######## block 1 ########
===== src/rtl/life_grid.sv =====
// Purpose: X-by-Y Game of Life grid, advanced a programmable number of generations per step command.
// Latency: Y+1 cycles per generation (one PREP cycle, then one row per cycle); rd_data registered, 1 cycle.
// Backpressure: none; load_valid and step are ignored while busy, host waits for done.
//
// Ports:
//   clk, rst_n                       clock, asynchronous active-low reset
//   load_valid, load_row, load_data  row write (IDLE only; rows >= Y dropped)
//   step, gens                       start command and generation count (gens = 0 -> immediate done)
//   busy, done                       run in progress / one-cycle completion pulse
//   gen_count                        generations completed since reset (wraps)
//   rd_row, rd_data                  registered row read port (rd_row >= Y reads 0)
module life_grid #(
    parameter int         X       = 8,
    parameter int         Y       = 8,
    parameter int         LOG2Y   = 3,
    parameter logic [8:0] BIRTH   = 9'b000001000,
    parameter logic [8:0] SURVIVE = 9'b000001100,
    parameter bit         WRAP    = 1'b1
) (
    input  logic             clk,
    input  logic             rst_n,
    input  logic             load_valid,
    input  logic [LOG2Y-1:0] load_row,
    input  logic [X-1:0]     load_data,
    input  logic             step,
    input  logic [7:0]       gens,
    output logic             busy,
    output logic             done,
    output logic [15:0]      gen_count,
    input  logic [LOG2Y-1:0] rd_row,
    output logic [X-1:0]     rd_data
);

    typedef enum logic [1:0] {IDLE, PREP, RUN} state_t;

    localparam logic [LOG2Y:0] Y_EXT = (LOG2Y+1)'(Y);

    state_t           state_q, state_d;
    logic             done_d;
    logic [X-1:0]     grid [Y];
    logic [X-1:0]     prev_row, row0_save;
    logic [X-1:0]     cur_row, below_row, new_row;
    logic [LOG2Y-1:0] r;
    logic [7:0]       gens_left;
    logic             last_row;
    logic             load_ok, rd_ok;

    assign last_row = (r == LOG2Y'(Y - 1));
    assign load_ok  = ({1'b0, load_row} < Y_EXT);
    assign rd_ok    = ({1'b0, rd_row} < Y_EXT);

    // Row r is still unmodified when it is processed; the row above was already
    // overwritten, so its old value comes from prev_row. Row 0 is gone by the
    // time the last row needs it as its lower neighbour, hence row0_save.
    assign cur_row   = grid[r];
    assign below_row = last_row ? (WRAP ? row0_save : '0) : grid[r + LOG2Y'(1)];

    for (genvar c = 0; c < X; c++) begin : g_cell
        localparam int CL    = (c == 0)     ? X - 1 : c - 1;
        localparam int CR    = (c == X - 1) ? 0     : c + 1;
        localparam bit HAS_L = WRAP || (c != 0);
        localparam bit HAS_R = WRAP || (c != X - 1);
        logic [3:0] n;
        assign n = 4'(prev_row[c]) + 4'(below_row[c])
                 + (HAS_L ? 4'(prev_row[CL]) + 4'(cur_row[CL]) + 4'(below_row[CL]) : 4'd0)
                 + (HAS_R ? 4'(prev_row[CR]) + 4'(cur_row[CR]) + 4'(below_row[CR]) : 4'd0);
        assign new_row[c] = cur_row[c] ? SURVIVE[n] : BIRTH[n];
    end

    always_ff @(posedge clk or negedge rst_n) begin
        if (!rst_n) state_q <= IDLE;
        else        state_q <= state_d;
    end

    always_comb begin
        state_d = state_q;
        done_d  = 1'b0;
        case (state_q)
            IDLE: begin
                if (step) begin
                    if (gens != 8'd0) state_d = PREP;
                    else              done_d  = 1'b1;
                end
            end
            PREP: state_d = RUN;
            RUN: begin
                if (last_row) begin
                    if (gens_left == 8'd1) begin
                        state_d = IDLE;
                        done_d  = 1'b1;
                    end else begin
                        state_d = PREP;
                    end
                end
            end
            default: state_d = IDLE;
        endcase
    end

    always_ff @(posedge clk or negedge rst_n) begin
        if (!rst_n) begin
            for (int i = 0; i < Y; i++) grid[i] <= '0;
            prev_row  <= '0;
            row0_save <= '0;
            r         <= '0;
            gens_left <= '0;
            gen_count <= '0;
            busy      <= 1'b0;
            done      <= 1'b0;
            rd_data   <= '0;
        end else begin
            busy <= (state_d != IDLE);
            done <= done_d;
            case (state_q)
                IDLE: begin
                    if (load_valid && load_ok) grid[load_row] <= load_data;
                    if (step && gens != 8'd0)  gens_left <= gens;
                end
                PREP: begin
                    prev_row  <= WRAP ? grid[Y-1] : '0;
                    row0_save <= grid[0];
                    r         <= '0;
                end
                RUN: begin
                    grid[r]  <= new_row;
                    prev_row <= cur_row;
                    if (last_row) begin
                        r         <= '0;
                        gen_count <= gen_count + 16'd1;
                        gens_left <= gens_left - 8'd1;
                    end else begin
                        r <= r + LOG2Y'(1);
                    end
                end
                default: ;
            endcase
            rd_data <= rd_ok ? grid[rd_row] : '0;
        end
    end

endmodule


===== config.mk =====
export PLATFORM = sky130hd
export DESIGN_NAME = life_grid
export DESIGN_NICKNAME = d
export VERILOG_FILES = /design/src/rtl/life_grid.sv
export SDC_FILE = /design/constraint.sdc
export NUM_CORES = 1
export LEC_CHECK = 0
export ABC_AREA = 1
export CELL_PAD_IN_SITES_DETAIL_PLACEMENT = 0
export CELL_PAD_IN_SITES_GLOBAL_PLACEMENT = 1
export CORE_MARGIN = 4
export CORE_UTILIZATION = 48
export DETAILED_ROUTE_END_ITERATION = 8
export GPL_TIMING_DRIVEN = 0
export HOLD_SLACK_MARGIN = 0.06
export PLACE_DENSITY = 0.95
export SYNTH_ARGS = -nofsm -noshare
export SYNTH_HDL_FRONTEND = slang
export SYNTH_SLANG_ARGS = --single-unit

===== constraint.sdc =====
create_clock -name clk -period 8.4 [get_ports clk]
set_clock_uncertainty 0.15 [all_clocks]
set_input_delay 1.68 -clock clk [delete_from_list [all_inputs] [get_ports clk]]
set_output_delay 1.68 -clock clk [all_outputs]
set_load 0.01 [all_outputs]

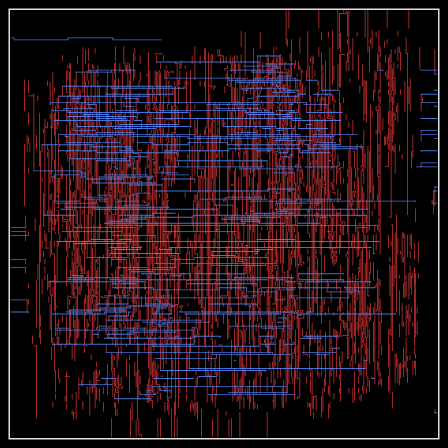
block_1/metal_stack.png
Only two layers are drawn.
Key: met2 = red [wire length 14300 µm]; met3 = blue [wire length 4510 µm]

==> run summary <==
Crit start category - register
CTS buffer count - 17
P&R area growth vs syn - 15.2%
Die span in y - 144 µm
Register bit total from synthesis - 119
Beginning of the worst hold path - gens_left[1]
GRT Total Usage - 0.339
Met1 Usage GRT - 0.475
HPWL Detailed - 26200 µm
Die X - 144 µm
Status - completed
Vias in the first global route - 8824
Cell type with the largest total area - dfrtp_1
WHS Endpoint - gens_left[1]
CP max stage delay - 0.96 ns
Most common reg cell - dfrtp_1
Setup TNS - 0 ns
## cell type report
class	count	area share
clock buffer	20	0.0434
multi-input combinational	922	0.490
buffer	46	0.0252
sequential	119	0.290
clock inverter	12	0.0102
timing repair buffer	50	0.0505
tap	229	0.0279
inverter	173	0.0634
## flip-flops by register name, indices dropped and copies added, names as in the netlist
signal	count
grid	64
gens_left	8
gen_count	16
rd_data	8
busy	1
state_q	2
prev_row	8
r	3
row0_save	8
done	1
## cells by family after synthesis
| group | Yosys count | share of synthesized area |
|---|---|---|
| buf+inv | 219 | 0.102 |
| compound gates | 346 | 0.206 |
| simple gates | 502 | 0.242 |
| fa+ha+maj | 57 | 0.100 |
| flops | 119 | 0.334 |
| xor+xnor | 17 | 0.0167 |
## cells in the mapped netlist, types with 3 or more instances
master      n
xnor2_1     6
o21ai_0   122
nand3_2     8
a21oi_1   179
buf_2      14
nand4_1     7
nor2_1    133
a21boi_0    3
o21a_1      5
xor2_1     11
nand3_1   123
buf_6       5
nor2_4      3
nand2_1   217
nand2_2     5
clkbuf_1   17
buf_4       8
fa_1       24
ha_1       33
inv_1     160
o21ai_1     8
a31oi_1     8
inv_2      10
o211ai_1   11
dfrtp_1   119

######## block 2 ########
block_2/wire_density.png
25 x 25 tiles, from dark purple (low) to yellow (high), scaled to the fullest tile. Values are wire area over tile area, all layers added.
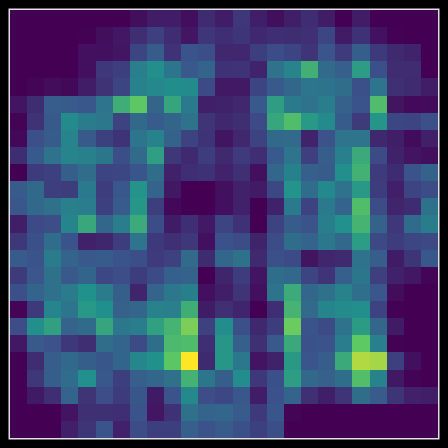
block_2/registers.png
Bar = 50 µm. Other sequential cells in the stronger gray, the rest of the logic in the fainter gray.
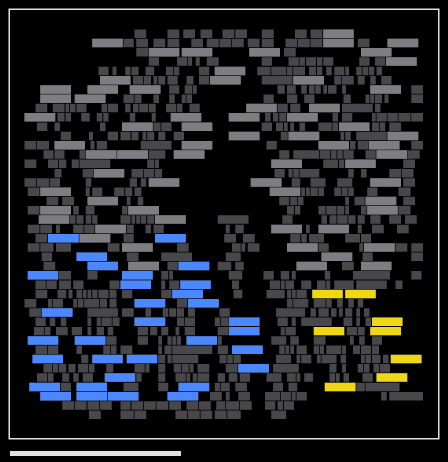
File: config.mk
export PLATFORM = sky130hd
export DESIGN_NAME = pipeline_ctrl_flat
export DESIGN_NICKNAME = d
export VERILOG_FILES = /design/src/rtl/pipeline_ctrl_if.sv /design/src/rtl/pipeline_ctrl.sv /design/src/flat_wrapper.sv
export SDC_FILE = /design/constraint.sdc
export NUM_CORES = 1
export LEC_CHECK = 0
export CAP_MARGIN = 20
export CORE_MARGIN = 4
export CORE_UTILIZATION = 40
export DETAILED_ROUTE_END_ITERATION = 6
export GPL_TIMING_DRIVEN = 0
export PLACE_DENSITY = 0.65
export SLEW_MARGIN = 20
export SYNTH_ARGS = -nofsm -noshare
export SYNTH_HDL_FRONTEND = slang
export SYNTH_SLANG_ARGS = --single-unit
File: constraint.sdc
create_clock -name clk -period 2.92 [get_ports clk]
set_input_delay 0.73 -clock clk [delete_from_list [all_inputs] [get_ports clk]]
set_output_delay 0.73 -clock clk [all_outputs]
set_load 0.05 [all_outputs]
File: src/rtl/pipeline_ctrl_if.sv
// Handshake bundle between the pipeline sequencer and the core datapath:
// hazard/memory requests in, per-stage enables and perf counters out.
interface pipeline_ctrl_if #(
  parameter int CNT_W  = 8,
  parameter int PERF_W = 32
);
  logic              stall_req;
  logic [CNT_W-1:0]  stall_len;
  logic              flush_req;
  logic              imem_busy;
  logic              dmem_busy;

  logic              pc_we;
  logic              ifid_we;
  logic              ifid_flush;
  logic              idex_bubble;
  logic              idex_we;
  logic              exmem_we;
  logic              memwb_bubble;
  logic              stalled;
  logic [PERF_W-1:0] perf_stall;
  logic [PERF_W-1:0] perf_freeze;
  logic [PERF_W-1:0] perf_flush;

  modport master (
    output stall_req, stall_len, flush_req, imem_busy, dmem_busy,
    input  pc_we, ifid_we, ifid_flush, idex_bubble, idex_we, exmem_we,
           memwb_bubble, stalled, perf_stall, perf_freeze, perf_flush
  );

  modport slave (
    input  stall_req, stall_len, flush_req, imem_busy, dmem_busy,
    output pc_we, ifid_we, ifid_flush, idex_bubble, idex_we, exmem_we,
           memwb_bubble, stalled, perf_stall, perf_freeze, perf_flush
  );
endinterface

File: src/rtl/pipeline_ctrl.sv
// Central 5-stage pipeline sequencer: turns stall, flush and memory-wait
// requests into per-stage enables/bubbles, and keeps saturating perf counters.
module pipeline_ctrl #(
  parameter int CNT_W  = 8,
  parameter int PERF_W = 32
) (
  input  logic            clk,
  input  logic            rst,
  pipeline_ctrl_if.slave  bus
);

  typedef enum logic {IDLE, STALL} state_t;

  state_t            r_state;
  state_t            w_stateNext;
  logic [CNT_W-1:0]  r_cnt;
  logic [CNT_W-1:0]  w_cntNext;
  logic [PERF_W-1:0] r_perfStall;
  logic [PERF_W-1:0] r_perfFreeze;
  logic [PERF_W-1:0] r_perfFlush;

  logic w_hazard;
  logic w_incStall;
  logic w_incFreeze;
  logic w_incFlush;
  logic w_pcWe;
  logic w_ifidWe;
  logic w_ifidFlush;
  logic w_idexBubble;
  logic w_idexWe;
  logic w_exmemWe;
  logic w_memwbBubble;

  // A zero-length request is no stall at all; in STALL new requests are ignored.
  assign w_hazard = (r_state == STALL) ||
                    (bus.stall_req && (bus.stall_len != '0));

  always_ff @(posedge clk or negedge rst) begin
    if (!rst) begin
      r_state <= IDLE;
      r_cnt   <= '0;
    end else begin
      r_state <= w_stateNext;
      r_cnt   <= w_cntNext;
    end
  end

  always_comb begin
    w_stateNext   = r_state;
    w_cntNext     = r_cnt;
    w_pcWe        = 1'b1;
    w_ifidWe      = 1'b1;
    w_ifidFlush   = 1'b0;
    w_idexBubble  = 1'b0;
    w_idexWe      = 1'b1;
    w_exmemWe     = 1'b1;
    w_memwbBubble = 1'b0;
    w_incStall    = 1'b0;
    w_incFreeze   = 1'b0;
    w_incFlush    = 1'b0;

    if (!rst) begin
      w_pcWe        = 1'b0;
      w_ifidWe      = 1'b0;
      w_idexWe      = 1'b0;
      w_exmemWe     = 1'b0;
      w_idexBubble  = 1'b1;
      w_memwbBubble = 1'b1;
    end else if (bus.dmem_busy) begin
      w_pcWe        = 1'b0;
      w_ifidWe      = 1'b0;
      w_idexWe      = 1'b0;
      w_exmemWe     = 1'b0;
      w_memwbBubble = 1'b1;
      w_incFreeze   = 1'b1;
    end else if (w_hazard) begin
      w_pcWe       = 1'b0;
      w_ifidWe     = 1'b0;
      w_idexBubble = 1'b1;
      w_incStall   = 1'b1;
      // The entry cycle counts as the first stall cycle, so cnt holds the remainder.
      if (r_state == IDLE) begin
        if (bus.stall_len != CNT_W'(1)) begin
          w_stateNext = STALL;
          w_cntNext   = bus.stall_len - CNT_W'(1);
        end
      end else if (r_cnt == CNT_W'(1)) begin
        w_stateNext = IDLE;
        w_cntNext   = '0;
      end else begin
        w_cntNext = r_cnt - CNT_W'(1);
      end
    end else if (bus.flush_req) begin
      w_ifidFlush = 1'b1;
      w_incFlush  = 1'b1;
    end else if (bus.imem_busy) begin
      w_pcWe      = 1'b0;
      w_ifidFlush = 1'b1;
    end
  end

  // Counters stick at all-ones rather than wrapping.
  always_ff @(posedge clk or negedge rst) begin
    if (!rst) begin
      r_perfStall  <= '0;
      r_perfFreeze <= '0;
      r_perfFlush  <= '0;
    end else begin
      if (w_incStall && (r_perfStall != '1))
        r_perfStall <= r_perfStall + PERF_W'(1);
      if (w_incFreeze && (r_perfFreeze != '1))
        r_perfFreeze <= r_perfFreeze + PERF_W'(1);
      if (w_incFlush && (r_perfFlush != '1))
        r_perfFlush <= r_perfFlush + PERF_W'(1);
    end
  end

  assign bus.pc_we        = w_pcWe;
  assign bus.ifid_we      = w_ifidWe;
  assign bus.ifid_flush   = w_ifidFlush;
  assign bus.idex_bubble  = w_idexBubble;
  assign bus.idex_we      = w_idexWe;
  assign bus.exmem_we     = w_exmemWe;
  assign bus.memwb_bubble = w_memwbBubble;
  assign bus.stalled      = rst && (r_state == STALL);
  assign bus.perf_stall   = r_perfStall;
  assign bus.perf_freeze  = r_perfFreeze;
  assign bus.perf_flush   = r_perfFlush;

endmodule
File: src/flat_wrapper.sv
// flat-port wrapper written by rule: the top's interface ports become plain ports
module pipeline_ctrl_flat 
#(
  parameter int CNT_W  = 8,
  parameter int PERF_W = 32
)
  (clk, rst, bus_stall_req, bus_stall_len, bus_flush_req, bus_imem_busy, bus_dmem_busy, bus_pc_we, bus_ifid_we, bus_ifid_flush, bus_idex_bubble, bus_idex_we, bus_exmem_we, bus_memwb_bubble, bus_stalled, bus_perf_stall, bus_perf_freeze, bus_perf_flush);
  pipeline_ctrl_if #(.CNT_W(CNT_W), .PERF_W(PERF_W)) bus_i ();
  input  logic clk;
  input  logic rst;
  input wire logic [$bits(bus_i.stall_req)-1:0] bus_stall_req;
  input wire logic [$bits(bus_i.stall_len)-1:0] bus_stall_len;
  input wire logic [$bits(bus_i.flush_req)-1:0] bus_flush_req;
  input wire logic [$bits(bus_i.imem_busy)-1:0] bus_imem_busy;
  input wire logic [$bits(bus_i.dmem_busy)-1:0] bus_dmem_busy;
  output wire logic [$bits(bus_i.pc_we)-1:0] bus_pc_we;
  output wire logic [$bits(bus_i.ifid_we)-1:0] bus_ifid_we;
  output wire logic [$bits(bus_i.ifid_flush)-1:0] bus_ifid_flush;
  output wire logic [$bits(bus_i.idex_bubble)-1:0] bus_idex_bubble;
  output wire logic [$bits(bus_i.idex_we)-1:0] bus_idex_we;
  output wire logic [$bits(bus_i.exmem_we)-1:0] bus_exmem_we;
  output wire logic [$bits(bus_i.memwb_bubble)-1:0] bus_memwb_bubble;
  output wire logic [$bits(bus_i.stalled)-1:0] bus_stalled;
  output wire logic [$bits(bus_i.perf_stall)-1:0] bus_perf_stall;
  output wire logic [$bits(bus_i.perf_freeze)-1:0] bus_perf_freeze;
  output wire logic [$bits(bus_i.perf_flush)-1:0] bus_perf_flush;
  assign bus_i.stall_req = bus_stall_req;
  assign bus_i.stall_len = bus_stall_len;
  assign bus_i.flush_req = bus_flush_req;
  assign bus_i.imem_busy = bus_imem_busy;
  assign bus_i.dmem_busy = bus_dmem_busy;
  assign bus_pc_we = bus_i.pc_we;
  assign bus_ifid_we = bus_i.ifid_we;
  assign bus_ifid_flush = bus_i.ifid_flush;
  assign bus_idex_bubble = bus_i.idex_bubble;
  assign bus_idex_we = bus_i.idex_we;
  assign bus_exmem_we = bus_i.exmem_we;
  assign bus_memwb_bubble = bus_i.memwb_bubble;
  assign bus_stalled = bus_i.stalled;
  assign bus_perf_stall = bus_i.perf_stall;
  assign bus_perf_freeze = bus_i.perf_freeze;
  assign bus_perf_flush = bus_i.perf_flush;
  pipeline_ctrl #(.CNT_W(CNT_W), .PERF_W(PERF_W)) u_core (.clk(clk), .rst(rst), .bus(bus_i));
endmodule
==> run summary <==
Initial antenna violation count - 0
Core Util, Final - 0.550
Status - completed
Fp_density - 0.412
Via density - 5.36
Routability cong. - 0.821
Vias in the first global route - 4576
Reg2reg path depth - 6
Mapped Avg Cell Area - 10.2 µm²
DRT iter0 DRCs - 290
RR Endpoint - u_core.bus.perf_flush[1]
Top sig layer - met4
Met3 WL post-DR - 679 µm
Combinational Power Share - 0.280
Ys cells - 537
Power Density - 570 nW/µm²
DRC - 0
Share of power burned in registers - 0.435
Cell family with the largest share of critical-path delay - buffers and inverters
Slowest cell on crit path - clkdlybuf4s15_1
WL final - 14100 µm
HPWL Detailed - 10100 µm
Vias - 4564
Notes on block_2/wire_density.png above:
13% of the tiles are nearly empty. 8.0% of the tiles are over half the peak. The fullest tile reaches 0.60. The densest ninth of the die: south. The mean over all tiles is 0.14.

Notes on block_2/registers.png above:
Key: `u_core.r_cnt` = yellow [placed flops 8, where south-east]; `u_core.bus.perf_freeze` = blue [placed flops 32]
Another 65 sequential cells are not colored.

[worst max-delay path by stage]
stage / startpoint / to / slack, ns
finish: bus_dmem_busy / bus_memwb_bubble / 0.09
global route: bus_stall_len[1] / bus_ifid_flush / 0.02
CTS: bus_dmem_busy / bus_memwb_bubble / 0.01
detailed placement: bus_stall_len[0] / bus_ifid_flush / -0.99
global placement: rst / u_core.bus.perf_freeze[25] / -4.61
floorplan: bus_stall_len[1] / bus_ifid_flush / -0.19
[cell type report]
type	count	share of cell area
inverters	14	0.00715
diodes	1	0.000341
well taps	176	0.0300
clock inverters	3	0.00596
flip-flops and latches	105	0.358
repair buffers	124	0.177
multi-input cells	402	0.378
plain buffers	16	0.0112
clock buffers	10	0.0325
[sequential cells by signal, summed over array words and instances (netlist names)]
register / cells
u_core.r_cnt: 8
u_core.bus.perf_flush: 32
u_core.bus.perf_stall: 32
u_core.r_state: 1
u_core.bus.perf_freeze: 32
[power by group through the flow]
stage                     combinational [mW]  sequential [mW]  clock [mW]
after floorplan                        0.376             2.19           0
after global placement                  1.13             1.84           0
after detailed placement                1.16             1.84           0
after CTS                               1.17             1.82        1.23
after global routing                    1.26             1.85        1.29
final                                   1.17             1.82        1.19

######## block 3 ########
block_3/density.png
Bar = 20 µm. 10 x 10 tiles, from dark purple (low) to yellow (high), 0 to 100% covered.
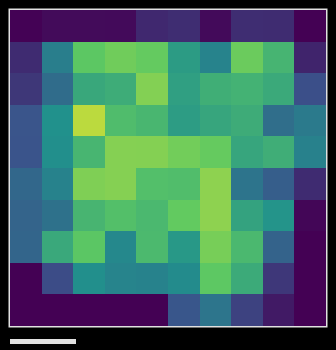
block_3/registers.png
Bar = 20 µm. Other sequential cells in the stronger gray, the rest of the logic in the fainter gray.
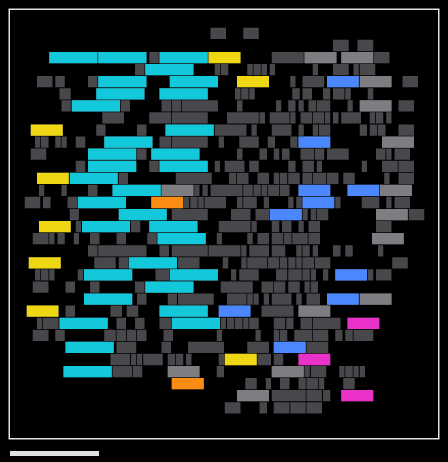
[src/rtl/avg_window_filter_pkg.sv]
// avg_window_filter_pkg: shared FSM encoding, handshake levels and alarm helper
package avg_window_filter_pkg;
  typedef enum logic [2:0] {
    S_IN,
    S_INACK,
    S_CALC,
    S_OUT,
    S_OUTACK
  } state_t;
  localparam logic DAV_ASSERT = 1'b0;
  localparam logic RFD_READY = 1'b1;
  function automatic logic alarm_next(input logic [7:0] m, input logic prev, input logic [7:0] hi, input logic [7:0] lo);
    return (m >= hi) ? 1'b1 : (m <= lo) ? 1'b0 : prev;
  endfunction
endpackage

[src/rtl/avg_window_filter_window_ring.sv]
// window_ring: circular buffer of the last 2**LOG2_DEPTH samples with a running sum
module window_ring
  import avg_window_filter_pkg::*;
#(
  parameter int LOG2_DEPTH = 2
) (
  input  logic                  clock,
  input  logic                  reset,
  input  logic                  load,
  input  logic                  prime,
  input  logic [7:0]            x,
  output logic [7+LOG2_DEPTH:0] sum
);
  localparam int DEPTH = 1 << LOG2_DEPTH;
  localparam int SW = 8 + LOG2_DEPTH;
  logic [7:0] win [DEPTH];
  logic [LOG2_DEPTH-1:0] wp;
  // Priming fills every entry with the first sample so the first mean equals it;
  // afterwards the oldest entry is swapped out of the sum and overwritten.
  always_ff @(posedge clock) begin
    if (reset) begin
      wp <= '0;
      sum <= '0;
      for (int i = 0; i < DEPTH; i++) win[i] <= '0;
    end else if (load) begin
      if (prime) begin
        for (int i = 0; i < DEPTH; i++) win[i] <= x;
        sum <= {x, {LOG2_DEPTH{1'b0}}};
        wp <= LOG2_DEPTH'(1);
      end else begin
        sum <= sum - SW'(win[wp]) + SW'(x);
        win[wp] <= x;
        wp <= wp + LOG2_DEPTH'(1);
      end
    end
  end
endmodule

[src/rtl/avg_window_filter.sv]
// avg_window_filter: sliding-window mean of upstream averages with hysteresis alarm
module avg_window_filter
  import avg_window_filter_pkg::*;
#(
  parameter int         LOG2_DEPTH = 2,
  parameter logic [7:0] TH_HI      = 8'd100,
  parameter logic [7:0] TH_LO      = 8'd80
) (
  input  logic       clock,
  input  logic       reset,
  input  logic       dav_in_,
  input  logic [7:0] avg_in,
  output logic       rfd_in,
  output logic       dav_out_,
  input  logic       rfd_out,
  output logic [7:0] mean,
  output logic       alarm
);
  state_t state;
  logic [7:0] x;
  logic primed;
  logic load;
  logic [7+LOG2_DEPTH:0] sum;
  logic [7:0] new_mean;
  // The ring is written as upstream releases dav_in_, so its sum is settled
  // during S_CALC and the mean can be registered on that cycle.
  assign load = (state == S_INACK) && (dav_in_ != DAV_ASSERT);
  assign new_mean = sum[LOG2_DEPTH +: 8];
  window_ring #(.LOG2_DEPTH(LOG2_DEPTH)) u_ring (
    .clock(clock),
    .reset(reset),
    .load (load),
    .prime(~primed),
    .x    (x),
    .sum  (sum)
  );
  // Handshake FSM with registered rfd_in/dav_out_ and mean/alarm held between outputs
  always_ff @(posedge clock) begin
    if (reset) begin
      state <= S_IN;
      rfd_in <= RFD_READY;
      dav_out_ <= ~DAV_ASSERT;
      mean <= '0;
      alarm <= 1'b0;
      primed <= 1'b0;
      x <= '0;
    end else begin
      case (state)
        S_IN:
          if (dav_in_ == DAV_ASSERT) begin
            x <= avg_in;
            rfd_in <= ~RFD_READY;
            state <= S_INACK;
          end
        S_INACK:
          if (dav_in_ != DAV_ASSERT) begin
            primed <= 1'b1;
            state <= S_CALC;
          end
        S_CALC: begin
          mean <= new_mean;
          alarm <= alarm_next(new_mean, alarm, TH_HI, TH_LO);
          state <= S_OUT;
        end
        S_OUT:
          if (rfd_out == RFD_READY) begin
            dav_out_ <= DAV_ASSERT;
            state <= S_OUTACK;
          end
        S_OUTACK:
          if (rfd_out != RFD_READY) begin
            dav_out_ <= ~DAV_ASSERT;
            rfd_in <= RFD_READY;
            state <= S_IN;
          end
        default: state <= S_IN;
      endcase
    end
  end
endmodule
[config.mk]
export PLATFORM = sky130hd
export DESIGN_NAME = avg_window_filter
export DESIGN_NICKNAME = d
export VERILOG_FILES = /design/src/rtl/avg_window_filter_pkg.sv /design/src/rtl/avg_window_filter_window_ring.sv /design/src/rtl/avg_window_filter.sv
export SDC_FILE = /design/constraint.sdc
export NUM_CORES = 1
export LEC_CHECK = 0
export CAP_MARGIN = 10
export CORE_MARGIN = 3
export CORE_UTILIZATION = 45
export DETAILED_ROUTE_END_ITERATION = 8
export PLACE_DENSITY = 0.68
export REMOVE_ABC_BUFFERS = 1
export SKIP_LAST_GASP = 1
export SYNTH_ARGS = -nofsm -noshare
export SYNTH_HDL_FRONTEND = slang
export SYNTH_SLANG_ARGS = --single-unit
[constraint.sdc]
create_clock -name clock -period 4.57 [get_ports clock]
set_clock_uncertainty 0.1 [all_clocks]
set_input_delay 1.1425 -clock clock [delete_from_list [all_inputs] [get_ports clock]]
set_output_delay 1.1425 -clock clock [all_outputs]
set_load 0.02 [all_outputs]
==> run summary <==
Status - completed
Mapped Avg Cell Area - 10.2 µm²
Port buffer count - 22
Clk buf depth - 2
Row count - 32
Top Layout Cells - nor2_1, inv_1, dfxtp_1
Antenna-violating nets left - 0
Initial antenna violation count - 0
Placed cell area - 3970 µm²
Die area - 9290 µm²
Yosys warning tally - 0
Final setup margin - 1.08 ns
Clock transition at path regs - 0.08 ns
Ys cells - 359
DRT iter0 DRCs - 106
Top comb family, area - simple AND/OR/NAND/NOR gates
Via density - 5.14
Die X - 96.4 µm
CP Data Arrival Time - 3.60 ns
Fp_density - 0.469
Maximum Capacitance Violations - 0
WL final - 7310 µm
Slew Limit Fails - 0
DRC - 0
Fin Hold WS - 0.357 ns
CTS H-Tree Depth - 3
Vias in the first global route - 2448
Slew @ Worst Pin - 0.921 ns
# setup viols final - 0
NumNets Final - 413
Final Hold Fails - 0
R2R Setup Slk - 1.08 ns
Reg2reg path depth - 9
Reg area - 1700 µm²
Most frequent cell after synthesis - nor2_1
Cell area leaders - edfxtp_1, dfxtp_1, and2_1
About block_3/density.png:
The fullest tile reaches 90%. 15% of the tiles are over 75% full. The mean over all tiles is 44%.

About block_3/registers.png:
Key: `u_ring.win` = cyan [placed flops 32]; `u_ring.sum` = blue [placed flops 10]; `state` = magenta [placed flops 3]; `u_ring.wp` = orange [placed flops 2]; `x` = yellow [placed flops 8]
Another 14 sequential cells are not colored.

critical path, stage by stage (launching register included):
cell,delay (ns)
dfxtp_1,0.64
mux4_2,0.59
fa_1,0.49
inv_1,0.07
fa_1,0.48
a211oi_1,0.39
o21bai_1,0.15
and3b_1,0.19
o21ai_0,0.15
a311oi_1,0.10
stage by stage:
| step | power (mW) | instances |
|---|---|---|
| 2_1_floorplan | 0.882 | 343 |
| 3_3_place_gp | 0.948 | 469 |
| 3_5_place_dp | 0.954 | 469 |
| 4_1_cts | 1.47 | 485 |
| 5_1_grt | 1.53 | 485 |
| 6_report | 1.45 | 485 |
where the power goes:
group          internal, mW  switching [mW]  leakage (nW)
clock                 0.258           0.255        0.0968
sequential            0.674          0.0276         0.636
combinational         0.104           0.133         0.896
final cells by class:
type,count,area share
multi-input cells,237,0.423
flip-flops and latches,69,0.408
repair buffers,24,0.0564
clock buffers,9,0.0297
inverters,37,0.0333
clock inverters,7,0.0192
well taps,102,0.0306
per-layer routing:
layer / global-route usage / part of all wire / vias up
met2: 0.294 / 0.47 / 46
met1: 0.244 / 0.46 / 1158
met5: 0 / 0 / -
li1: - / - / 1279
met4: 0.0502 / 0.013 / 0
met3: 0.0480 / 0.052 / 11

######## block 4 ########
block_4/density.png
Bar = 20 µm. 12 x 23 tiles, from dark purple (low) to yellow (high), 0 to 100% covered.
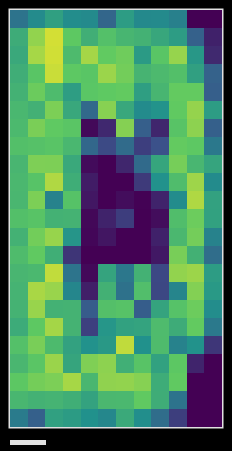
block_4/final_clocks.png
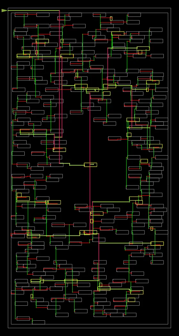
--- config.mk ---
export PLATFORM = sky130hd
export DESIGN_NAME = puf_challenge_sequencer
export DESIGN_NICKNAME = d
export VERILOG_FILES = /design/src/rtl/puf_challenge_sequencer.sv
export SDC_FILE = /design/constraint.sdc
export NUM_CORES = 1
export LEC_CHECK = 0
export CAP_MARGIN = 15
export CORE_AREA = 2 2 116 230
export CTS_CLUSTER_SIZE = 40
export DETAILED_ROUTE_END_ITERATION = 16
export DIE_AREA = 0 0 118 232
export GPL_TIMING_DRIVEN = 1
export PLACE_DENSITY = 0.76
export SYNTH_ARGS = -nofsm -noshare
export SYNTH_HDL_FRONTEND = slang
export SYNTH_SLANG_ARGS = --single-unit
--- constraint.sdc ---
create_clock -name clk -period 7.87 [get_ports clk]
set_clock_uncertainty 0.05 [all_clocks]
set_input_delay 0.787 -clock clk [delete_from_list [all_inputs] [get_ports clk]]
set_output_delay 0.787 -clock clk [all_outputs]
set_load 0.01 [all_outputs]
--- src/rtl/puf_challenge_sequencer.sv ---
// Initiator for the PDL PUF array: accepts a challenge, runs NUM_EVAL reset/arm/fire/settle/sample
// evaluations against the array, majority-votes each response bit and flags non-unanimous bits.
module puf_challenge_sequencer #(
  parameter int unsigned CHAL_W        = 128,
  parameter int unsigned RESP_W        = 16,
  parameter int unsigned NUM_EVAL      = 5,
  parameter int unsigned RST_CYCLES    = 4,
  parameter int unsigned SETUP_CYCLES  = 4,
  parameter int unsigned TRIG_CYCLES   = 2,
  parameter int unsigned SETTLE_CYCLES = 16
) (
  input  logic              clk,
  input  logic              reset,
  input  logic [CHAL_W-1:0] chal_in,
  input  logic              chal_valid,
  output logic              chal_ready,
  output logic [RESP_W-1:0] resp_out,
  output logic [RESP_W-1:0] resp_unstable,
  output logic              resp_valid,
  input  logic              resp_ready,
  output logic              busy,
  output logic [CHAL_W-1:0] puf_challenge,
  output logic              puf_reset,
  output logic              puf_trigger,
  input  logic [RESP_W-1:0] puf_response
);

  localparam int unsigned ONES_W = $clog2(NUM_EVAL + 1);
  localparam int unsigned MAX_AB = (RST_CYCLES > SETUP_CYCLES) ? RST_CYCLES : SETUP_CYCLES;
  localparam int unsigned MAX_CD = (TRIG_CYCLES > SETTLE_CYCLES) ? TRIG_CYCLES : SETTLE_CYCLES;
  localparam int unsigned MAX_CYC = (MAX_AB > MAX_CD) ? MAX_AB : MAX_CD;
  localparam int unsigned CNT_W = $clog2(MAX_CYC + 1);

  typedef enum logic [2:0] {
    StIdle, StRst, StArm, StFire, StSettle, StSample, StDone
  } state_e;

  state_e                         state;
  logic [CNT_W-1:0]               cnt;
  logic [7:0]                     eval_cnt;
  logic [RESP_W-1:0][ONES_W-1:0]  ones;
  logic [RESP_W-1:0][ONES_W-1:0]  ones_next;
  logic [RESP_W-1:0]              sync1;
  logic [RESP_W-1:0]              sync2;

  // Two-flop synchronizer for the asynchronous PUF outputs, free-running.
  always_ff @(posedge clk or posedge reset) begin
    if (reset) begin
      sync1 <= '0;
      sync2 <= '0;
    end else begin
      sync1 <= puf_response;
      sync2 <= sync1;
    end
  end

  // Per-bit ones count including the evaluation currently being sampled.
  always_comb begin
    ones_next = ones;
    for (int i = 0; i < RESP_W; i++) begin
      ones_next[i] = ones[i] + ONES_W'(sync2[i]);
    end
  end

  // Sequencer FSM; every output is registered and updated on the transition into its state.
  always_ff @(posedge clk or posedge reset) begin
    if (reset) begin
      state         <= StIdle;
      cnt           <= '0;
      eval_cnt      <= '0;
      ones          <= '0;
      chal_ready    <= 1'b1;
      busy          <= 1'b0;
      resp_valid    <= 1'b0;
      resp_out      <= '0;
      resp_unstable <= '0;
      puf_challenge <= '0;
      puf_reset     <= 1'b1;
      puf_trigger   <= 1'b0;
    end else begin
      unique case (state)
        StIdle: begin
          if (chal_valid) begin
            puf_challenge <= chal_in;
            ones          <= '0;
            eval_cnt      <= '0;
            cnt           <= '0;
            chal_ready    <= 1'b0;
            busy          <= 1'b1;
            puf_reset     <= 1'b1;
            state         <= StRst;
          end
        end
        StRst: begin
          if (cnt == CNT_W'(RST_CYCLES - 1)) begin
            cnt       <= '0;
            puf_reset <= 1'b0;
            state     <= StArm;
          end else begin
            cnt <= cnt + 1'b1;
          end
        end
        StArm: begin
          if (cnt == CNT_W'(SETUP_CYCLES - 1)) begin
            cnt         <= '0;
            puf_trigger <= 1'b1;
            state       <= StFire;
          end else begin
            cnt <= cnt + 1'b1;
          end
        end
        StFire: begin
          if (cnt == CNT_W'(TRIG_CYCLES - 1)) begin
            cnt         <= '0;
            puf_trigger <= 1'b0;
            state       <= StSettle;
          end else begin
            cnt <= cnt + 1'b1;
          end
        end
        StSettle: begin
          if (cnt == CNT_W'(SETTLE_CYCLES - 1)) begin
            cnt   <= '0;
            state <= StSample;
          end else begin
            cnt <= cnt + 1'b1;
          end
        end
        StSample: begin
          ones      <= ones_next;
          eval_cnt  <= eval_cnt + 8'd1;
          puf_reset <= 1'b1;
          if (32'(eval_cnt) + 32'd1 < NUM_EVAL) begin
            state <= StRst;
          end else begin
            // Majority vote: a tie (even NUM_EVAL) resolves to 0.
            for (int i = 0; i < RESP_W; i++) begin
              resp_out[i]      <= ((32'(ones_next[i]) << 1) > NUM_EVAL);
              resp_unstable[i] <= (ones_next[i] != '0) && (32'(ones_next[i]) != NUM_EVAL);
            end
            resp_valid <= 1'b1;
            state      <= StDone;
          end
        end
        StDone: begin
          if (resp_ready) begin
            resp_valid <= 1'b0;
            chal_ready <= 1'b1;
            busy       <= 1'b0;
            state      <= StIdle;
          end
        end
        default: state <= StIdle;
      endcase
    end
  end

endmodule

==> run summary <==
Top Usage Layer GRT - met2
Largest net degree at the start of global routing - 182
Setup Buffers After CTS - 0
WL final - 26000 µm
R2R Setup Slk - 4.64 ns
Setup CP Type - register to register
Multiplexer share - 0.167
Top comb family, area - multiplexers
Net Sw Power - 1.73 mW
Top Layout Cells - clkdlybuf4s50_1, dfrtp_1, mux2_1
IO Count - 313
Combinational Power Share - 0.393
Root buf cell - clkbuf_16
Met2 usage - 0.349
Post-Syn Area - 10900 µm²
Reg2reg path depth - 5
Core Box Area - 25700 µm²
Unique masters post-synth - 52
Status - completed
CP Capture Type - register
CP Data Required Time - 8.23 ns
Cell area leaders - dfrtp_1, mux2_1, ha_1
RSZ-0062 raised after global routing - false
Notes on block_4/density.png above:
The fullest tile reaches 94%. 22% of the tiles are over 75% full. The mean over all tiles is 53%. The emptiest ninth of the die: center. 8.0% of the tiles are nearly empty.

Notes on block_4/final_clocks.png above:
CTS buffer count: 25
clock-net power: 1.16 mW
latest clock arrival within the worst-skew pair: 0.53 ns

==> stage by stage <==
step                power (mW)   util  hold slack (ns)  area, µm²  std cells
global placement          4.17  0.556            0.285      14300       1436
floorplan                 3.08      -            0.281      10900        817
detailed placement        4.23  0.556            0.286      14300       1436
CTS                       5.42  0.586            0.300      15000       1481
global route              5.69  0.586            0.305      15000       1482
finish                    5.35  0.586            0.298      15000       1482
==> final cells by class <==
cell class / instances / area (µm²) / share of cell area
antenna: 1 / 2.50 / 0.000166
clock inverter: 9 / 58.8 / 0.00391
tap: 340 / 425 / 0.0283
multi-input combinational: 475 / 3950 / 0.263
clock buffer: 36 / 717 / 0.0477
inverter: 41 / 158 / 0.0105
sequential: 261 / 6530 / 0.435
timing repair buffer: 319 / 3190 / 0.212
==> flip-flops by register name (all words and copies together) (netlist names) <==
register,flops
puf_trigger,1
eval_cnt,8
state,3
ones,48
puf_reset,1
chal_ready,1
sync1,16
sync2,16
busy,1
resp_valid,1
resp_unstable,16
resp_out,16
puf_challenge,128
cnt,5
==> worst max-delay path, delay by kind of cell (launching register included) <==
kind                   cells  cell delay, ns
flip-flops                 1            0.59
buffers and inverters      2            1.43
AND/OR/NAND/NOR            2            0.55
multiplexers               1            0.40

######## block 5 ########
==> config.mk <==
export PLATFORM = sky130hd
export DESIGN_NAME = mem_access_ctrl
export DESIGN_NICKNAME = d
export VERILOG_FILES = /design/src/rtl/mem_access_ctrl_pkg.sv /design/src/rtl/mem_access_ctrl_prio_arb.sv /design/src/rtl/mem_access_ctrl.sv
export SDC_FILE = /design/constraint.sdc
export NUM_CORES = 1
export LEC_CHECK = 0
export ABC_AREA = 1
export CORE_ASPECT_RATIO = 2
export CORE_MARGIN = 1.5
export CORE_UTILIZATION = 40
export CTS_BUF_LIST = sky130_fd_sc_hd__clkbuf_16
export DETAILED_ROUTE_END_ITERATION = 12
export GPL_TIMING_DRIVEN = 0
export PLACE_DENSITY = 0.81
export SYNTH_ARGS = -nofsm -noshare
export SYNTH_HDL_FRONTEND = slang
export SYNTH_SLANG_ARGS = --single-unit
==> constraint.sdc <==
create_clock -name clk -period 1.66 [get_ports clk]
set_input_delay 0.249 -clock clk [delete_from_list [all_inputs] [get_ports clk]]
set_output_delay 0.249 -clock clk [all_outputs]
set_load 0.01 [all_outputs]
==> src/rtl/mem_access_ctrl_pkg.sv <==
// Shared definitions for the memory access controller: FSM state encoding,
// requester identifiers, word/address widths and the WAIT timeout limit.
package mem_access_ctrl_pkg;

    localparam int WORD_W        = 31;
    localparam int ADDR_W        = 12;
    localparam int TMO_W         = 4;
    localparam int TIMEOUT_LIMIT = 15;

    // Counter value seen in the last WAIT cycle before a timeout fires.
    localparam logic [TMO_W-1:0] TMO_LAST = 4'(TIMEOUT_LIMIT - 1);

    typedef enum logic [1:0] {
        ST_IDLE  = 2'd0,
        ST_ISSUE = 2'd1,
        ST_WAIT  = 2'd2,
        ST_DONE  = 2'd3
    } state_t;

    typedef enum logic [1:0] {
        ID_PNL  = 2'd0,
        ID_IO   = 2'd1,
        ID_PU   = 2'd2,
        ID_NONE = 2'd3
    } req_id_t;

endpackage

==> src/rtl/mem_access_ctrl_prio_arb.sv <==
// Fixed-priority requester selector: panel > IO > PU.
module mem_prio_arb
    import mem_access_ctrl_pkg::*;
(
    input  logic    pnl_req,
    input  logic    io_req,
    input  logic    pu_req,
    output logic    grant_valid,
    output req_id_t grant_id
);

    // Pick the highest-priority active request.
    always_comb begin
        grant_valid = 1'b0;
        grant_id    = ID_NONE;
        if (pnl_req) begin
            grant_valid = 1'b1;
            grant_id    = ID_PNL;
        end else if (io_req) begin
            grant_valid = 1'b1;
            grant_id    = ID_IO;
        end else if (pu_req) begin
            grant_valid = 1'b1;
            grant_id    = ID_PU;
        end else begin
            grant_valid = 1'b0;
            grant_id    = ID_NONE;
        end
    end

endmodule

==> src/rtl/mem_access_ctrl.sv <==
// Memory access controller: arbitrates PU / panel / IO requests onto a single
// memory port and runs one transaction at a time (IDLE, ISSUE, WAIT, DONE).
// All outputs are registered. Optional feature: define MEM_TIMEOUT_EN to end a
// WAIT after 15 cycles without a matching reply, flagging err with the ack.
module mem_access_ctrl
    import mem_access_ctrl_pkg::*;
(
    input  logic              clk,
    input  logic              resetn,
    input  logic              pu_req,
    input  logic [ADDR_W-1:0] pu_addr,
    input  logic              pnl_req,
    input  logic              pnl_we,
    input  logic [ADDR_W-1:0] pnl_addr,
    input  logic [WORD_W-1:0] pnl_wdata,
    input  logic              io_req,
    input  logic [ADDR_W-1:0] io_addr,
    input  logic [WORD_W-1:0] io_wdata,
    output logic              mem_read,
    output logic              mem_write,
    output logic [ADDR_W-1:0] sel_value,
    output logic [WORD_W-1:0] mem_wdata,
    input  logic              mem_read_reply,
    input  logic              mem_write_reply,
    input  logic [WORD_W-1:0] mem_rdata,
    output logic              pu_ack,
    output logic              pnl_ack,
    output logic              io_ack,
    output logic [WORD_W-1:0] rdata,
    output logic              err
);

    state_t            state_r, state_s;
    req_id_t           id_r, id_s;
    logic              we_r, we_s;
    logic [ADDR_W-1:0] sel_value_r, sel_value_s;
    logic [WORD_W-1:0] wdata_r, wdata_s;
    logic [WORD_W-1:0] rdata_r, rdata_s;
    logic              mem_read_r, mem_read_s;
    logic              mem_write_r, mem_write_s;
    logic              pu_ack_r, pu_ack_s;
    logic              pnl_ack_r, pnl_ack_s;
    logic              io_ack_r, io_ack_s;
    logic              err_r, err_s;
    logic [TMO_W-1:0]  tmo_cnt_r, tmo_cnt_s;
    logic              finish_s;
    logic              reply_match_s;
    logic              grant_valid_s;
    req_id_t           grant_id_s;

    mem_prio_arb u_arb (
        .pnl_req     (pnl_req),
        .io_req      (io_req),
        .pu_req      (pu_req),
        .grant_valid (grant_valid_s),
        .grant_id    (grant_id_s)
    );

    // Only the reply matching the latched direction can end a WAIT.
    assign reply_match_s = we_r ? mem_write_reply : mem_read_reply;

    // Next-state and next-output logic; strobes and acks default to idle.
    always_comb begin
        state_s     = state_r;
        id_s        = id_r;
        we_s        = we_r;
        sel_value_s = sel_value_r;
        wdata_s     = wdata_r;
        rdata_s     = rdata_r;
        tmo_cnt_s   = tmo_cnt_r;
        mem_read_s  = 1'b0;
        mem_write_s = 1'b0;
        err_s       = 1'b0;
        finish_s    = 1'b0;
        case (state_r)
            ST_IDLE: begin
                if (grant_valid_s) begin
                    state_s = ST_ISSUE;
                    id_s    = grant_id_s;
                    case (grant_id_s)
                        ID_PNL: begin
                            we_s        = pnl_we;
                            sel_value_s = pnl_addr;
                            wdata_s     = pnl_we ? pnl_wdata : {WORD_W{1'b0}};
                        end
                        ID_IO: begin
                            we_s        = 1'b1;
                            sel_value_s = io_addr;
                            wdata_s     = io_wdata;
                        end
                        ID_PU: begin
                            we_s        = 1'b0;
                            sel_value_s = pu_addr;
                            wdata_s     = {WORD_W{1'b0}};
                        end
                        default: begin
                            we_s        = 1'b0;
                            sel_value_s = {ADDR_W{1'b0}};
                            wdata_s     = {WORD_W{1'b0}};
                        end
                    endcase
                    // Registered so the strobe is high exactly in the ISSUE cycle.
                    mem_read_s  = ~we_s;
                    mem_write_s = we_s;
                end else begin
                    sel_value_s = {ADDR_W{1'b0}};
                    wdata_s     = {WORD_W{1'b0}};
                end
            end
            ST_ISSUE: begin
                state_s   = ST_WAIT;
                tmo_cnt_s = {TMO_W{1'b0}};
            end
            ST_WAIT: begin
                if (reply_match_s) begin
                    finish_s = 1'b1;
                    rdata_s  = we_r ? rdata_r : mem_rdata;
`ifdef MEM_TIMEOUT_EN
                end else if (tmo_cnt_r == TMO_LAST) begin
                    finish_s = 1'b1;
                    err_s    = 1'b1;
                    rdata_s  = we_r ? rdata_r : {WORD_W{1'b0}};
                end else begin
                    tmo_cnt_s = tmo_cnt_r + 4'd1;
                end
`else
                end else begin
                    tmo_cnt_s = tmo_cnt_r;
                end
`endif
                if (finish_s) begin
                    state_s     = ST_DONE;
                    sel_value_s = {ADDR_W{1'b0}};
                    wdata_s     = {WORD_W{1'b0}};
                    tmo_cnt_s   = {TMO_W{1'b0}};
                end else begin
                    state_s = ST_WAIT;
                end
            end
            ST_DONE: begin
                // No arbitration here: a still-held request waits for IDLE.
                state_s = ST_IDLE;
            end
            default: begin
                state_s     = ST_IDLE;
                sel_value_s = {ADDR_W{1'b0}};
                wdata_s     = {WORD_W{1'b0}};
                tmo_cnt_s   = {TMO_W{1'b0}};
            end
        endcase
        pnl_ack_s = finish_s && (id_r == ID_PNL);
        io_ack_s  = finish_s && (id_r == ID_IO);
        pu_ack_s  = finish_s && (id_r == ID_PU);
    end

    // State and output registers; reset forces IDLE with every output cleared.
    always_ff @(posedge clk or negedge resetn) begin
        if (!resetn) begin
            state_r     <= ST_IDLE;
            id_r        <= ID_NONE;
            we_r        <= 1'b0;
            sel_value_r <= {ADDR_W{1'b0}};
            wdata_r     <= {WORD_W{1'b0}};
            rdata_r     <= {WORD_W{1'b0}};
            mem_read_r  <= 1'b0;
            mem_write_r <= 1'b0;
            pu_ack_r    <= 1'b0;
            pnl_ack_r   <= 1'b0;
            io_ack_r    <= 1'b0;
            err_r       <= 1'b0;
            tmo_cnt_r   <= {TMO_W{1'b0}};
        end else begin
            state_r     <= state_s;
            id_r        <= id_s;
            we_r        <= we_s;
            sel_value_r <= sel_value_s;
            wdata_r     <= wdata_s;
            rdata_r     <= rdata_s;
            mem_read_r  <= mem_read_s;
            mem_write_r <= mem_write_s;
            pu_ack_r    <= pu_ack_s;
            pnl_ack_r   <= pnl_ack_s;
            io_ack_r    <= io_ack_s;
            err_r       <= err_s;
            tmo_cnt_r   <= tmo_cnt_s;
        end
    end

    assign mem_read  = mem_read_r;
    assign mem_write = mem_write_r;
    assign sel_value = sel_value_r;
    assign mem_wdata = wdata_r;
    assign rdata     = rdata_r;
    assign pu_ack    = pu_ack_r;
    assign pnl_ack   = pnl_ack_r;
    assign io_ack    = io_ack_r;
    assign err       = err_r;

endmodule

==> run summary <==
Antenna-violating nets left - 0
Layout Cells excl Fill - 896
Post-route cell area - 6880 µm²
Cell family with the largest share of critical-path delay - buffers and inverters
Fin Hold WS - 0.334 ns
Post-synth EDFFs - 0
Seq share, synth - 0.500
# setup viols final - 0
Fp_density - 0.415
Ant diodes - 0
Clkbuf count - 9
Power Density - 1510 nW/µm²
HP Class - input port to register
CTS H-Tree Depth - 3
DRT iter0 DRCs - 203
Row count - 52
Register bit total from synthesis - 84
Status - completed
Met2 wire len - 7380 µm
Die span in y - 148 µm
Fillcell total - 868
Largest area class, layout - non-clock buffers
Ys cells - 529
CP Capture Type - register
Clk buf depth - 2
Die X - 75.6 µm
Setup TNS - 0 ns
Routed wire per std cell - 15.0 µm
Yosys adder share - 0.00594
Top cell by count, worst path - clkbuf_4
Tool warnings - 28
Fmax - 627 MHz
CP max stage delay - 0.37 ns
Synth Net Count - 668
Largest net degree at the start of global routing - 56
Met1 wire length - 4620 µm
Post-Synth Simple-Gate Area - 0.304
Core Util, Final - 0.677
IO Count - 217
Final setup margin - 0.0651 ns
FFs w/ async S/R, synth - 1.00
Fraction of area in multi-input gates - 0.241
worst min-delay path, stage by stage:
cell and delay (ns):
buf_4 0.16, nand2_1 0.15, o22ai_1 0.09
synthesized netlist by cell type, types with 8 or more instances:
master      n
clkbuf_1    9
nand3_1   108
buf_2      14
nand2_1   129
nand2_2    10
nand4_1    18
o21ai_0    21
buf_1       8
o21ai_2    10
inv_1      64
o21ai_1    28
dfrtp_1    82
worst paths after layout:
kind                             from      endpoint  cells after the start
setup / recovery           state_r[0]  mem_wdata[5]                      7
hold / removal                 io_req       id_r[0]                      3
setup reg to reg           state_r[0]  mem_wdata[5]                      7
hold reg to reg             rdata[29]     rdata[29]                      2
max in group asynchronous      resetn       id_r[0]                      3
min in group asynchronous      resetn      rdata[1]                      2
where the power goes:
group | total (mW) | internal, mW | switching [mW]
Sequential | 3.41 | 2.95 | 0.457
Combinational | 4.93 | 2.49 | 2.44
Clock | 2.06 | 1.30 | 0.760
metal layers:
metal | up-vias | track usage
met2 | 234 | 0.461
met4 | 0 | 0.130
met1 | 2038 | 0.252
met3 | 38 | 0.0440
met5 | - | 0
li1 | 2162 | -
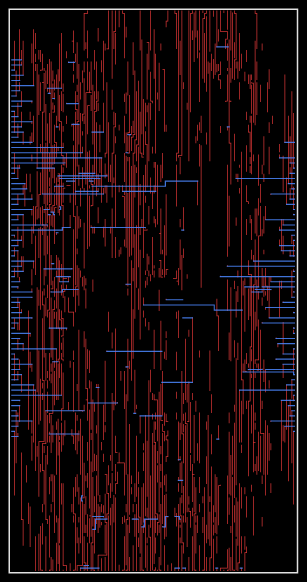
block_5/metal_stack.png
Only two layers are drawn.
Key: met2 = red [wire length 7380 µm]; met3 = blue [wire length 826 µm]

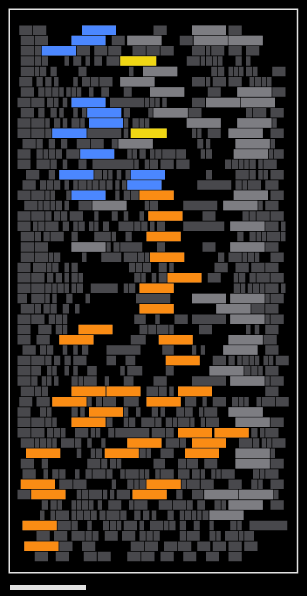
block_5/registers.png
Bar = 20 µm. Other sequential cells in the stronger gray, the rest of the logic in the fainter gray.
Key: `sel_value` = blue [placed flops 12]; `mem_wdata` = orange [placed flops 31]; `id_r` = yellow [placed flops 2]


######## block 6 ########
block_6/registers.png
Bar = 20 µm. Other sequential cells in the stronger gray, the rest of the logic in the fainter gray.
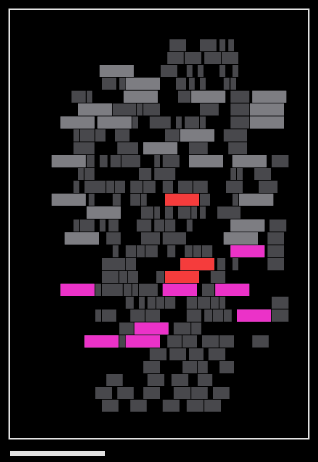
block_6/final_clocks.png
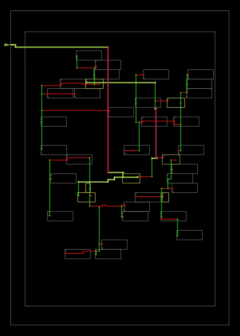
### config.mk
export PLATFORM = sky130hd
export DESIGN_NAME = memmapio_uart_tx_drain
export DESIGN_NICKNAME = d
export VERILOG_FILES = /design/src/rtl/memmapio_uart_tx_drain.sv
export SDC_FILE = /design/constraint.sdc
export NUM_CORES = 1
export LEC_CHECK = 0
export CORE_ASPECT_RATIO = 1.5
export CORE_MARGIN = 4
export CORE_UTILIZATION = 35
export DETAILED_ROUTE_END_ITERATION = 16
export GPL_ROUTABILITY_DRIVEN = 0
export PLACE_DENSITY = 0.7
export RECOVER_POWER = 25
export SKIP_CTS_REPAIR_TIMING = 1
export SLEW_MARGIN = 20
export SYNTH_ARGS = -nofsm -noshare
export SYNTH_HDL_FRONTEND = slang
export SYNTH_SLANG_ARGS = --single-unit
### constraint.sdc
create_clock -name clk -period 2.76 [get_ports clk]
set_clock_uncertainty 0.1 [all_clocks]
set_input_delay 0.828 -clock clk [delete_from_list [all_inputs] [get_ports clk]]
set_output_delay 0.828 -clock clk [all_outputs]
set_load 0.02 [all_outputs]
### src/rtl/memmapio_uart_tx_drain.sv
// memmapio_uart_tx_drain
// Drains the memory-mapped UART TX ring: reads the byte at the head slot,
// sends it as an 8N1 frame (LSB first) on uart_tx, then advances the head.
module memmapio_uart_tx_drain #(
  parameter int CLK_FREQ  = 27000000,
  parameter int BAUD_RATE = 115200,
  parameter int PTR_WIDTH = 8
) (
  input  logic                 clk,
  input  logic                 rst,
  input  logic                 tx_enable,
  input  logic [PTR_WIDTH-1:0] queue_tail,
  output logic [PTR_WIDTH-1:0] queue_head,
  output logic [PTR_WIDTH-1:0] rd_addr,
  input  logic [7:0]           rd_data,
  output logic                 uart_tx,
  output logic                 busy
);

  localparam int BIT_CYCLES = CLK_FREQ / BAUD_RATE;
  localparam int CNT_W      = (BIT_CYCLES > 1) ? $clog2(BIT_CYCLES) : 1;
  localparam logic [CNT_W-1:0] BAUD_LAST = CNT_W'(BIT_CYCLES - 1);

  typedef enum logic [2:0] {
    S_IDLE,
    S_FETCH,
    S_START,
    S_DATA,
    S_STOP
  } state_t;

  state_t               state_q, state_d;
  logic [CNT_W-1:0]     baud_q, baud_d;
  logic [2:0]           bit_q, bit_d;
  logic [7:0]           sr_q, sr_d;
  logic [PTR_WIDTH-1:0] head_q, head_d;
  logic                 tx_q, tx_d;
  logic                 busy_q, busy_d;
  logic                 baud_end;

  assign baud_end = (baud_q == BAUD_LAST);

  // Next-state logic: frame sequencing, bit timing, shift register and head pointer.
  always_comb begin
    state_d = state_q;
    baud_d  = baud_q;
    bit_d   = bit_q;
    sr_d    = sr_q;
    head_d  = head_q;

    case (state_q)
      S_IDLE: begin
        // Tail is sampled as it is this cycle; a same-cycle update is seen next time round.
        if (tx_enable && (head_q != queue_tail)) begin
          state_d = S_FETCH;
        end
      end
      S_FETCH: begin
        // rd_addr has been stable at head since IDLE, so rd_data is valid now.
        sr_d    = rd_data;
        state_d = S_START;
      end
      S_START: begin
        if (baud_end) begin
          state_d = S_DATA;
        end
      end
      S_DATA: begin
        if (baud_end) begin
          if (bit_q == 3'd7) begin
            state_d = S_STOP;
          end else begin
            bit_d = bit_q + 3'd1;
            sr_d  = {1'b0, sr_q[7:1]};
          end
        end
      end
      S_STOP: begin
        if (baud_end) begin
          // Only place the head moves; the frame is complete on the line.
          head_d  = head_q + PTR_WIDTH'(1);
          state_d = S_IDLE;
        end
      end
      default: begin
        state_d = S_IDLE;
      end
    endcase

    // Baud counter restarts on every state change and at each bit boundary;
    // it only runs while a bit is being timed.
    if ((state_d != state_q) || baud_end ||
        (state_q == S_IDLE) || (state_q == S_FETCH)) begin
      baud_d = '0;
    end else begin
      baud_d = baud_q + CNT_W'(1);
    end

    if (state_d != S_DATA) begin
      bit_d = 3'd0;
    end
  end

  // Registered line and busy values, derived from where the FSM is heading.
  always_comb begin
    case (state_d)
      S_START: tx_d = 1'b0;
      S_DATA:  tx_d = sr_d[0];
      default: tx_d = 1'b1;
    endcase
    busy_d = (state_d != S_IDLE);
  end

  // State registers; reset abandons any partial frame and returns the line high.
  always_ff @(posedge clk) begin
    if (rst) begin
      state_q <= S_IDLE;
      baud_q  <= '0;
      bit_q   <= 3'd0;
      sr_q    <= 8'd0;
      head_q  <= '0;
      tx_q    <= 1'b1;
      busy_q  <= 1'b0;
    end else begin
      state_q <= state_d;
      baud_q  <= baud_d;
      bit_q   <= bit_d;
      sr_q    <= sr_d;
      head_q  <= head_d;
      tx_q    <= tx_d;
      busy_q  <= busy_d;
    end
  end

  assign queue_head = head_q;
  assign rd_addr    = head_q;
  assign uart_tx    = tx_q;
  assign busy       = busy_q;

endmodule

==> run summary <==
Status - completed
Crit path to - rd_addr[3]
Share of layout cells above drive strength 1 - 0.0588
DRT iter0 DRCs - 33
First-pass GRT wire length - 5350 µm
Routed wire per std cell - 13.0 µm
Top pwr grp - sequential cells
CTS H-Tree Depth - 2
WL final - 3250 µm
Top Layout Cells - clkdlybuf4s50_1, nor2_1, dfxtp_1
Seq share, synth - 0.404
Maximum Capacitance Violations - 0
Share of power burned in registers - 0.544
Synth Instances - 175
FFs w/ async S/R, synth - 0
Die area - 5690 µm²
Beginning of the worst hold path - sr_q[7]
Cell type with the largest total area - dfxtp_1
Antenna-violating nets left - 0
Root buf cell - clkbuf_8
HP Class - register to register
Unique masters post-synth - 39
Crit path buffers/inverters - 1
RR Endpoint - queue_head[7]
DRC - 0
Top comb family, area - simple AND/OR/NAND/NOR gates
Layout Cells excl Fill - 250
Slew Limit Fails - 0
CP Capture Type - primary output
RSZ-0062 raised after global routing - false
GRT Total Usage - 0.118
XORs/XNORs by Area - 0.105
Top-area cell type share of the netlist area - 0.404
Combinational Power Share - 0.091
Pre-Repair DR Iteration Count - 4
Latest clock arrival within the worst-skew pair - 0.28 ns
HPWL Detailed - 2490 µm
Port buffer count - 36
Largest net degree at the start of global routing - 14
R2R Setup Slk - 0.58 ns
P&R area growth vs syn - 26.2%
Setup CP Type - register to primary output
Setup TNS - 0 ns
Hold Path Depth - 2
Notes on block_6/registers.png above:
Key: `state_q` = red [placed flops 3]; `queue_head` = magenta [placed flops 8]

Notes on block_6/final_clocks.png above:
clkbuf count: 6
clock-net power: 0.327 mW
Flops: 32
CTS buffer count: 5

## stage by stage
stage | area [µm²] | hold WS (ns) | utilization | total power, mW | worst slack [ns]
2_1_floorplan | 1580 | 0.341 | - | 0.538 | 0.741
3_3_place_gp | 1930 | 0.362 | 0.446 | 0.580 | 0.574
3_5_place_dp | 1930 | 0.369 | 0.446 | 0.581 | 0.551
4_1_cts | 2000 | 0.379 | 0.464 | 0.910 | 0.378
5_1_grt | 2000 | 0.405 | 0.463 | 0.934 | 0.335
6_report | 2000 | 0.378 | 0.463 | 0.896 | 0.392
## area by class of cell
cell class / count / area [µm²] / area share
well taps: 46 / 57.6 / 0.0288
inverters: 4 / 15.0 / 0.00751
clock inverters: 1 / 5.00 / 0.00250
multi-input cells: 123 / 837 / 0.419
flip-flops and latches: 32 / 641 / 0.320
repair buffers: 38 / 372 / 0.186
clock buffers: 6 / 72.6 / 0.0363
## per-layer routing
metal,up-vias,routed length [µm],global-route usage
li1,670,-,-
met1,617,1290,0.117
met2,25,1780,0.212
met3,4,142,0.0436
met4,0,50,0.0552
met5,-,0,0

######## block 7 ########
block_7/metal_stack.png
Only two layers are drawn.
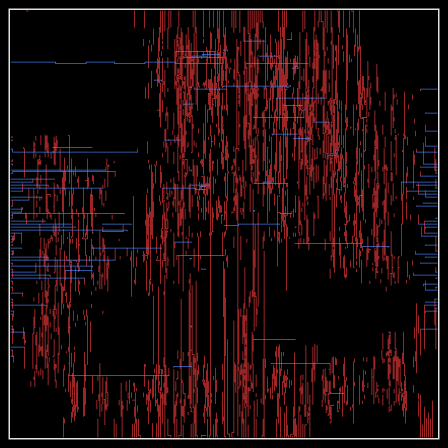
block_7/density.png
Bar = 50 µm. 19 x 19 tiles, from dark purple (low) to yellow (high), 0 to 100% covered.
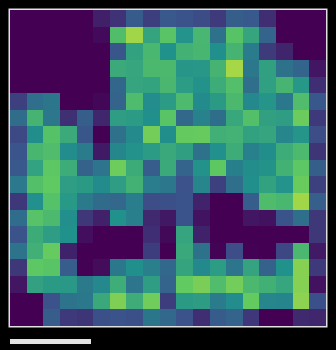
block_7/final_clocks.png
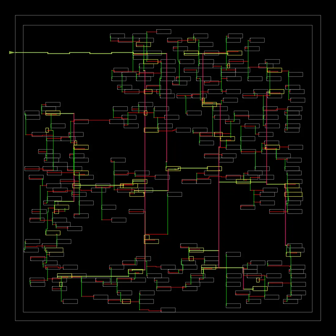
[src/rtl/decode_stage_if.sv]
// Fetch-to-execute decode bus: fetch handshake inputs plus the decoded entry and retire counter.
interface decode_stage_if #(
  parameter int INSN_WIDTH = 32,
  parameter int XLEN       = 32,
  parameter int PC_WIDTH   = 32,
  parameter int ADDR_WIDTH = 5,
  parameter int CNT_WIDTH  = 32
);
  logic                  in_valid;
  logic                  in_ready;
  logic [INSN_WIDTH-1:0] in_insn;
  logic [PC_WIDTH-1:0]   in_pc;

  logic                  out_valid;
  logic                  out_ready;
  logic [PC_WIDTH-1:0]   out_pc;
  logic [6:0]            opcode;
  logic [2:0]            funct3;
  logic [6:0]            funct7;
  logic [ADDR_WIDTH-1:0] rs1;
  logic [ADDR_WIDTH-1:0] rs2;
  logic [ADDR_WIDTH-1:0] rd;
  logic [2:0]            fmt;
  logic [XLEN-1:0]       imm;
  logic                  illegal;
  logic [CNT_WIDTH-1:0]  decode_cnt;

  // Fetch/execute side of the bus.
  modport master (
    output in_valid, in_insn, in_pc, out_ready,
    input  in_ready, out_valid, out_pc, opcode, funct3, funct7,
           rs1, rs2, rd, fmt, imm, illegal, decode_cnt
  );

  // Decode stage side of the bus.
  modport slave (
    input  in_valid, in_insn, in_pc, out_ready,
    output in_ready, out_valid, out_pc, opcode, funct3, funct7,
           rs1, rs2, rd, fmt, imm, illegal, decode_cnt
  );
endinterface

[src/rtl/decode_stage.sv]
// RV32I decode stage: 1-cycle registered decode of fields, format and immediate.
// Output register plus one skid entry; in_ready is registered and drops only when the skid is full.
module decode_stage #(
  parameter int INSN_WIDTH = 32,
  parameter int XLEN       = 32,
  parameter int PC_WIDTH   = 32,
  parameter int NUM_REGS   = 32,
  parameter int ADDR_WIDTH = $clog2(NUM_REGS),
  parameter int CNT_WIDTH  = 32
) (
  input  logic           clk,
  input  logic           rst_n,
  input  logic           flush,
  decode_stage_if.slave  bus
);

  localparam logic [2:0] FMT_R   = 3'd0;
  localparam logic [2:0] FMT_I   = 3'd1;
  localparam logic [2:0] FMT_S   = 3'd2;
  localparam logic [2:0] FMT_B   = 3'd3;
  localparam logic [2:0] FMT_U   = 3'd4;
  localparam logic [2:0] FMT_J   = 3'd5;
  localparam logic [2:0] FMT_ILL = 3'd7;

  typedef struct packed {
    logic [PC_WIDTH-1:0]   pc;
    logic [6:0]            opcode;
    logic [2:0]            funct3;
    logic [6:0]            funct7;
    logic [ADDR_WIDTH-1:0] rs1;
    logic [ADDR_WIDTH-1:0] rs2;
    logic [ADDR_WIDTH-1:0] rd;
    logic [2:0]            fmt;
    logic [XLEN-1:0]       imm;
    logic                  illegal;
  } entry_t;

  function automatic logic [XLEN-1:0] sext32(input logic [31:0] v);
    logic [XLEN-1:0] r;
    r       = {XLEN{v[31]}};
    r[31:0] = v;
    return r;
  endfunction

  entry_t                dec;
  entry_t                out_q, out_d;
  entry_t                skid_q, skid_d;
  logic                  out_vld_q, out_vld_d;
  logic                  skid_vld_q, skid_vld_d;
  logic [CNT_WIDTH-1:0]  cnt_q, cnt_d;
  logic [INSN_WIDTH-1:0] insn;
  logic                  accept;
  logic                  drain;

  assign insn   = bus.in_insn;
  assign accept = bus.in_valid && !skid_vld_q;
  assign drain  = out_vld_q && bus.out_ready;

  always_comb begin
    dec         = '0;
    dec.pc      = bus.in_pc;
    dec.opcode  = insn[6:0];
    dec.funct3  = insn[14:12];
    dec.funct7  = insn[31:25];
    dec.rs1     = ADDR_WIDTH'(insn[19:15]);
    dec.rs2     = ADDR_WIDTH'(insn[24:20]);
    dec.rd      = ADDR_WIDTH'(insn[11:7]);
    unique case (insn[6:0])
      7'b0110011:                                         dec.fmt = FMT_R;
      7'b0010011, 7'b0000011, 7'b1100111, 7'b1110011,
      7'b0001111:                                         dec.fmt = FMT_I;
      7'b0100011:                                         dec.fmt = FMT_S;
      7'b1100011:                                         dec.fmt = FMT_B;
      7'b0110111, 7'b0010111:                             dec.fmt = FMT_U;
      7'b1101111:                                         dec.fmt = FMT_J;
      default:                                            dec.fmt = FMT_ILL;
    endcase
    if (insn[1:0] != 2'b11) dec.fmt = FMT_ILL;
    dec.illegal = (dec.fmt == FMT_ILL);

    case (dec.fmt)
      FMT_I:   dec.imm = sext32({{20{insn[31]}}, insn[31:20]});
      FMT_S:   dec.imm = sext32({{20{insn[31]}}, insn[31:25], insn[11:7]});
      FMT_B:   dec.imm = sext32({{19{insn[31]}}, insn[31], insn[7], insn[30:25], insn[11:8], 1'b0});
      FMT_U:   dec.imm = sext32({insn[31:12], 12'b0});
      FMT_J:   dec.imm = sext32({{11{insn[31]}}, insn[31], insn[19:12], insn[20], insn[30:21], 1'b0});
      default: dec.imm = '0;
    endcase
    // S and B have no destination; illegal entries must not look like a write either.
    if (dec.fmt == FMT_S || dec.fmt == FMT_B || dec.fmt == FMT_ILL) dec.rd = '0;
  end

  always_comb begin
    out_d      = out_q;
    out_vld_d  = out_vld_q;
    skid_d     = skid_q;
    skid_vld_d = skid_vld_q;
    cnt_d      = cnt_q + CNT_WIDTH'(drain);
    if (flush) begin
      out_vld_d  = 1'b0;
      skid_vld_d = 1'b0;
    end else if (!out_vld_q || drain) begin
      // Skid is older than anything arriving now; in_ready is low whenever it is full.
      if (skid_vld_q) begin
        out_d      = skid_q;
        out_vld_d  = 1'b1;
        skid_vld_d = 1'b0;
      end else if (accept) begin
        out_d     = dec;
        out_vld_d = 1'b1;
      end else begin
        out_vld_d = 1'b0;
      end
    end else if (accept) begin
      skid_d     = dec;
      skid_vld_d = 1'b1;
    end
  end

  always_ff @(posedge clk or negedge rst_n) begin
    if (!rst_n) begin
      out_q      <= '0;
      skid_q     <= '0;
      out_vld_q  <= 1'b0;
      skid_vld_q <= 1'b0;
      cnt_q      <= '0;
    end else begin
      out_q      <= out_d;
      skid_q     <= skid_d;
      out_vld_q  <= out_vld_d;
      skid_vld_q <= skid_vld_d;
      cnt_q      <= cnt_d;
    end
  end

  assign bus.in_ready   = !skid_vld_q;
  assign bus.out_valid  = out_vld_q;
  assign bus.out_pc     = out_q.pc;
  assign bus.opcode     = out_q.opcode;
  assign bus.funct3     = out_q.funct3;
  assign bus.funct7     = out_q.funct7;
  assign bus.rs1        = out_q.rs1;
  assign bus.rs2        = out_q.rs2;
  assign bus.rd         = out_q.rd;
  assign bus.fmt        = out_q.fmt;
  assign bus.imm        = out_q.imm;
  assign bus.illegal    = out_q.illegal;
  assign bus.decode_cnt = cnt_q;

endmodule

[src/flat_wrapper.sv]
// flat-port wrapper written by rule: the top's interface ports become plain ports
module decode_stage_flat 
#(
  parameter int INSN_WIDTH = 32,
  parameter int XLEN       = 32,
  parameter int PC_WIDTH   = 32,
  parameter int NUM_REGS   = 32,
  parameter int ADDR_WIDTH = $clog2(NUM_REGS),
  parameter int CNT_WIDTH  = 32
)
  (clk, rst_n, flush, bus_in_valid, bus_in_insn, bus_in_pc, bus_out_ready, bus_in_ready, bus_out_valid, bus_out_pc, bus_opcode, bus_funct3, bus_funct7, bus_rs1, bus_rs2, bus_rd, bus_fmt, bus_imm, bus_illegal, bus_decode_cnt);
  decode_stage_if #(.INSN_WIDTH(INSN_WIDTH), .XLEN(XLEN), .PC_WIDTH(PC_WIDTH), .ADDR_WIDTH(ADDR_WIDTH), .CNT_WIDTH(CNT_WIDTH)) bus_i ();
  input  logic clk;
  input  logic rst_n;
  input  logic flush;
  input wire logic [$bits(bus_i.in_valid)-1:0] bus_in_valid;
  input wire logic [$bits(bus_i.in_insn)-1:0] bus_in_insn;
  input wire logic [$bits(bus_i.in_pc)-1:0] bus_in_pc;
  input wire logic [$bits(bus_i.out_ready)-1:0] bus_out_ready;
  output wire logic [$bits(bus_i.in_ready)-1:0] bus_in_ready;
  output wire logic [$bits(bus_i.out_valid)-1:0] bus_out_valid;
  output wire logic [$bits(bus_i.out_pc)-1:0] bus_out_pc;
  output wire logic [$bits(bus_i.opcode)-1:0] bus_opcode;
  output wire logic [$bits(bus_i.funct3)-1:0] bus_funct3;
  output wire logic [$bits(bus_i.funct7)-1:0] bus_funct7;
  output wire logic [$bits(bus_i.rs1)-1:0] bus_rs1;
  output wire logic [$bits(bus_i.rs2)-1:0] bus_rs2;
  output wire logic [$bits(bus_i.rd)-1:0] bus_rd;
  output wire logic [$bits(bus_i.fmt)-1:0] bus_fmt;
  output wire logic [$bits(bus_i.imm)-1:0] bus_imm;
  output wire logic [$bits(bus_i.illegal)-1:0] bus_illegal;
  output wire logic [$bits(bus_i.decode_cnt)-1:0] bus_decode_cnt;
  assign bus_i.in_valid = bus_in_valid;
  assign bus_i.in_insn = bus_in_insn;
  assign bus_i.in_pc = bus_in_pc;
  assign bus_i.out_ready = bus_out_ready;
  assign bus_in_ready = bus_i.in_ready;
  assign bus_out_valid = bus_i.out_valid;
  assign bus_out_pc = bus_i.out_pc;
  assign bus_opcode = bus_i.opcode;
  assign bus_funct3 = bus_i.funct3;
  assign bus_funct7 = bus_i.funct7;
  assign bus_rs1 = bus_i.rs1;
  assign bus_rs2 = bus_i.rs2;
  assign bus_rd = bus_i.rd;
  assign bus_fmt = bus_i.fmt;
  assign bus_imm = bus_i.imm;
  assign bus_illegal = bus_i.illegal;
  assign bus_decode_cnt = bus_i.decode_cnt;
  decode_stage #(.INSN_WIDTH(INSN_WIDTH), .XLEN(XLEN), .PC_WIDTH(PC_WIDTH), .NUM_REGS(NUM_REGS), .ADDR_WIDTH(ADDR_WIDTH), .CNT_WIDTH(CNT_WIDTH)) u_core (.clk(clk), .rst_n(rst_n), .flush(flush), .bus(bus_i));
endmodule
[config.mk]
export PLATFORM = sky130hd
export DESIGN_NAME = decode_stage_flat
export DESIGN_NICKNAME = d
export VERILOG_FILES = /design/src/rtl/decode_stage_if.sv /design/src/rtl/decode_stage.sv /design/src/flat_wrapper.sv
export SDC_FILE = /design/constraint.sdc
export NUM_CORES = 1
export LEC_CHECK = 0
export CORE_MARGIN = 5
export CORE_UTILIZATION = 30
export DETAILED_ROUTE_END_ITERATION = 10
export SYNTH_ARGS = -nofsm -noshare
export SYNTH_HDL_FRONTEND = slang
export SYNTH_SLANG_ARGS = --single-unit
[constraint.sdc]
create_clock -name clk -period 2 [get_ports clk]
set_input_delay 0.2 -clock clk [delete_from_list [all_inputs] [get_ports clk]]
set_output_delay 0.2 -clock clk [all_outputs]
set_load 0.005 [all_outputs]
==> run summary <==
Most frequent cells after synthesis - nand2_1, dfrtp_1, o21ai_0
CP Data Arrival Time - 1.72 ns
Seq share, synth - 0.577
Top sig layer - met5
# setup viols final - 0
Routability cong. - 0.820
Combinational Power Share - 0.166
HPWL Detailed - 20900 µm
Power Density - 932 nW/µm²
Share of power burned in registers - 0.452
Layout Cells excl Fill - 1764
Status - completed
Fp_density - 0.304
Crit path from - u_core.skid_vld_q
Total gr overflow - 0
Maximum Capacitance Violations - 0
First-pass GRT wire length - 47900 µm
Synth Instances - 1042
Met1 wire length - 13300 µm
Share of layout cells above drive strength 1 - 0.112
Core Util, Final - 0.426
Latest clock arrival within the worst-skew pair - 0.53 ns
Antenna-violating nets left - 0
Register bit total from synthesis - 234
Max FO, Critical Path - 5
Worst R2R Start - u_core.bus.out_valid
Period utilization - 0.961
Die X - 194 µm
P&R area growth vs syn - 40.2%
Final Critical Period - 1.92 ns
Max reg flops - 100
Dominant logic cell type in the layout - nand2_1
RSZ-0062 raised after global routing - false
WL final - 29700 µm
Crit path buffers/inverters - 2
About block_7/metal_stack.png:
Key: met2 = red [wire length 14000 µm]; met3 = blue [wire length 1610 µm]

About block_7/density.png:
The mean over all tiles is 36%. 5.5% of the tiles are over 75% full. The emptiest ninth of the die: north-west. The fullest tile reaches 86%. 19% of the tiles are nearly empty. The densest ninth of the die: north.

About block_7/final_clocks.png:
CTS buffer count: 28
Clock Sinks: 234
Worst Clk Skew: 0.0116 ns
clkbuf count: 38
Flops: 234

==> layout make-up <==
cell class | instances | area share
Sequential cell | 234 | 0.411
Multi-Input combinational cell | 739 | 0.281
Timing Repair Buffer | 289 | 0.202
Clock buffer | 38 | 0.0568
Tap cell | 448 | 0.0394
Clock inverter | 10 | 0.00764
Inverter | 5 | 0.00158
Antenna cell | 1 | 0.000176
==> metrics by stage <==
step / TNS, ns / hold WS [ns] / worst slack (ns)
floorplan: 0 / -0.0956 / 0.162
global placement: -3.26 / 0.188 / -0.149
detailed placement: -4.87 / 0.205 / -0.169
CTS: 0 / 0.191 / 0.0315
global route: 0 / 0.216 / 0.0218
finish: 0 / 0.213 / 0.0776
==> cells by family (layout without fill, tap and decap cells) <==
group	after synthesis	after routing	synth area share
DFF	234	234	0.577
AOI/OAI and AO/OA	200	200	0.112
adders and majority gates	2	2	0.00246
xor gates and xnor gates	31	31	0.0267
muxes	60	60	0.0593
other	0	1	0
and+or+nand+nor	446	446	0.192
buffers and inverters	69	342	0.0308
==> what timing repair did <==
item,in CTS,in global routing
pin swaps,0,1
endpoints found under the hold margin,54,0
hold buffers,1,0
gates resized,1,2
setup endpoints to repair,1,9

######## block 8 ########
## src/rtl/biu_constants_pkg.sv

```systemverilog
// biu_constants_pkg: BIU transfer size, burst type and protection encodings
package biu_constants_pkg;
  typedef enum logic [2:0] {BYTE = 3'd0, HWORD = 3'd1, WORD = 3'd2, DWORD = 3'd3} biu_size_t;
  typedef enum logic [1:0] {SINGLE = 2'd0, INCR = 2'd1, WRAP = 2'd2} biu_type_t;
  typedef logic [2:0] biu_prot_t;
  localparam biu_prot_t PROT_DATA  = 3'b001;
  localparam biu_prot_t PROT_PRIV  = 3'b010;
  localparam biu_prot_t PROT_CACHE = 3'b100;
endpackage

```

## src/rtl/riscv_cache_pkg.sv

```systemverilog
// riscv_cache_pkg: cache-subsystem arbiter state and owner encodings
package riscv_cache_pkg;
  typedef enum logic [1:0] {IDLE, ADDR, DATA, LOCKED} arb_state_t;
  typedef enum logic [1:0] {OWN_NONE = 2'b00, OWN_I = 2'b01, OWN_D = 2'b10} arb_owner_t;
endpackage

```

## src/rtl/riscv_rr_arb2.sv

```systemverilog
// riscv_rr_arb2: 2-way round-robin grant with last-owner register
//   req[1:0] : {D,I} requests (already masked by the caller)
//   gnt[1:0] : one-hot {D,I} grant, combinational from req
module riscv_rr_arb2 (
  input  logic       clk,
  input  logic       rst_n,
  input  logic [1:0] req,
  output logic [1:0] gnt
);
  logic last_d;
  // on a tie the master that did not win last time is granted; reset favours D
  assign gnt = &req ? (last_d ? 2'b01 : 2'b10) : req;
  always_ff @(posedge clk or negedge rst_n)
    if (!rst_n) last_d <= 1'b0;
    else if (|gnt) last_d <= gnt[1];
endmodule

```

## src/rtl/riscv_cache_biu_arb.sv

```systemverilog
// riscv_cache_biu_arb: shares one BIU between the I-cache and D-cache memory FSMs
//   i_*/d_*  : master request attributes in, stb_ack/ack/err/q back to the owner
//   biu_*    : registered request to the BIU, stb_ack/ack/err/q responses from it
//   owner_o  : one-hot {D,I} current owner, busy_o : arbiter not idle
module riscv_cache_biu_arb
  import biu_constants_pkg::*, riscv_cache_pkg::*;
#(
  parameter int XLEN      = 32,
  parameter int PLEN      = XLEN == 32 ? 34 : 56,
  parameter int BURST_LEN = 4
) (
  input  logic            clk_i,
  input  logic            rst_ni,
  input  logic            i_req_i,
  input  logic [PLEN-1:0] i_adr_i,
  input  biu_size_t       i_size_i,
  input  biu_type_t       i_type_i,
  input  logic            i_we_i,
  input  logic [XLEN-1:0] i_d_i,
  input  biu_prot_t       i_prot_i,
  input  logic            i_lock_i,
  output logic            i_stb_ack_o,
  output logic            i_ack_o,
  output logic            i_err_o,
  output logic [XLEN-1:0] i_q_o,
  input  logic            d_req_i,
  input  logic [PLEN-1:0] d_adr_i,
  input  biu_size_t       d_size_i,
  input  biu_type_t       d_type_i,
  input  logic            d_we_i,
  input  logic [XLEN-1:0] d_d_i,
  input  biu_prot_t       d_prot_i,
  input  logic            d_lock_i,
  output logic            d_stb_ack_o,
  output logic            d_ack_o,
  output logic            d_err_o,
  output logic [XLEN-1:0] d_q_o,
  output logic            biu_stb_o,
  output logic [PLEN-1:0] biu_adr_o,
  output biu_size_t       biu_size_o,
  output biu_type_t       biu_type_o,
  output logic            biu_we_o,
  output logic [XLEN-1:0] biu_d_o,
  output biu_prot_t       biu_prot_o,
  output logic            biu_lock_o,
  input  logic            biu_stb_ack_i,
  input  logic            biu_ack_i,
  input  logic            biu_err_i,
  input  logic [XLEN-1:0] biu_q_i,
  output logic [1:0]      owner_o,
  output logic            busy_o
);
  localparam int CW = $clog2(BURST_LEN + 1);
  arb_state_t      state, state_nxt;
  arb_owner_t      owner;
  logic [PLEN-1:0] adr;
  biu_size_t       size;
  biu_type_t       typ;
  logic            we;
  logic [XLEN-1:0] dat;
  biu_prot_t       prot;
  logic            lock;
  logic [CW-1:0]   cnt;
  logic [1:0]      req, gnt;
  logic            act, own_i, own_d, own_lock, sel_d, done;
  assign act      = state == ADDR || state == DATA;
  assign own_i    = owner == OWN_I;
  assign own_d    = owner == OWN_D;
  assign own_lock = own_d ? d_lock_i : i_lock_i;
  assign sel_d    = gnt[1];
  assign done     = act && biu_ack_i && cnt == CW'(1);
  // while locked only the current owner may start a new transaction
  assign req = state == IDLE   ? {d_req_i, i_req_i} :
               state == LOCKED ? {d_req_i & own_d, i_req_i & own_i} : 2'b00;
  riscv_rr_arb2 u_rr (
    .clk   (clk_i),
    .rst_n (rst_ni),
    .req   (req),
    .gnt   (gnt)
  );
  always_comb begin
    state_nxt = state;
    if (|gnt) state_nxt = ADDR;
    else if (act && biu_err_i) state_nxt = IDLE;
    else if (done) state_nxt = lock && own_lock ? LOCKED : IDLE;
    else if (state == ADDR && biu_stb_ack_i) state_nxt = DATA;
    else if (state == LOCKED && !own_lock) state_nxt = IDLE;
  end
  always_ff @(posedge clk_i or negedge rst_ni)
    if (!rst_ni) begin
      state <= IDLE;
      owner <= OWN_NONE;
      adr   <= '0;
      size  <= BYTE;
      typ   <= SINGLE;
      we    <= 1'b0;
      dat   <= '0;
      prot  <= '0;
      lock  <= 1'b0;
      cnt   <= '0;
    end else begin
      state <= state_nxt;
      owner <= state_nxt == IDLE ? OWN_NONE : |gnt ? arb_owner_t'(gnt) : owner;
      if (|gnt) begin
        adr  <= sel_d ? d_adr_i : i_adr_i;
        size <= sel_d ? d_size_i : i_size_i;
        typ  <= sel_d ? d_type_i : i_type_i;
        we   <= sel_d ? d_we_i : i_we_i;
        dat  <= sel_d ? d_d_i : i_d_i;
        prot <= sel_d ? d_prot_i : i_prot_i;
        lock <= sel_d ? d_lock_i : i_lock_i;
        cnt  <= (sel_d ? d_type_i : i_type_i) == SINGLE ? CW'(1) : CW'(BURST_LEN);
      end else if (act && biu_err_i) cnt <= '0;
      else if (act && biu_ack_i && cnt != '0) cnt <= cnt - CW'(1);
    end
  assign i_stb_ack_o = state == ADDR && own_i && biu_stb_ack_i;
  assign d_stb_ack_o = state == ADDR && own_d && biu_stb_ack_i;
  assign i_ack_o     = act && own_i && biu_ack_i;
  assign d_ack_o     = act && own_d && biu_ack_i;
  assign i_err_o     = act && own_i && biu_err_i;
  assign d_err_o     = act && own_d && biu_err_i;
  assign i_q_o       = biu_q_i;
  assign d_q_o       = biu_q_i;
  assign biu_stb_o   = state == ADDR;
  assign biu_adr_o   = adr;
  assign biu_size_o  = size;
  assign biu_type_o  = typ;
  assign biu_we_o    = we;
  assign biu_d_o     = dat;
  assign biu_prot_o  = prot;
  assign biu_lock_o  = lock;
  assign owner_o     = owner;
  assign busy_o      = state != IDLE;
endmodule

```

## config.mk

```make
export PLATFORM = sky130hd
export DESIGN_NAME = riscv_cache_biu_arb
export DESIGN_NICKNAME = d
export VERILOG_FILES = /design/src/rtl/biu_constants_pkg.sv /design/src/rtl/riscv_cache_pkg.sv /design/src/rtl/riscv_rr_arb2.sv /design/src/rtl/riscv_cache_biu_arb.sv
export SDC_FILE = /design/constraint.sdc
export NUM_CORES = 1
export LEC_CHECK = 0
export ABC_AREA = 1
export CORE_AREA = 2 2 132 134
export CTS_CLUSTER_SIZE = 8
export DETAILED_ROUTE_END_ITERATION = 6
export DIE_AREA = 0 0 134 136
export PLACE_DENSITY = 0.7
export RECOVER_POWER = 50
export SKIP_LAST_GASP = 1
export SLEW_MARGIN = 5
export SYNTH_ARGS = -nofsm -noshare
export SYNTH_HDL_FRONTEND = slang
export SYNTH_SLANG_ARGS = --single-unit
```

## constraint.sdc

```tcl
create_clock -name clk_i -period 3.05 [get_ports clk_i]
set_input_delay 0.61 -clock clk_i [delete_from_list [all_inputs] [get_ports clk_i]]
set_output_delay 0.61 -clock clk_i [all_outputs]
set_load 0.05 [all_outputs]
```

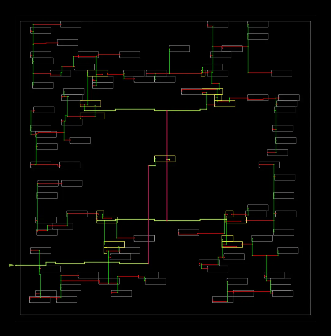
block_8/final_clocks.png
latest clock arrival within the worst-skew pair: 0.34 ns
Clock Sinks: 84
Worst Clk Skew: 0.00895 ns

==> run summary <==
Share of power burned in registers - 0.242
Reg2reg path depth - 10
Top Layout Cells - clkdlybuf4s50_1, nand2_1, nand3_1
WL final - 14500 µm
Yosys adder share - 0.0164
Layout Cells excl Fill - 970
Routed wire per std cell - 15.0 µm
Beginning of the worst hold path - biu_type_o[0]
Slowest cell on crit path - clkdlybuf4s50_1
Violated checks - capacitance limit, slew limit
CTS H-Tree Depth - 3
Synth Net Count - 769
Tool warnings - 29
Crit path from - state[0]
Maximum Capacitance Violations - 1
Ao+oa area frac - 0.0118
R2R Setup Slk - 0.87 ns
Port buffer count - 244
Cell family with the largest share of critical-path delay - buffers and inverters
Die span in y - 136 µm
HP Class - register to register
Initial antenna violation count - 0
Status - finished with violations
Final Critical Period - 2.77 ns
Final Hold Fails - 0
Pre-Repair DR Iteration Count - 6
P&R area growth vs syn - 53.1%
Slew Limit Fails - 42
Period utilization - 0.909
Relative slew slack - -0.576
Crit path to - d_ack_o
Clk pwr share - 0.132
DRC - 0
Antenna-violating nets left - 0
Vias in the first global route - 4238
Net Sw Power - 4.33 mW
Root buf cell - clkbuf_16
Synth Instances - 572
Ant diodes - 0
Clock transition at path regs - 0.07 ns
Top Usage Layer GRT - met2
Worst vdd ir - 740 µV
[power by group through the flow]
| stage | sequential, mW | combinational, mW | clock (mW) |
|---|---|---|---|
| after detailed placement | 2.04 | 5.36 | 0 |
| final | 2.04 | 5.28 | 1.11 |
| after global routing | 2.10 | 5.65 | 1.20 |
| after CTS | 2.04 | 5.35 | 1.16 |
| after global placement | 2.04 | 5.29 | 0 |
| after floorplan | 3.84 | 1.94 | 0 |
[cell type report]
class	instances	area (µm²)	area share
Timing Repair Buffer	253	2530	0.362
Sequential cell	84	2100	0.301
Multi-Input combinational cell	372	1700	0.243
Tap cell	225	282	0.0403
Clock buffer	11	243	0.0347
Inverter	20	75.1	0.0107
Clock inverter	5	61.3	0.00877
[Yosys cell counts]
library cell / instances
nand2_1: 178
nand3_1: 164
dfrtp_1: 84
buf_4: 66
inv_1: 17
buf_2: 14
nor2_1: 9
buf_6: 8
clkbuf_1: 7
ha_1: 6
a21oi_1: 3
inv_2: 3
o21ai_0: 3
nand2_4: 2
a21boi_2: 1
buf_1: 1
nand2_2: 1
nand3_2: 1
nand3b_1: 1
o211ai_1: 1
o21ai_1: 1
or2_2: 1

######## block 9 ########
block_9/wire_density.png
33 x 17 tiles, from dark purple (low) to yellow (high), scaled to the fullest tile. Values are wire area over tile area, all layers added.
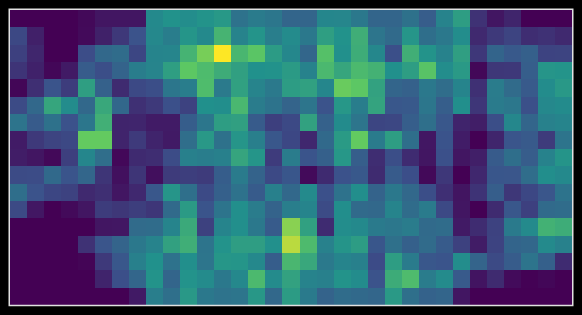
block_9/registers.png
Bar = 50 µm. Other sequential cells in the stronger gray, the rest of the logic in the fainter gray.
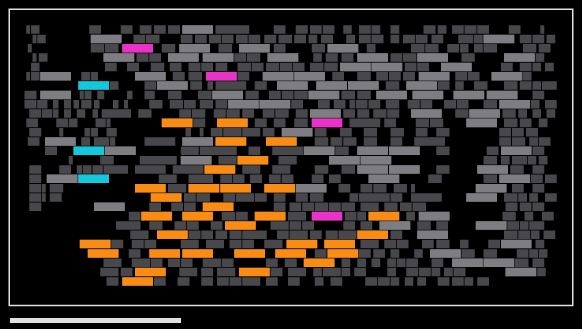
block_9/metal_stack.png
Only two layers are drawn.
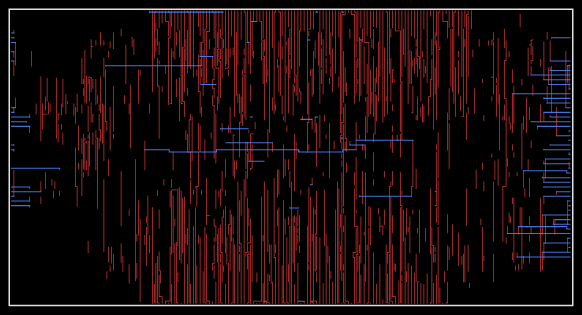
$ cat config.mk
export PLATFORM = sky130hd
export DESIGN_NAME = axi4l_master
export DESIGN_NICKNAME = d
export VERILOG_FILES = /design/src/rtl/axi4l_master.sv
export SDC_FILE = /design/constraint.sdc
export NUM_CORES = 1
export LEC_CHECK = 0
export CORE_ASPECT_RATIO = 0.5
export CORE_MARGIN = 4
export CORE_UTILIZATION = 39
export DETAILED_ROUTE_END_ITERATION = 8
export GPL_TIMING_DRIVEN = 0
export PLACE_DENSITY = 0.81
export SLEW_MARGIN = 20
export SYNTH_ARGS = -nofsm -noshare
export SYNTH_HDL_FRONTEND = slang
export SYNTH_SLANG_ARGS = --single-unit
export TNS_END_PERCENT = 20
$ cat constraint.sdc
create_clock -name clk -period 2.07 [get_ports clk]
set_input_delay 0.621 -clock clk [delete_from_list [all_inputs] [get_ports clk]]
set_output_delay 0.621 -clock clk [all_outputs]
set_load 0.02 [all_outputs]
$ cat src/rtl/axi4l_master.sv
// axi4l_master: single-outstanding AXI4-Lite master bridging a simple command/response port.
module axi4l_master #(
    parameter int ADDR_W = 32,
    parameter int DATA_W = 32
) (
    input  logic                clk,
    input  logic                rst_n,
    input  logic                cmd_valid,
    output logic                cmd_ready,
    input  logic                cmd_we,
    input  logic [ADDR_W-1:0]   cmd_addr,
    input  logic [DATA_W-1:0]   cmd_wdata,
    input  logic [DATA_W/8-1:0] cmd_wstrb,
    output logic                rsp_valid,
    output logic [DATA_W-1:0]   rsp_rdata,
    output logic                rsp_err,
    output logic [ADDR_W-1:0]   m_awaddr,
    output logic [2:0]          m_awprot,
    output logic                m_awvalid,
    input  logic                m_awready,
    output logic [DATA_W-1:0]   m_wdata,
    output logic [DATA_W/8-1:0] m_wstrb,
    output logic                m_wvalid,
    input  logic                m_wready,
    input  logic [1:0]          m_bresp,
    input  logic                m_bvalid,
    output logic                m_bready,
    output logic [ADDR_W-1:0]   m_araddr,
    output logic [2:0]          m_arprot,
    output logic                m_arvalid,
    input  logic                m_arready,
    input  logic [DATA_W-1:0]   m_rdata,
    input  logic [1:0]          m_rresp,
    input  logic                m_rvalid,
    output logic                m_rready
);
    typedef enum logic [2:0] {IDLE, WADDR, WRESP, RADDR, RDATA} state_t;
    state_t              r_state;
    logic [ADDR_W-1:0]   r_addr;
    logic [DATA_W-1:0]   r_wdata;
    logic [DATA_W/8-1:0] r_wstrb;
    logic                r_awvalid, r_wvalid, r_bready, r_arvalid, r_rready;
    logic                r_rsp_valid, r_rsp_err;
    logic [DATA_W-1:0]   r_rsp_rdata;
    logic                w_aw_done, w_w_done;
    // A channel counts as done if it already handshook or is handshaking now.
    assign w_aw_done = !r_awvalid || m_awready;
    assign w_w_done  = !r_wvalid || m_wready;
    always_ff @(posedge clk or negedge rst_n) begin
        if (!rst_n) begin
            r_state     <= IDLE;
            r_addr      <= '0;
            r_wdata     <= '0;
            r_wstrb     <= '0;
            r_awvalid   <= 1'b0;
            r_wvalid    <= 1'b0;
            r_bready    <= 1'b0;
            r_arvalid   <= 1'b0;
            r_rready    <= 1'b0;
            r_rsp_valid <= 1'b0;
            r_rsp_err   <= 1'b0;
            r_rsp_rdata <= '0;
        end else begin
            r_rsp_valid <= 1'b0;
            case (r_state)
                IDLE: if (cmd_valid) begin
                    r_addr    <= cmd_addr;
                    r_wdata   <= cmd_wdata;
                    r_wstrb   <= cmd_wstrb;
                    r_awvalid <= cmd_we;
                    r_wvalid  <= cmd_we;
                    r_arvalid <= !cmd_we;
                    r_state   <= cmd_we ? WADDR : RADDR;
                end
                WADDR: begin
                    if (m_awready) r_awvalid <= 1'b0;
                    if (m_wready) r_wvalid <= 1'b0;
                    if (w_aw_done && w_w_done) begin
                        r_bready <= 1'b1;
                        r_state  <= WRESP;
                    end
                end
                WRESP: if (m_bvalid) begin
                    r_bready    <= 1'b0;
                    r_rsp_valid <= 1'b1;
                    r_rsp_err   <= |m_bresp;
                    r_state     <= IDLE;
                end
                RADDR: if (m_arready) begin
                    r_arvalid <= 1'b0;
                    r_rready  <= 1'b1;
                    r_state   <= RDATA;
                end
                RDATA: if (m_rvalid) begin
                    r_rready    <= 1'b0;
                    r_rsp_rdata <= m_rdata;
                    r_rsp_err   <= |m_rresp;
                    r_rsp_valid <= 1'b1;
                    r_state     <= IDLE;
                end
                default: r_state <= IDLE;
            endcase
        end
    end
    assign cmd_ready = (r_state == IDLE);
    assign rsp_valid = r_rsp_valid;
    assign rsp_rdata = r_rsp_rdata;
    assign rsp_err   = r_rsp_err;
    assign m_awaddr  = r_addr;
    assign m_araddr  = r_addr;
    assign m_awprot  = 3'b000;
    assign m_arprot  = 3'b000;
    assign m_awvalid = r_awvalid;
    assign m_wdata   = r_wdata;
    assign m_wstrb   = r_wstrb;
    assign m_wvalid  = r_wvalid;
    assign m_bready  = r_bready;
    assign m_arvalid = r_arvalid;
    assign m_rready  = r_rready;
endmodule

==> run summary <==
Status - completed
RSZ-0062 raised after global routing - false
CTS Hold Bufs - 0
Largest area class, layout - non-clock buffers
Tool warnings - 26
Most frequent cell after synthesis - dfrtp_1
Share of layout cells above drive strength 1 - 0.234
Fraction of area in non-clock buffers - 0.383
Setup WS pre-CTS - -0.120 ns
Vias in the first global route - 3528
HP Class - input port to async pin
Initial antenna violation count - 0
Crit start category - register
WL final - 12500 µm
Post-Syn Area - 4740 µm²
Period utilization - 0.975
Reg area - 2750 µm²
Clock Sinks - 110
Most common reg cell - dfrtp_1
Slew @ Worst Pin - 0.520 ns
CTS H-Tree Depth - 3
Maximum Capacitance Violations - 0
Unique masters post-synth - 30
Core Box Area - 11800 µm²
Slew Limit Fails - 0
Root buf cell - clkbuf_16
# setup viols final - 0
Notes on block_9/wire_density.png above:
18% of the tiles are over half the peak. The densest ninth of the die: north. The emptiest ninth of the die: south-west. The mean over all tiles is 0.14. 9.3% of the tiles are nearly empty.

Notes on block_9/registers.png above:
Key: `m_wstrb` = magenta [placed flops 4]; `r_state` = cyan [placed flops 3]; `rsp_rdata` = orange [placed flops 32]

Notes on block_9/metal_stack.png above:
Key: met3 = blue [wire length 532 µm]; met2 = red [wire length 7100 µm]

[per-layer routing]
layer	vias to the layer above	GRT usage	wire (µm)
met3	22	0.0379	532
met5	-	0	0
li1	1540	-	-
met2	97	0.337	7100
met1	1637	0.189	4500
met4	0	0.0586	334
[sequential cells by signal, summed over array words and instances (netlist names)]
name,cells
m_bready,1
rsp_valid,1
m_rready,1
rsp_rdata,32
r_state,3
m_wdata,32
m_arvalid,1
rsp_err,1
m_wvalid,1
m_awvalid,1
m_wstrb,4
m_araddr,32
[path summary, 6_finish.rpt]
check / from / to / slack [ns]
max: m_araddr[6] / m_awaddr[6] / 0.05
min: rst_n / rsp_rdata[24] / 0.24
max reg2reg: r_state[1] / m_araddr[25] / 0.37
min reg2reg: m_wdata[21] / m_wdata[21] / 0.49
max in group asynchronous: rst_n / rsp_rdata[5] / 1.18
min in group clk: m_wdata[21] / m_wdata[21] / 0.49
[critical path: stages, from the launching register on]
cell and delay, ns:
dfrtp_1 0.36, buf_4 0.11, clkdlybuf4s50_1 0.59
[where the power goes]
group	internal, mW	switching [mW]
Sequential	3.20	0.622
Combinational	3.80	3.20
Clock	1.06	0.750
Total	8.06	4.57

######## block 10 ########
block_10/wire_density.png
19 x 19 tiles, from dark purple (low) to yellow (high), scaled to the fullest tile. Values are wire area over tile area, all layers added.
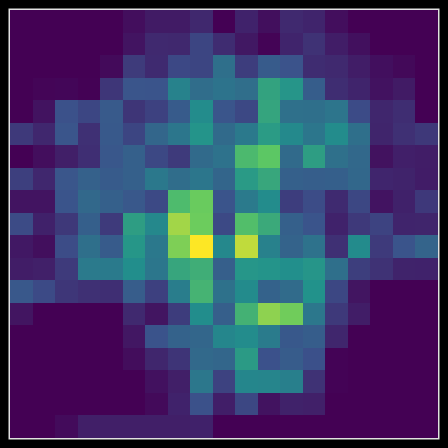
block_10/density.png
Bar = 20 µm. 10 x 10 tiles, from dark purple (low) to yellow (high), 0 to 100% covered.
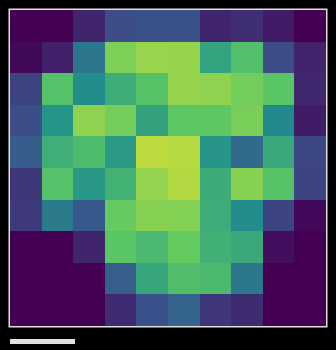
File: src/rtl/seg_scan_ctrl.sv
// ---------------------------------------------------------------------------
// seg_scan_ctrl
// Time-multiplexed scan controller for an NDIG-digit common-anode 7-segment
// bank. A shadow copy of the digits, decimal points and enable mask is kept
// and only reloaded at frame end (or while idle), so a frame never mixes old
// and new data. Each digit is lit for SCAN_DIV cycles and is followed by
// GAP_CYC all-blank cycles to suppress ghosting. Masked digits keep their
// time slot, so the frame length is fixed.
// ---------------------------------------------------------------------------
module seg_scan_ctrl #(
  parameter int NDIG     = 4,
  parameter int SCAN_DIV = 1000,
  parameter int GAP_CYC  = 16
) (
  input  logic              clk,
  input  logic              rst_n,
  input  logic              en,
  input  logic              wr_valid,
  output logic              wr_ready,
  input  logic [4*NDIG-1:0] wr_data,
  input  logic [NDIG-1:0]   wr_dp,
  input  logic [NDIG-1:0]   wr_mask,
  output logic [7:0]        seg_n,
  output logic [NDIG-1:0]   an_n,
  output logic              frame_tick
);

  // Counter must hold the longest of the lit and gap phases.
  localparam int CNT_MAX = (SCAN_DIV > GAP_CYC) ? ((SCAN_DIV > 2) ? SCAN_DIV : 2)
                                                : ((GAP_CYC > 2) ? GAP_CYC : 2);
  localparam int CW = $clog2(CNT_MAX);
  localparam int DW = $clog2(NDIG);

  localparam logic [1:0] ST_OFF  = 2'd0;
  localparam logic [1:0] ST_SCAN = 2'd1;
  localparam logic [1:0] ST_GAP  = 2'd2;

  localparam logic [CW-1:0] SCAN_LAST = CW'(SCAN_DIV - 1);
  localparam logic [CW-1:0] GAP_LAST  = CW'((GAP_CYC > 0) ? (GAP_CYC - 1) : 0);
  localparam logic [DW-1:0] D_LAST    = DW'(NDIG - 1);

  // Segment font, bit7..0 = a,b,c,d,e,f,g,dp (active-high).
  function automatic logic [7:0] font(input logic [3:0] nib);
    logic [7:0] f;
    case (nib)
      4'h0:    f = 8'hFC;
      4'h1:    f = 8'h60;
      4'h2:    f = 8'hDA;
      4'h3:    f = 8'hF2;
      4'h4:    f = 8'h66;
      4'h5:    f = 8'hB6;
      4'h6:    f = 8'hBE;
      4'h7:    f = 8'hE0;
      4'h8:    f = 8'hFE;
      4'h9:    f = 8'hF6;
      4'hA:    f = 8'hEE;
      4'hB:    f = 8'h3E;
      4'hC:    f = 8'h9C;
      4'hD:    f = 8'h7A;
      4'hE:    f = 8'h9E;
      4'hF:    f = 8'h8E;
      default: f = 8'h00;
    endcase
    return f;
  endfunction

  // Registers
  logic [1:0]        r_state;
  logic [DW-1:0]     r_d;
  logic [CW-1:0]     r_cnt;
  logic [4*NDIG-1:0] r_data;
  logic [NDIG-1:0]   r_dp;
  logic [NDIG-1:0]   r_mask;
  logic [7:0]        r_seg_n;
  logic [NDIG-1:0]   r_an_n;
  logic              r_frame_tick;

  // Combinational next values
  logic              w_xfer;
  logic [1:0]        w_state_nx;
  logic [DW-1:0]     w_d_nx;
  logic [CW-1:0]     w_cnt_nx;
  logic [DW-1:0]     w_d_inc;
  logic [4*NDIG-1:0] w_data_nx;
  logic [NDIG-1:0]   w_dp_nx;
  logic [NDIG-1:0]   w_mask_nx;
  logic [3:0]        w_nib;
  logic [7:0]        w_font;
  logic [7:0]        w_seg_nx;
  logic [NDIG-1:0]   w_an_nx;
  logic              w_tick_nx;

  // Data may be taken while idle or on the final cycle of a frame.
  assign wr_ready = rst_n & ((r_state == ST_OFF) | r_frame_tick);
  assign w_xfer   = wr_valid & wr_ready;

  // Shadow contents as they will be after this edge, so a frame-end load
  // is visible on digit 0 with no extra cycle of lag.
  assign w_data_nx = w_xfer ? wr_data : r_data;
  assign w_dp_nx   = w_xfer ? wr_dp   : r_dp;
  assign w_mask_nx = w_xfer ? wr_mask : r_mask;

  assign w_d_inc = (r_d == D_LAST) ? {DW{1'b0}} : (r_d + DW'(1));

  // Scan sequencer: next state, digit index and phase counter.
  always_comb begin
    w_state_nx = r_state;
    w_d_nx     = r_d;
    w_cnt_nx   = r_cnt;
    case (r_state)
      ST_OFF: begin
        w_d_nx   = {DW{1'b0}};
        w_cnt_nx = {CW{1'b0}};
        if (en) begin
          w_state_nx = ST_SCAN;
        end else begin
          w_state_nx = ST_OFF;
        end
      end
      ST_SCAN: begin
        if (!en) begin
          w_state_nx = ST_OFF;
          w_d_nx     = {DW{1'b0}};
          w_cnt_nx   = {CW{1'b0}};
        end else if (r_cnt == SCAN_LAST) begin
          w_cnt_nx = {CW{1'b0}};
          if (GAP_CYC > 0) begin
            w_state_nx = ST_GAP;
          end else begin
            w_state_nx = ST_SCAN;
            w_d_nx     = w_d_inc;
          end
        end else begin
          w_cnt_nx = r_cnt + CW'(1);
        end
      end
      ST_GAP: begin
        if (!en) begin
          w_state_nx = ST_OFF;
          w_d_nx     = {DW{1'b0}};
          w_cnt_nx   = {CW{1'b0}};
        end else if (r_cnt == GAP_LAST) begin
          w_state_nx = ST_SCAN;
          w_d_nx     = w_d_inc;
          w_cnt_nx   = {CW{1'b0}};
        end else begin
          w_cnt_nx = r_cnt + CW'(1);
        end
      end
      default: begin
        w_state_nx = ST_OFF;
        w_d_nx     = {DW{1'b0}};
        w_cnt_nx   = {CW{1'b0}};
      end
    endcase
  end

  // Frame tick marks the last cycle of the final digit's slot.
  always_comb begin
    w_tick_nx = 1'b0;
    if (GAP_CYC > 0) begin
      w_tick_nx = (w_state_nx == ST_GAP) && (w_d_nx == D_LAST) && (w_cnt_nx == GAP_LAST);
    end else begin
      w_tick_nx = (w_state_nx == ST_SCAN) && (w_d_nx == D_LAST) && (w_cnt_nx == SCAN_LAST);
    end
  end

  assign w_nib  = w_data_nx[{w_d_nx, 2'b00} +: 4];
  assign w_font = font(w_nib);

  // Pin values for the upcoming cycle: only the active, enabled digit drives.
  always_comb begin
    w_seg_nx = 8'hFF;
    w_an_nx  = {NDIG{1'b1}};
    if (w_state_nx == ST_SCAN) begin
      w_an_nx[w_d_nx] = ~w_mask_nx[w_d_nx];
      if (w_mask_nx[w_d_nx]) begin
        w_seg_nx = ~{w_font[7:1], w_dp_nx[w_d_nx]};
      end else begin
        w_seg_nx = 8'hFF;
      end
    end else begin
      w_seg_nx = 8'hFF;
    end
  end

  // State, shadow data and registered pin drivers.
  always_ff @(posedge clk) begin
    if (!rst_n) begin
      r_state      <= ST_OFF;
      r_d          <= {DW{1'b0}};
      r_cnt        <= {CW{1'b0}};
      r_data       <= {(4*NDIG){1'b0}};
      r_dp         <= {NDIG{1'b0}};
      r_mask       <= {NDIG{1'b0}};
      r_seg_n      <= 8'hFF;
      r_an_n       <= {NDIG{1'b1}};
      r_frame_tick <= 1'b0;
    end else begin
      r_state      <= w_state_nx;
      r_d          <= w_d_nx;
      r_cnt        <= w_cnt_nx;
      r_data       <= w_data_nx;
      r_dp         <= w_dp_nx;
      r_mask       <= w_mask_nx;
      r_seg_n      <= w_seg_nx;
      r_an_n       <= w_an_nx;
      r_frame_tick <= w_tick_nx;
    end
  end

  assign seg_n      = r_seg_n;
  assign an_n       = r_an_n;
  assign frame_tick = r_frame_tick;

endmodule
File: config.mk
export PLATFORM = sky130hd
export DESIGN_NAME = seg_scan_ctrl
export DESIGN_NICKNAME = d
export VERILOG_FILES = /design/src/rtl/seg_scan_ctrl.sv
export SDC_FILE = /design/constraint.sdc
export NUM_CORES = 1
export LEC_CHECK = 0
export CORE_MARGIN = 5
export CORE_UTILIZATION = 39
export DETAILED_ROUTE_END_ITERATION = 7
export PLACE_DENSITY = 0.66
export SYNTH_ARGS = -nofsm -noshare
export SYNTH_HDL_FRONTEND = slang
export SYNTH_SLANG_ARGS = --single-unit
File: constraint.sdc
create_clock -name clk -period 3.3 [get_ports clk]
set_input_delay 0.66 -clock clk [delete_from_list [all_inputs] [get_ports clk]]
set_output_delay 0.66 -clock clk [all_outputs]
set_load 0.005 [all_outputs]
==> run summary <==
Status - completed
Slowest cell on crit path - or4_4
Die area - 9340 µm²
Top comb family, area - simple AND/OR/NAND/NOR gates
Combinational Power Share - 0.185
Most frequent cells after synthesis - dfxtp_1, nand2_1, mux2i_1
Die span in y - 96.6 µm
Yosys warning tally - 0
Period utilization - 0.967
Crit path to - seg_n[7]
XORs/XNORs by Area - 0.0419
Flop share of the area - 0.258
CTS buffer count - 5
Port buffer count - 41
FFs w/ async S/R, synth - 0
Reg area - 1020 µm²
Gate Area - 1860 µm²
Clk pwr share - 0.310
Clock-net power - 0.392 mW
Sw Ratio - 0.266
Power Density - 319 nW/µm²
Most common reg cell - dfxtp_1
Top cell by count, worst path - or4_4
Met2 usage - 0.242
Cell type with the largest total area - dfxtp_1
Latest clock arrival within the worst-skew pair - 0.32 ns
CP Data Arrival Time - 3.40 ns
Maximum Capacitance Violations - 0
Dominant logic cell type in the layout - buf_4
Routed wire per std cell - 14.9 µm
Worst vdd ir - 147 µV
Fp_density - 0.402
Register bit total from synthesis - 51
Unique masters post-synth - 60
Fraction of area in non-clock buffers - 0.210
Total internal power - 0.927 mW
HP Class - register to register
CP Capture Type - register
Worst Clk Skew - 0.0144 ns
Sequential Power - 0.638 mW
Via density - 5.40
Notes on block_10/wire_density.png above:
8.9% of the tiles are over half the peak. 26% of the tiles are nearly empty. The fullest tile reaches 0.65. The densest ninth of the die: center. The emptiest ninth of the die: south-west.

Notes on block_10/density.png above:
18% of the tiles are over 75% full. 16% of the tiles are nearly empty. The densest ninth of the die: center. The emptiest ninth of the die: south-west. The fullest tile reaches 90%. The mean over all tiles is 41%.

==> through the flow <==
step / util / instances / power [mW] / setup TNS (ns)
finish: 0.544 / 509 / 1.26 / 0
global placement: 0.510 / 498 / 0.871 / -0.114
CTS: 0.524 / 506 / 1.27 / 0
global route: 0.544 / 509 / 1.33 / -0.0231
floorplan: - / 332 / 0.774 / 0
detailed placement: 0.510 / 498 / 0.875 / -0.446
==> what timing repair did <==
item                       in CTS  in global routing
pin swaps                       0                  6
setup endpoints to repair       1                  7
setup buffers                   0                  3
gates resized                   1                 26
==> sequential cells by signal (all words and copies together), names as in the netlist <==
register    count
r_data         16
frame_tick      1
r_cnt          10
an_n            4
r_d             2
r_state         2
seg_n           8
r_mask          4
r_dp            4
==> layer usage <==
layer	part of all wire	routed length, µm	vias to the layer above
li1	-	-	1353
met1	0.47	3600	1283
met2	0.44	3350	100
met3	0.067	506	12
met4	0.017	129	0
met5	0	0	-
==> worst max-delay path, delay by kind of cell, from the launching register on <==
family                   cells  cell delay, ns
adder cells (fa/ha/maj)      1            0.20
multiplexers                 1            0.18
flip-flops                   1            0.33
AND-OR/OR-AND                4            0.47
AND/OR/NAND/NOR              4            1.92

######## block 11 ########
block_11/wire_density.png
39 x 24 tiles, from dark purple (low) to yellow (high), scaled to the fullest tile. Values are wire area over tile area, all layers added.
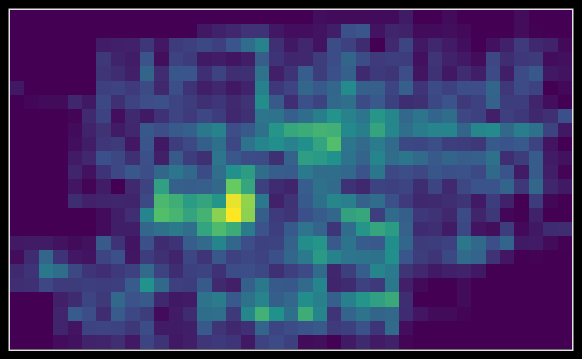
block_11/registers.png
Bar = 50 µm. Other sequential cells in the stronger gray, the rest of the logic in the fainter gray.
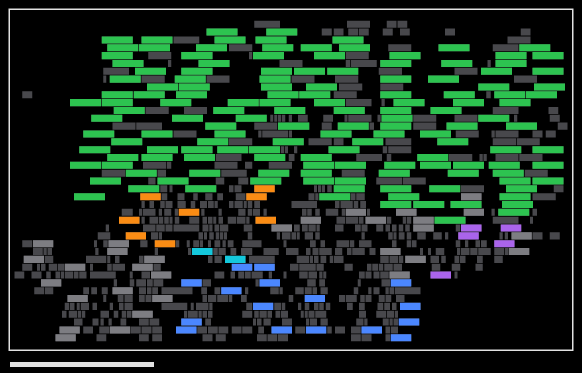
## src/rtl/noc_pkg.sv

```systemverilog
// Shared types and constants for the NOC-to-device link receive path.
package noc_pkg;

  localparam int NOC_NOP        = 0;
  localparam int NOC_DEF_LINK_W = 8;

  typedef enum logic [1:0] {
    IDLE    = 2'd0,
    PAYLOAD = 2'd1,
    DISCARD = 2'd2
  } rx_state_t;

  // Default-width beat; the top specialises the data field to its LINK_W.
  typedef struct packed {
    logic                      last;
    logic [NOC_DEF_LINK_W-1:0] data;
  } noc_beat_t;

  function automatic logic is_pow2(input int v);
    return (v > 0) && ((v & (v - 1)) == 0);
  endfunction

endpackage

```

## src/rtl/noc_pkt_fifo.sv

```systemverilog
// Store-and-forward beat FIFO with a speculative write pointer that is either
// committed at end of packet or rewound to discard a partial packet.
module noc_pkt_fifo
  import noc_pkg::*;
#(
  parameter type beat_t = noc_beat_t,
  parameter int  DEPTH  = 16
) (
  input  logic  clk,
  input  logic  reset,
  input  logic  i_wr_en,
  input  beat_t i_wr_beat,
  input  logic  i_commit,
  input  logic  i_rewind,
  input  logic  i_pop,
  output logic  o_spec_full,
  output logic  o_valid,
  output beat_t o_beat
);

  localparam int AW = $clog2(DEPTH);
  localparam int PW = AW + 1;

  beat_t         r_mem [DEPTH];
  logic [PW-1:0] r_rd;
  logic [PW-1:0] r_wr_spec;
  logic [PW-1:0] r_wr_commit;
  logic [PW-1:0] w_used;
  logic          w_wr;
  logic          w_pop;

  // Occupancy counts speculative beats, so a packet in flight reserves space.
  assign w_used      = r_wr_spec - r_rd;
  assign o_spec_full = (w_used == PW'(DEPTH));
  assign o_valid     = (r_rd != r_wr_commit);
  assign w_wr        = i_wr_en & ~o_spec_full;
  assign w_pop       = i_pop & o_valid;
  assign o_beat      = r_mem[r_rd[AW-1:0]];

  // Read, speculative-write and committed-write pointers.
  always_ff @(posedge clk) begin
    if (reset) begin
      r_rd        <= {PW{1'b0}};
      r_wr_spec   <= {PW{1'b0}};
      r_wr_commit <= {PW{1'b0}};
    end else begin
      if (w_pop) begin
        r_rd <= r_rd + PW'(1);
      end
      if (i_rewind) begin
        r_wr_spec <= r_wr_commit;
      end else if (w_wr) begin
        r_wr_spec <= r_wr_spec + PW'(1);
      end
      if (i_commit) begin
        r_wr_commit <= r_wr_spec + PW'(1);
      end
    end
  end

  // Beat storage; contents are only meaningful between rd and wr_spec.
  always_ff @(posedge clk) begin
    if (w_wr) begin
      r_mem[r_wr_spec[AW-1:0]] <= i_wr_beat;
    end
  end

endmodule

```

## src/rtl/noc_link_rx_buffer.sv

```systemverilog
// Receive endpoint of the NOC-to-device link: frames ctl/data beats into
// packets, buffers them whole, and streams committed packets to the device.
module noc_link_rx_buffer
  import noc_pkg::*;
#(
  parameter int LINK_W  = 8,
  parameter int DEPTH   = 16,
  parameter int MAX_LEN = 8,
  parameter int CNT_W   = 16
) (
  input  logic              clk,
  input  logic              reset,
  input  logic              noc_to_dev_ctl,
  input  logic [LINK_W-1:0] noc_to_dev_data,
  output logic              pkt_valid,
  output logic [LINK_W-1:0] pkt_data,
  output logic              pkt_last,
  input  logic              pkt_ready,
  output logic [CNT_W-1:0]  drop_cnt,
  output logic [CNT_W-1:0]  err_cnt
);

  if (!is_pow2(DEPTH) || (DEPTH < 2) || (DEPTH < MAX_LEN) || (MAX_LEN < 1) ||
      ((MAX_LEN >> LINK_W) != 0) || (LINK_W < 4)) begin : g_param_check
    $error("noc_link_rx_buffer: illegal DEPTH/MAX_LEN/LINK_W combination");
  end

  typedef struct packed {
    logic              last;
    logic [LINK_W-1:0] data;
  } rx_beat_t;

  rx_state_t          r_state;
  rx_state_t          w_state_nxt;
  rx_state_t          w_hdr_state;
  logic [LINK_W-1:0]  r_rem;
  logic [LINK_W-1:0]  w_rem_nxt;
  logic [CNT_W-1:0]   r_drop_cnt;
  logic [CNT_W-1:0]   r_err_cnt;
  logic [CNT_W:0]     w_err_sum;
  logic [1:0]         w_err_add;
  logic               w_hdr_err;
  logic               w_drop_inc;
  logic               w_wr_en;
  logic               w_commit;
  logic               w_rewind;
  logic               w_spec_full;
  logic               w_fifo_valid;
  rx_beat_t           w_wr_beat;
  rx_beat_t           w_head;

  noc_pkt_fifo #(
    .beat_t (rx_beat_t),
    .DEPTH  (DEPTH)
  ) u_fifo (
    .clk         (clk),
    .reset       (reset),
    .i_wr_en     (w_wr_en),
    .i_wr_beat   (w_wr_beat),
    .i_commit    (w_commit),
    .i_rewind    (w_rewind),
    .i_pop       (pkt_ready),
    .o_spec_full (w_spec_full),
    .o_valid     (w_fifo_valid),
    .o_beat      (w_head)
  );

  assign pkt_valid = w_fifo_valid;
  assign pkt_data  = w_head.data;
  assign pkt_last  = w_head.last;
  assign drop_cnt  = r_drop_cnt;
  assign err_cnt   = r_err_cnt;

  assign w_wr_beat.last = (r_rem == LINK_W'(1));
  assign w_wr_beat.data = noc_to_dev_data;

  // Decode of a control beat, shared by every state that can see a header.
  always_comb begin
    w_hdr_state = IDLE;
    w_hdr_err   = 1'b0;
    if (noc_to_dev_data == LINK_W'(NOC_NOP)) begin
      w_hdr_state = IDLE;
      w_hdr_err   = 1'b0;
    end else if (noc_to_dev_data > LINK_W'(MAX_LEN)) begin
      w_hdr_state = DISCARD;
      w_hdr_err   = 1'b1;
    end else begin
      w_hdr_state = PAYLOAD;
      w_hdr_err   = 1'b0;
    end
  end

  // Framing FSM next-state and FIFO control.
  always_comb begin
    w_state_nxt = r_state;
    w_rem_nxt   = r_rem;
    w_wr_en     = 1'b0;
    w_commit    = 1'b0;
    w_rewind    = 1'b0;
    w_drop_inc  = 1'b0;
    w_err_add   = 2'd0;
    case (r_state)
      IDLE: begin
        if (noc_to_dev_ctl) begin
          w_state_nxt = w_hdr_state;
          w_rem_nxt   = noc_to_dev_data;
          w_err_add   = {1'b0, w_hdr_err};
        end else begin
          w_err_add = 2'd1;
        end
      end
      PAYLOAD: begin
        if (noc_to_dev_ctl) begin
          // Truncated packet: discard it, then treat this beat as fresh framing.
          w_rewind    = 1'b1;
          w_state_nxt = w_hdr_state;
          w_rem_nxt   = noc_to_dev_data;
          w_err_add   = 2'd1 + {1'b0, w_hdr_err};
        end else if (w_spec_full) begin
          w_drop_inc  = 1'b1;
          w_rewind    = 1'b1;
          w_state_nxt = DISCARD;
        end else begin
          w_wr_en   = 1'b1;
          w_rem_nxt = r_rem - LINK_W'(1);
          if (r_rem == LINK_W'(1)) begin
            w_commit    = 1'b1;
            w_state_nxt = IDLE;
          end else begin
            w_state_nxt = PAYLOAD;
          end
        end
      end
      DISCARD: begin
        if (noc_to_dev_ctl) begin
          w_state_nxt = w_hdr_state;
          w_rem_nxt   = noc_to_dev_data;
          w_err_add   = {1'b0, w_hdr_err};
        end else begin
          w_state_nxt = DISCARD;
        end
      end
      default: begin
        w_state_nxt = IDLE;
      end
    endcase
  end

  // FSM state and remaining-beat counter.
  always_ff @(posedge clk) begin
    if (reset) begin
      r_state <= IDLE;
      r_rem   <= {LINK_W{1'b0}};
    end else begin
      r_state <= w_state_nxt;
      r_rem   <= w_rem_nxt;
    end
  end

  assign w_err_sum = {1'b0, r_err_cnt} + (CNT_W + 1)'(w_err_add);

  // Saturating status counters.
  always_ff @(posedge clk) begin
    if (reset) begin
      r_drop_cnt <= {CNT_W{1'b0}};
      r_err_cnt  <= {CNT_W{1'b0}};
    end else begin
      if (w_drop_inc && (r_drop_cnt != {CNT_W{1'b1}})) begin
        r_drop_cnt <= r_drop_cnt + CNT_W'(1);
      end
      r_err_cnt <= w_err_sum[CNT_W] ? {CNT_W{1'b1}} : w_err_sum[CNT_W-1:0];
    end
  end

endmodule
```

## config.mk

```make
export PLATFORM = sky130hd
export DESIGN_NAME = noc_link_rx_buffer
export DESIGN_NICKNAME = d
export VERILOG_FILES = /design/src/rtl/noc_pkg.sv /design/src/rtl/noc_pkt_fifo.sv /design/src/rtl/noc_link_rx_buffer.sv
export SDC_FILE = /design/constraint.sdc
export NUM_CORES = 1
export LEC_CHECK = 0
export CAP_MARGIN = 10
export CORE_ASPECT_RATIO = 0.6
export CORE_MARGIN = 1
export CORE_UTILIZATION = 40
export CTS_CLUSTER_DIAMETER = 60
export DETAILED_ROUTE_END_ITERATION = 8
export GPL_TIMING_DRIVEN = 0
export PLACE_DENSITY = 0.62
export SLEW_MARGIN = 10
export SYNTH_ARGS = -nofsm -noshare
export SYNTH_HDL_FRONTEND = slang
export SYNTH_SLANG_ARGS = --single-unit
export TNS_END_PERCENT = 100
```

## constraint.sdc

```tcl
create_clock -name clk -period 6.68 [get_ports clk]
set_clock_uncertainty 0.05 [all_clocks]
set_input_delay 1.336 -clock clk [delete_from_list [all_inputs] [get_ports clk]]
set_output_delay 1.336 -clock clk [all_outputs]
set_load 0.005 [all_outputs]
```

==> run summary <==
Setup TNS - 0 ns
Most common reg cell - edfxtp_1
Gate Area - 3240 µm²
Top pwr grp - sequential cells
CTS buffer count - 21
Total internal power - 2.01 mW
Ys cells - 635
Pre-Repair DR Iteration Count - 5
Worst R2R Start - r_state[0]
Antenna-violating nets left - 0
Setup Buffers After CTS - 0
Cell family with the largest share of critical-path delay - simple AND/OR/NAND/NOR gates
Vias in the first global route - 5751
Clkbuf count - 27
Beginning of the worst hold path - drop_cnt[6]
Fmax - 189 MHz
Total gr overflow - 0
Crit. path cell count - 14
Final Critical Period - 5.30 ns
Most frequent cells after synthesis - edfxtp_1, dfxtp_1, mux4_2
FFs w/ async S/R, synth - 0
CTS Hold Bufs - 0
Share of power burned in registers - 0.538
Top Layout Cells - edfxtp_1, dfxtp_1, clkdlybuf4s50_1
Status - completed
About block_11/wire_density.png:
The fullest tile reaches 0.86. The mean over all tiles is 0.16. The emptiest ninth of the die: north-west.

About block_11/registers.png:
Key: `u_fifo.r_rd` = purple [placed flops 5]; `r_state` = cyan [placed flops 2]; `drop_cnt` = blue [placed flops 16, where south]; `r_rem` = orange [placed flops 8]; `u_fifo.r_mem` = green [placed flops 144]

==> kinds of logic (layout without fill, tap and decap cells) <==
group	Yosys count	after routing	synth area share
AOI/OAI and AO/OA	109	109	0.0820
xor gates and xnor gates	24	24	0.0243
adders and majority gates	15	15	0.0218
buffers and inverters	46	137	0.0204
DFF	205	205	0.620
muxes	52	52	0.122
and+or+nand+nor	184	184	0.110
==> per-layer routing <==
metal | wire, µm | vias to the layer above | track usage
met4 | 289 | 0 | 0.0354
met1 | 10600 | 2988 | 0.306
met3 | 2150 | 38 | 0.0562
li1 | - | 2647 | -
met5 | 0 | - | 0
met2 | 9080 | 256 | 0.266
==> stage by stage <==
stage	cells	total power, mW	setup slack [ns]	area, µm²	utilization
floorplan	635	1.43	2.46	8940	-
global placement	967	1.47	1.14	9820	0.458
detailed placement	967	1.47	0.872	9840	0.459
CTS	1005	2.57	1.40	10500	0.489
global route	1005	2.63	1.00	10500	0.489
finish	1005	2.55	1.38	10500	0.489
==> state kept, by name, summed over array words and instances, names as in the netlist, named ones only <==
signal	count
u_fifo.r_mem	144
drop_cnt	16
err_cnt	16
r_rem	8
u_fifo.r_rd	5
u_fifo.r_wr_commit	5
u_fifo.r_wr_spec	5
r_state	2


## Gallery

Clock routing.
panel A
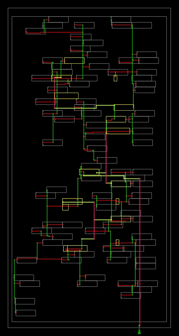
panel B
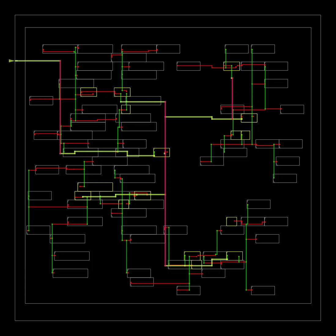
panel C
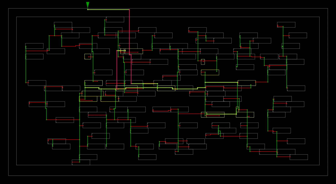
panel D
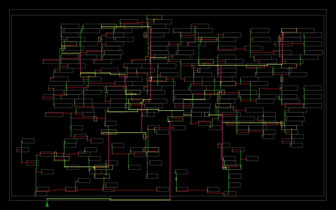
panel E
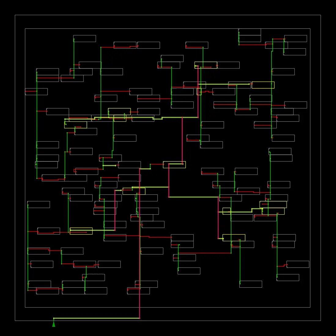
panel F
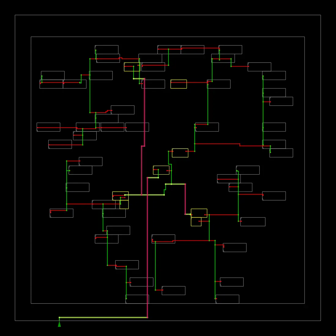
Panel B is block 3.
Panel A is block 5.
Panel F is block 10.
Panel C is block 9.
Panel E is block 2.
Panel D is block 11.
The one with the most sequential cells is panel D.
The one with the most clock buffers is panel D.


==> layout pictures side by side <==
Routed metal per tile.
(a)
15 x 30 tiles, from dark purple (low) to yellow (high), scaled to the fullest tile. Values are wire area over tile area, all layers added.
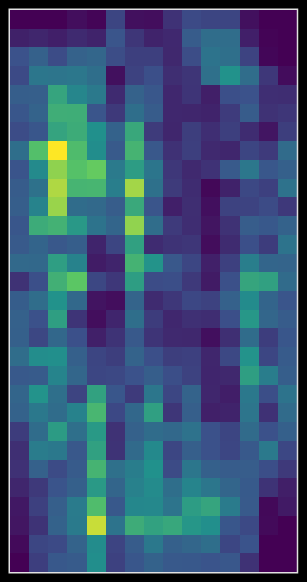
(b)
13 x 18 tiles, from dark purple (low) to yellow (high), scaled to the fullest tile. Values are wire area over tile area, all layers added.
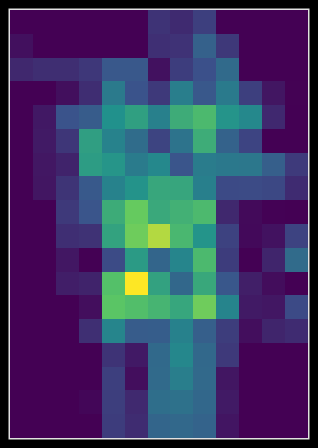
(c)
39 x 39 tiles, from dark purple (low) to yellow (high), scaled to the fullest tile. Values are wire area over tile area, all layers added.
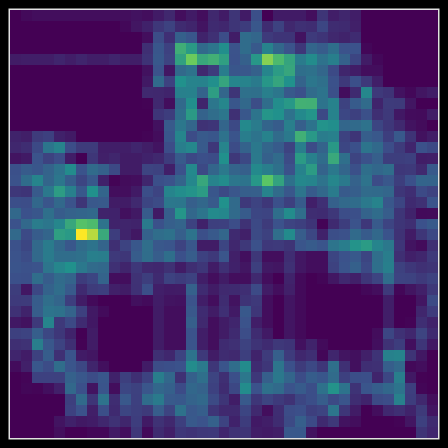
(d)
29 x 29 tiles, from dark purple (low) to yellow (high), scaled to the fullest tile. Values are wire area over tile area, all layers added.
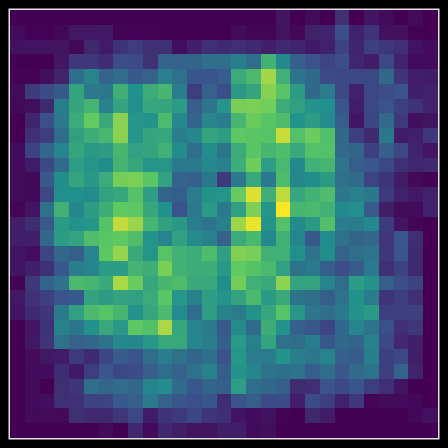
(e)
19 x 19 tiles, from dark purple (low) to yellow (high), scaled to the fullest tile. Values are wire area over tile area, all layers added.
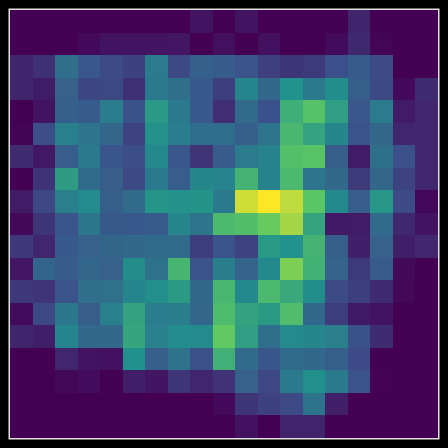
(f)
12 x 23 tiles, from dark purple (low) to yellow (high), scaled to the fullest tile. Values are wire area over tile area, all layers added.
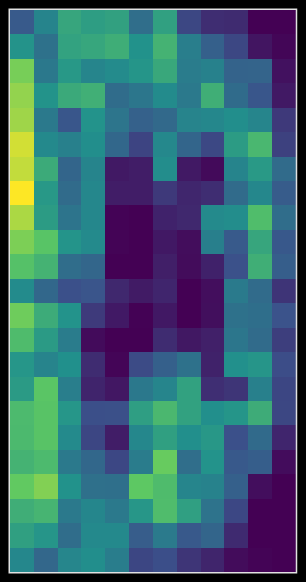
For block 1, see (d).
For block 6, see (b).
For block 4, see (f).
For block 3, see (e).
For block 5, see (a).
For block 7, see (c).

Key to (f):
The fullest tile reaches 0.43. 8.0% of the tiles are nearly empty. The mean over all tiles is 0.16. 28% of the tiles are over half the peak.

No activity file was given, so power comes from the tool's default toggle rates.
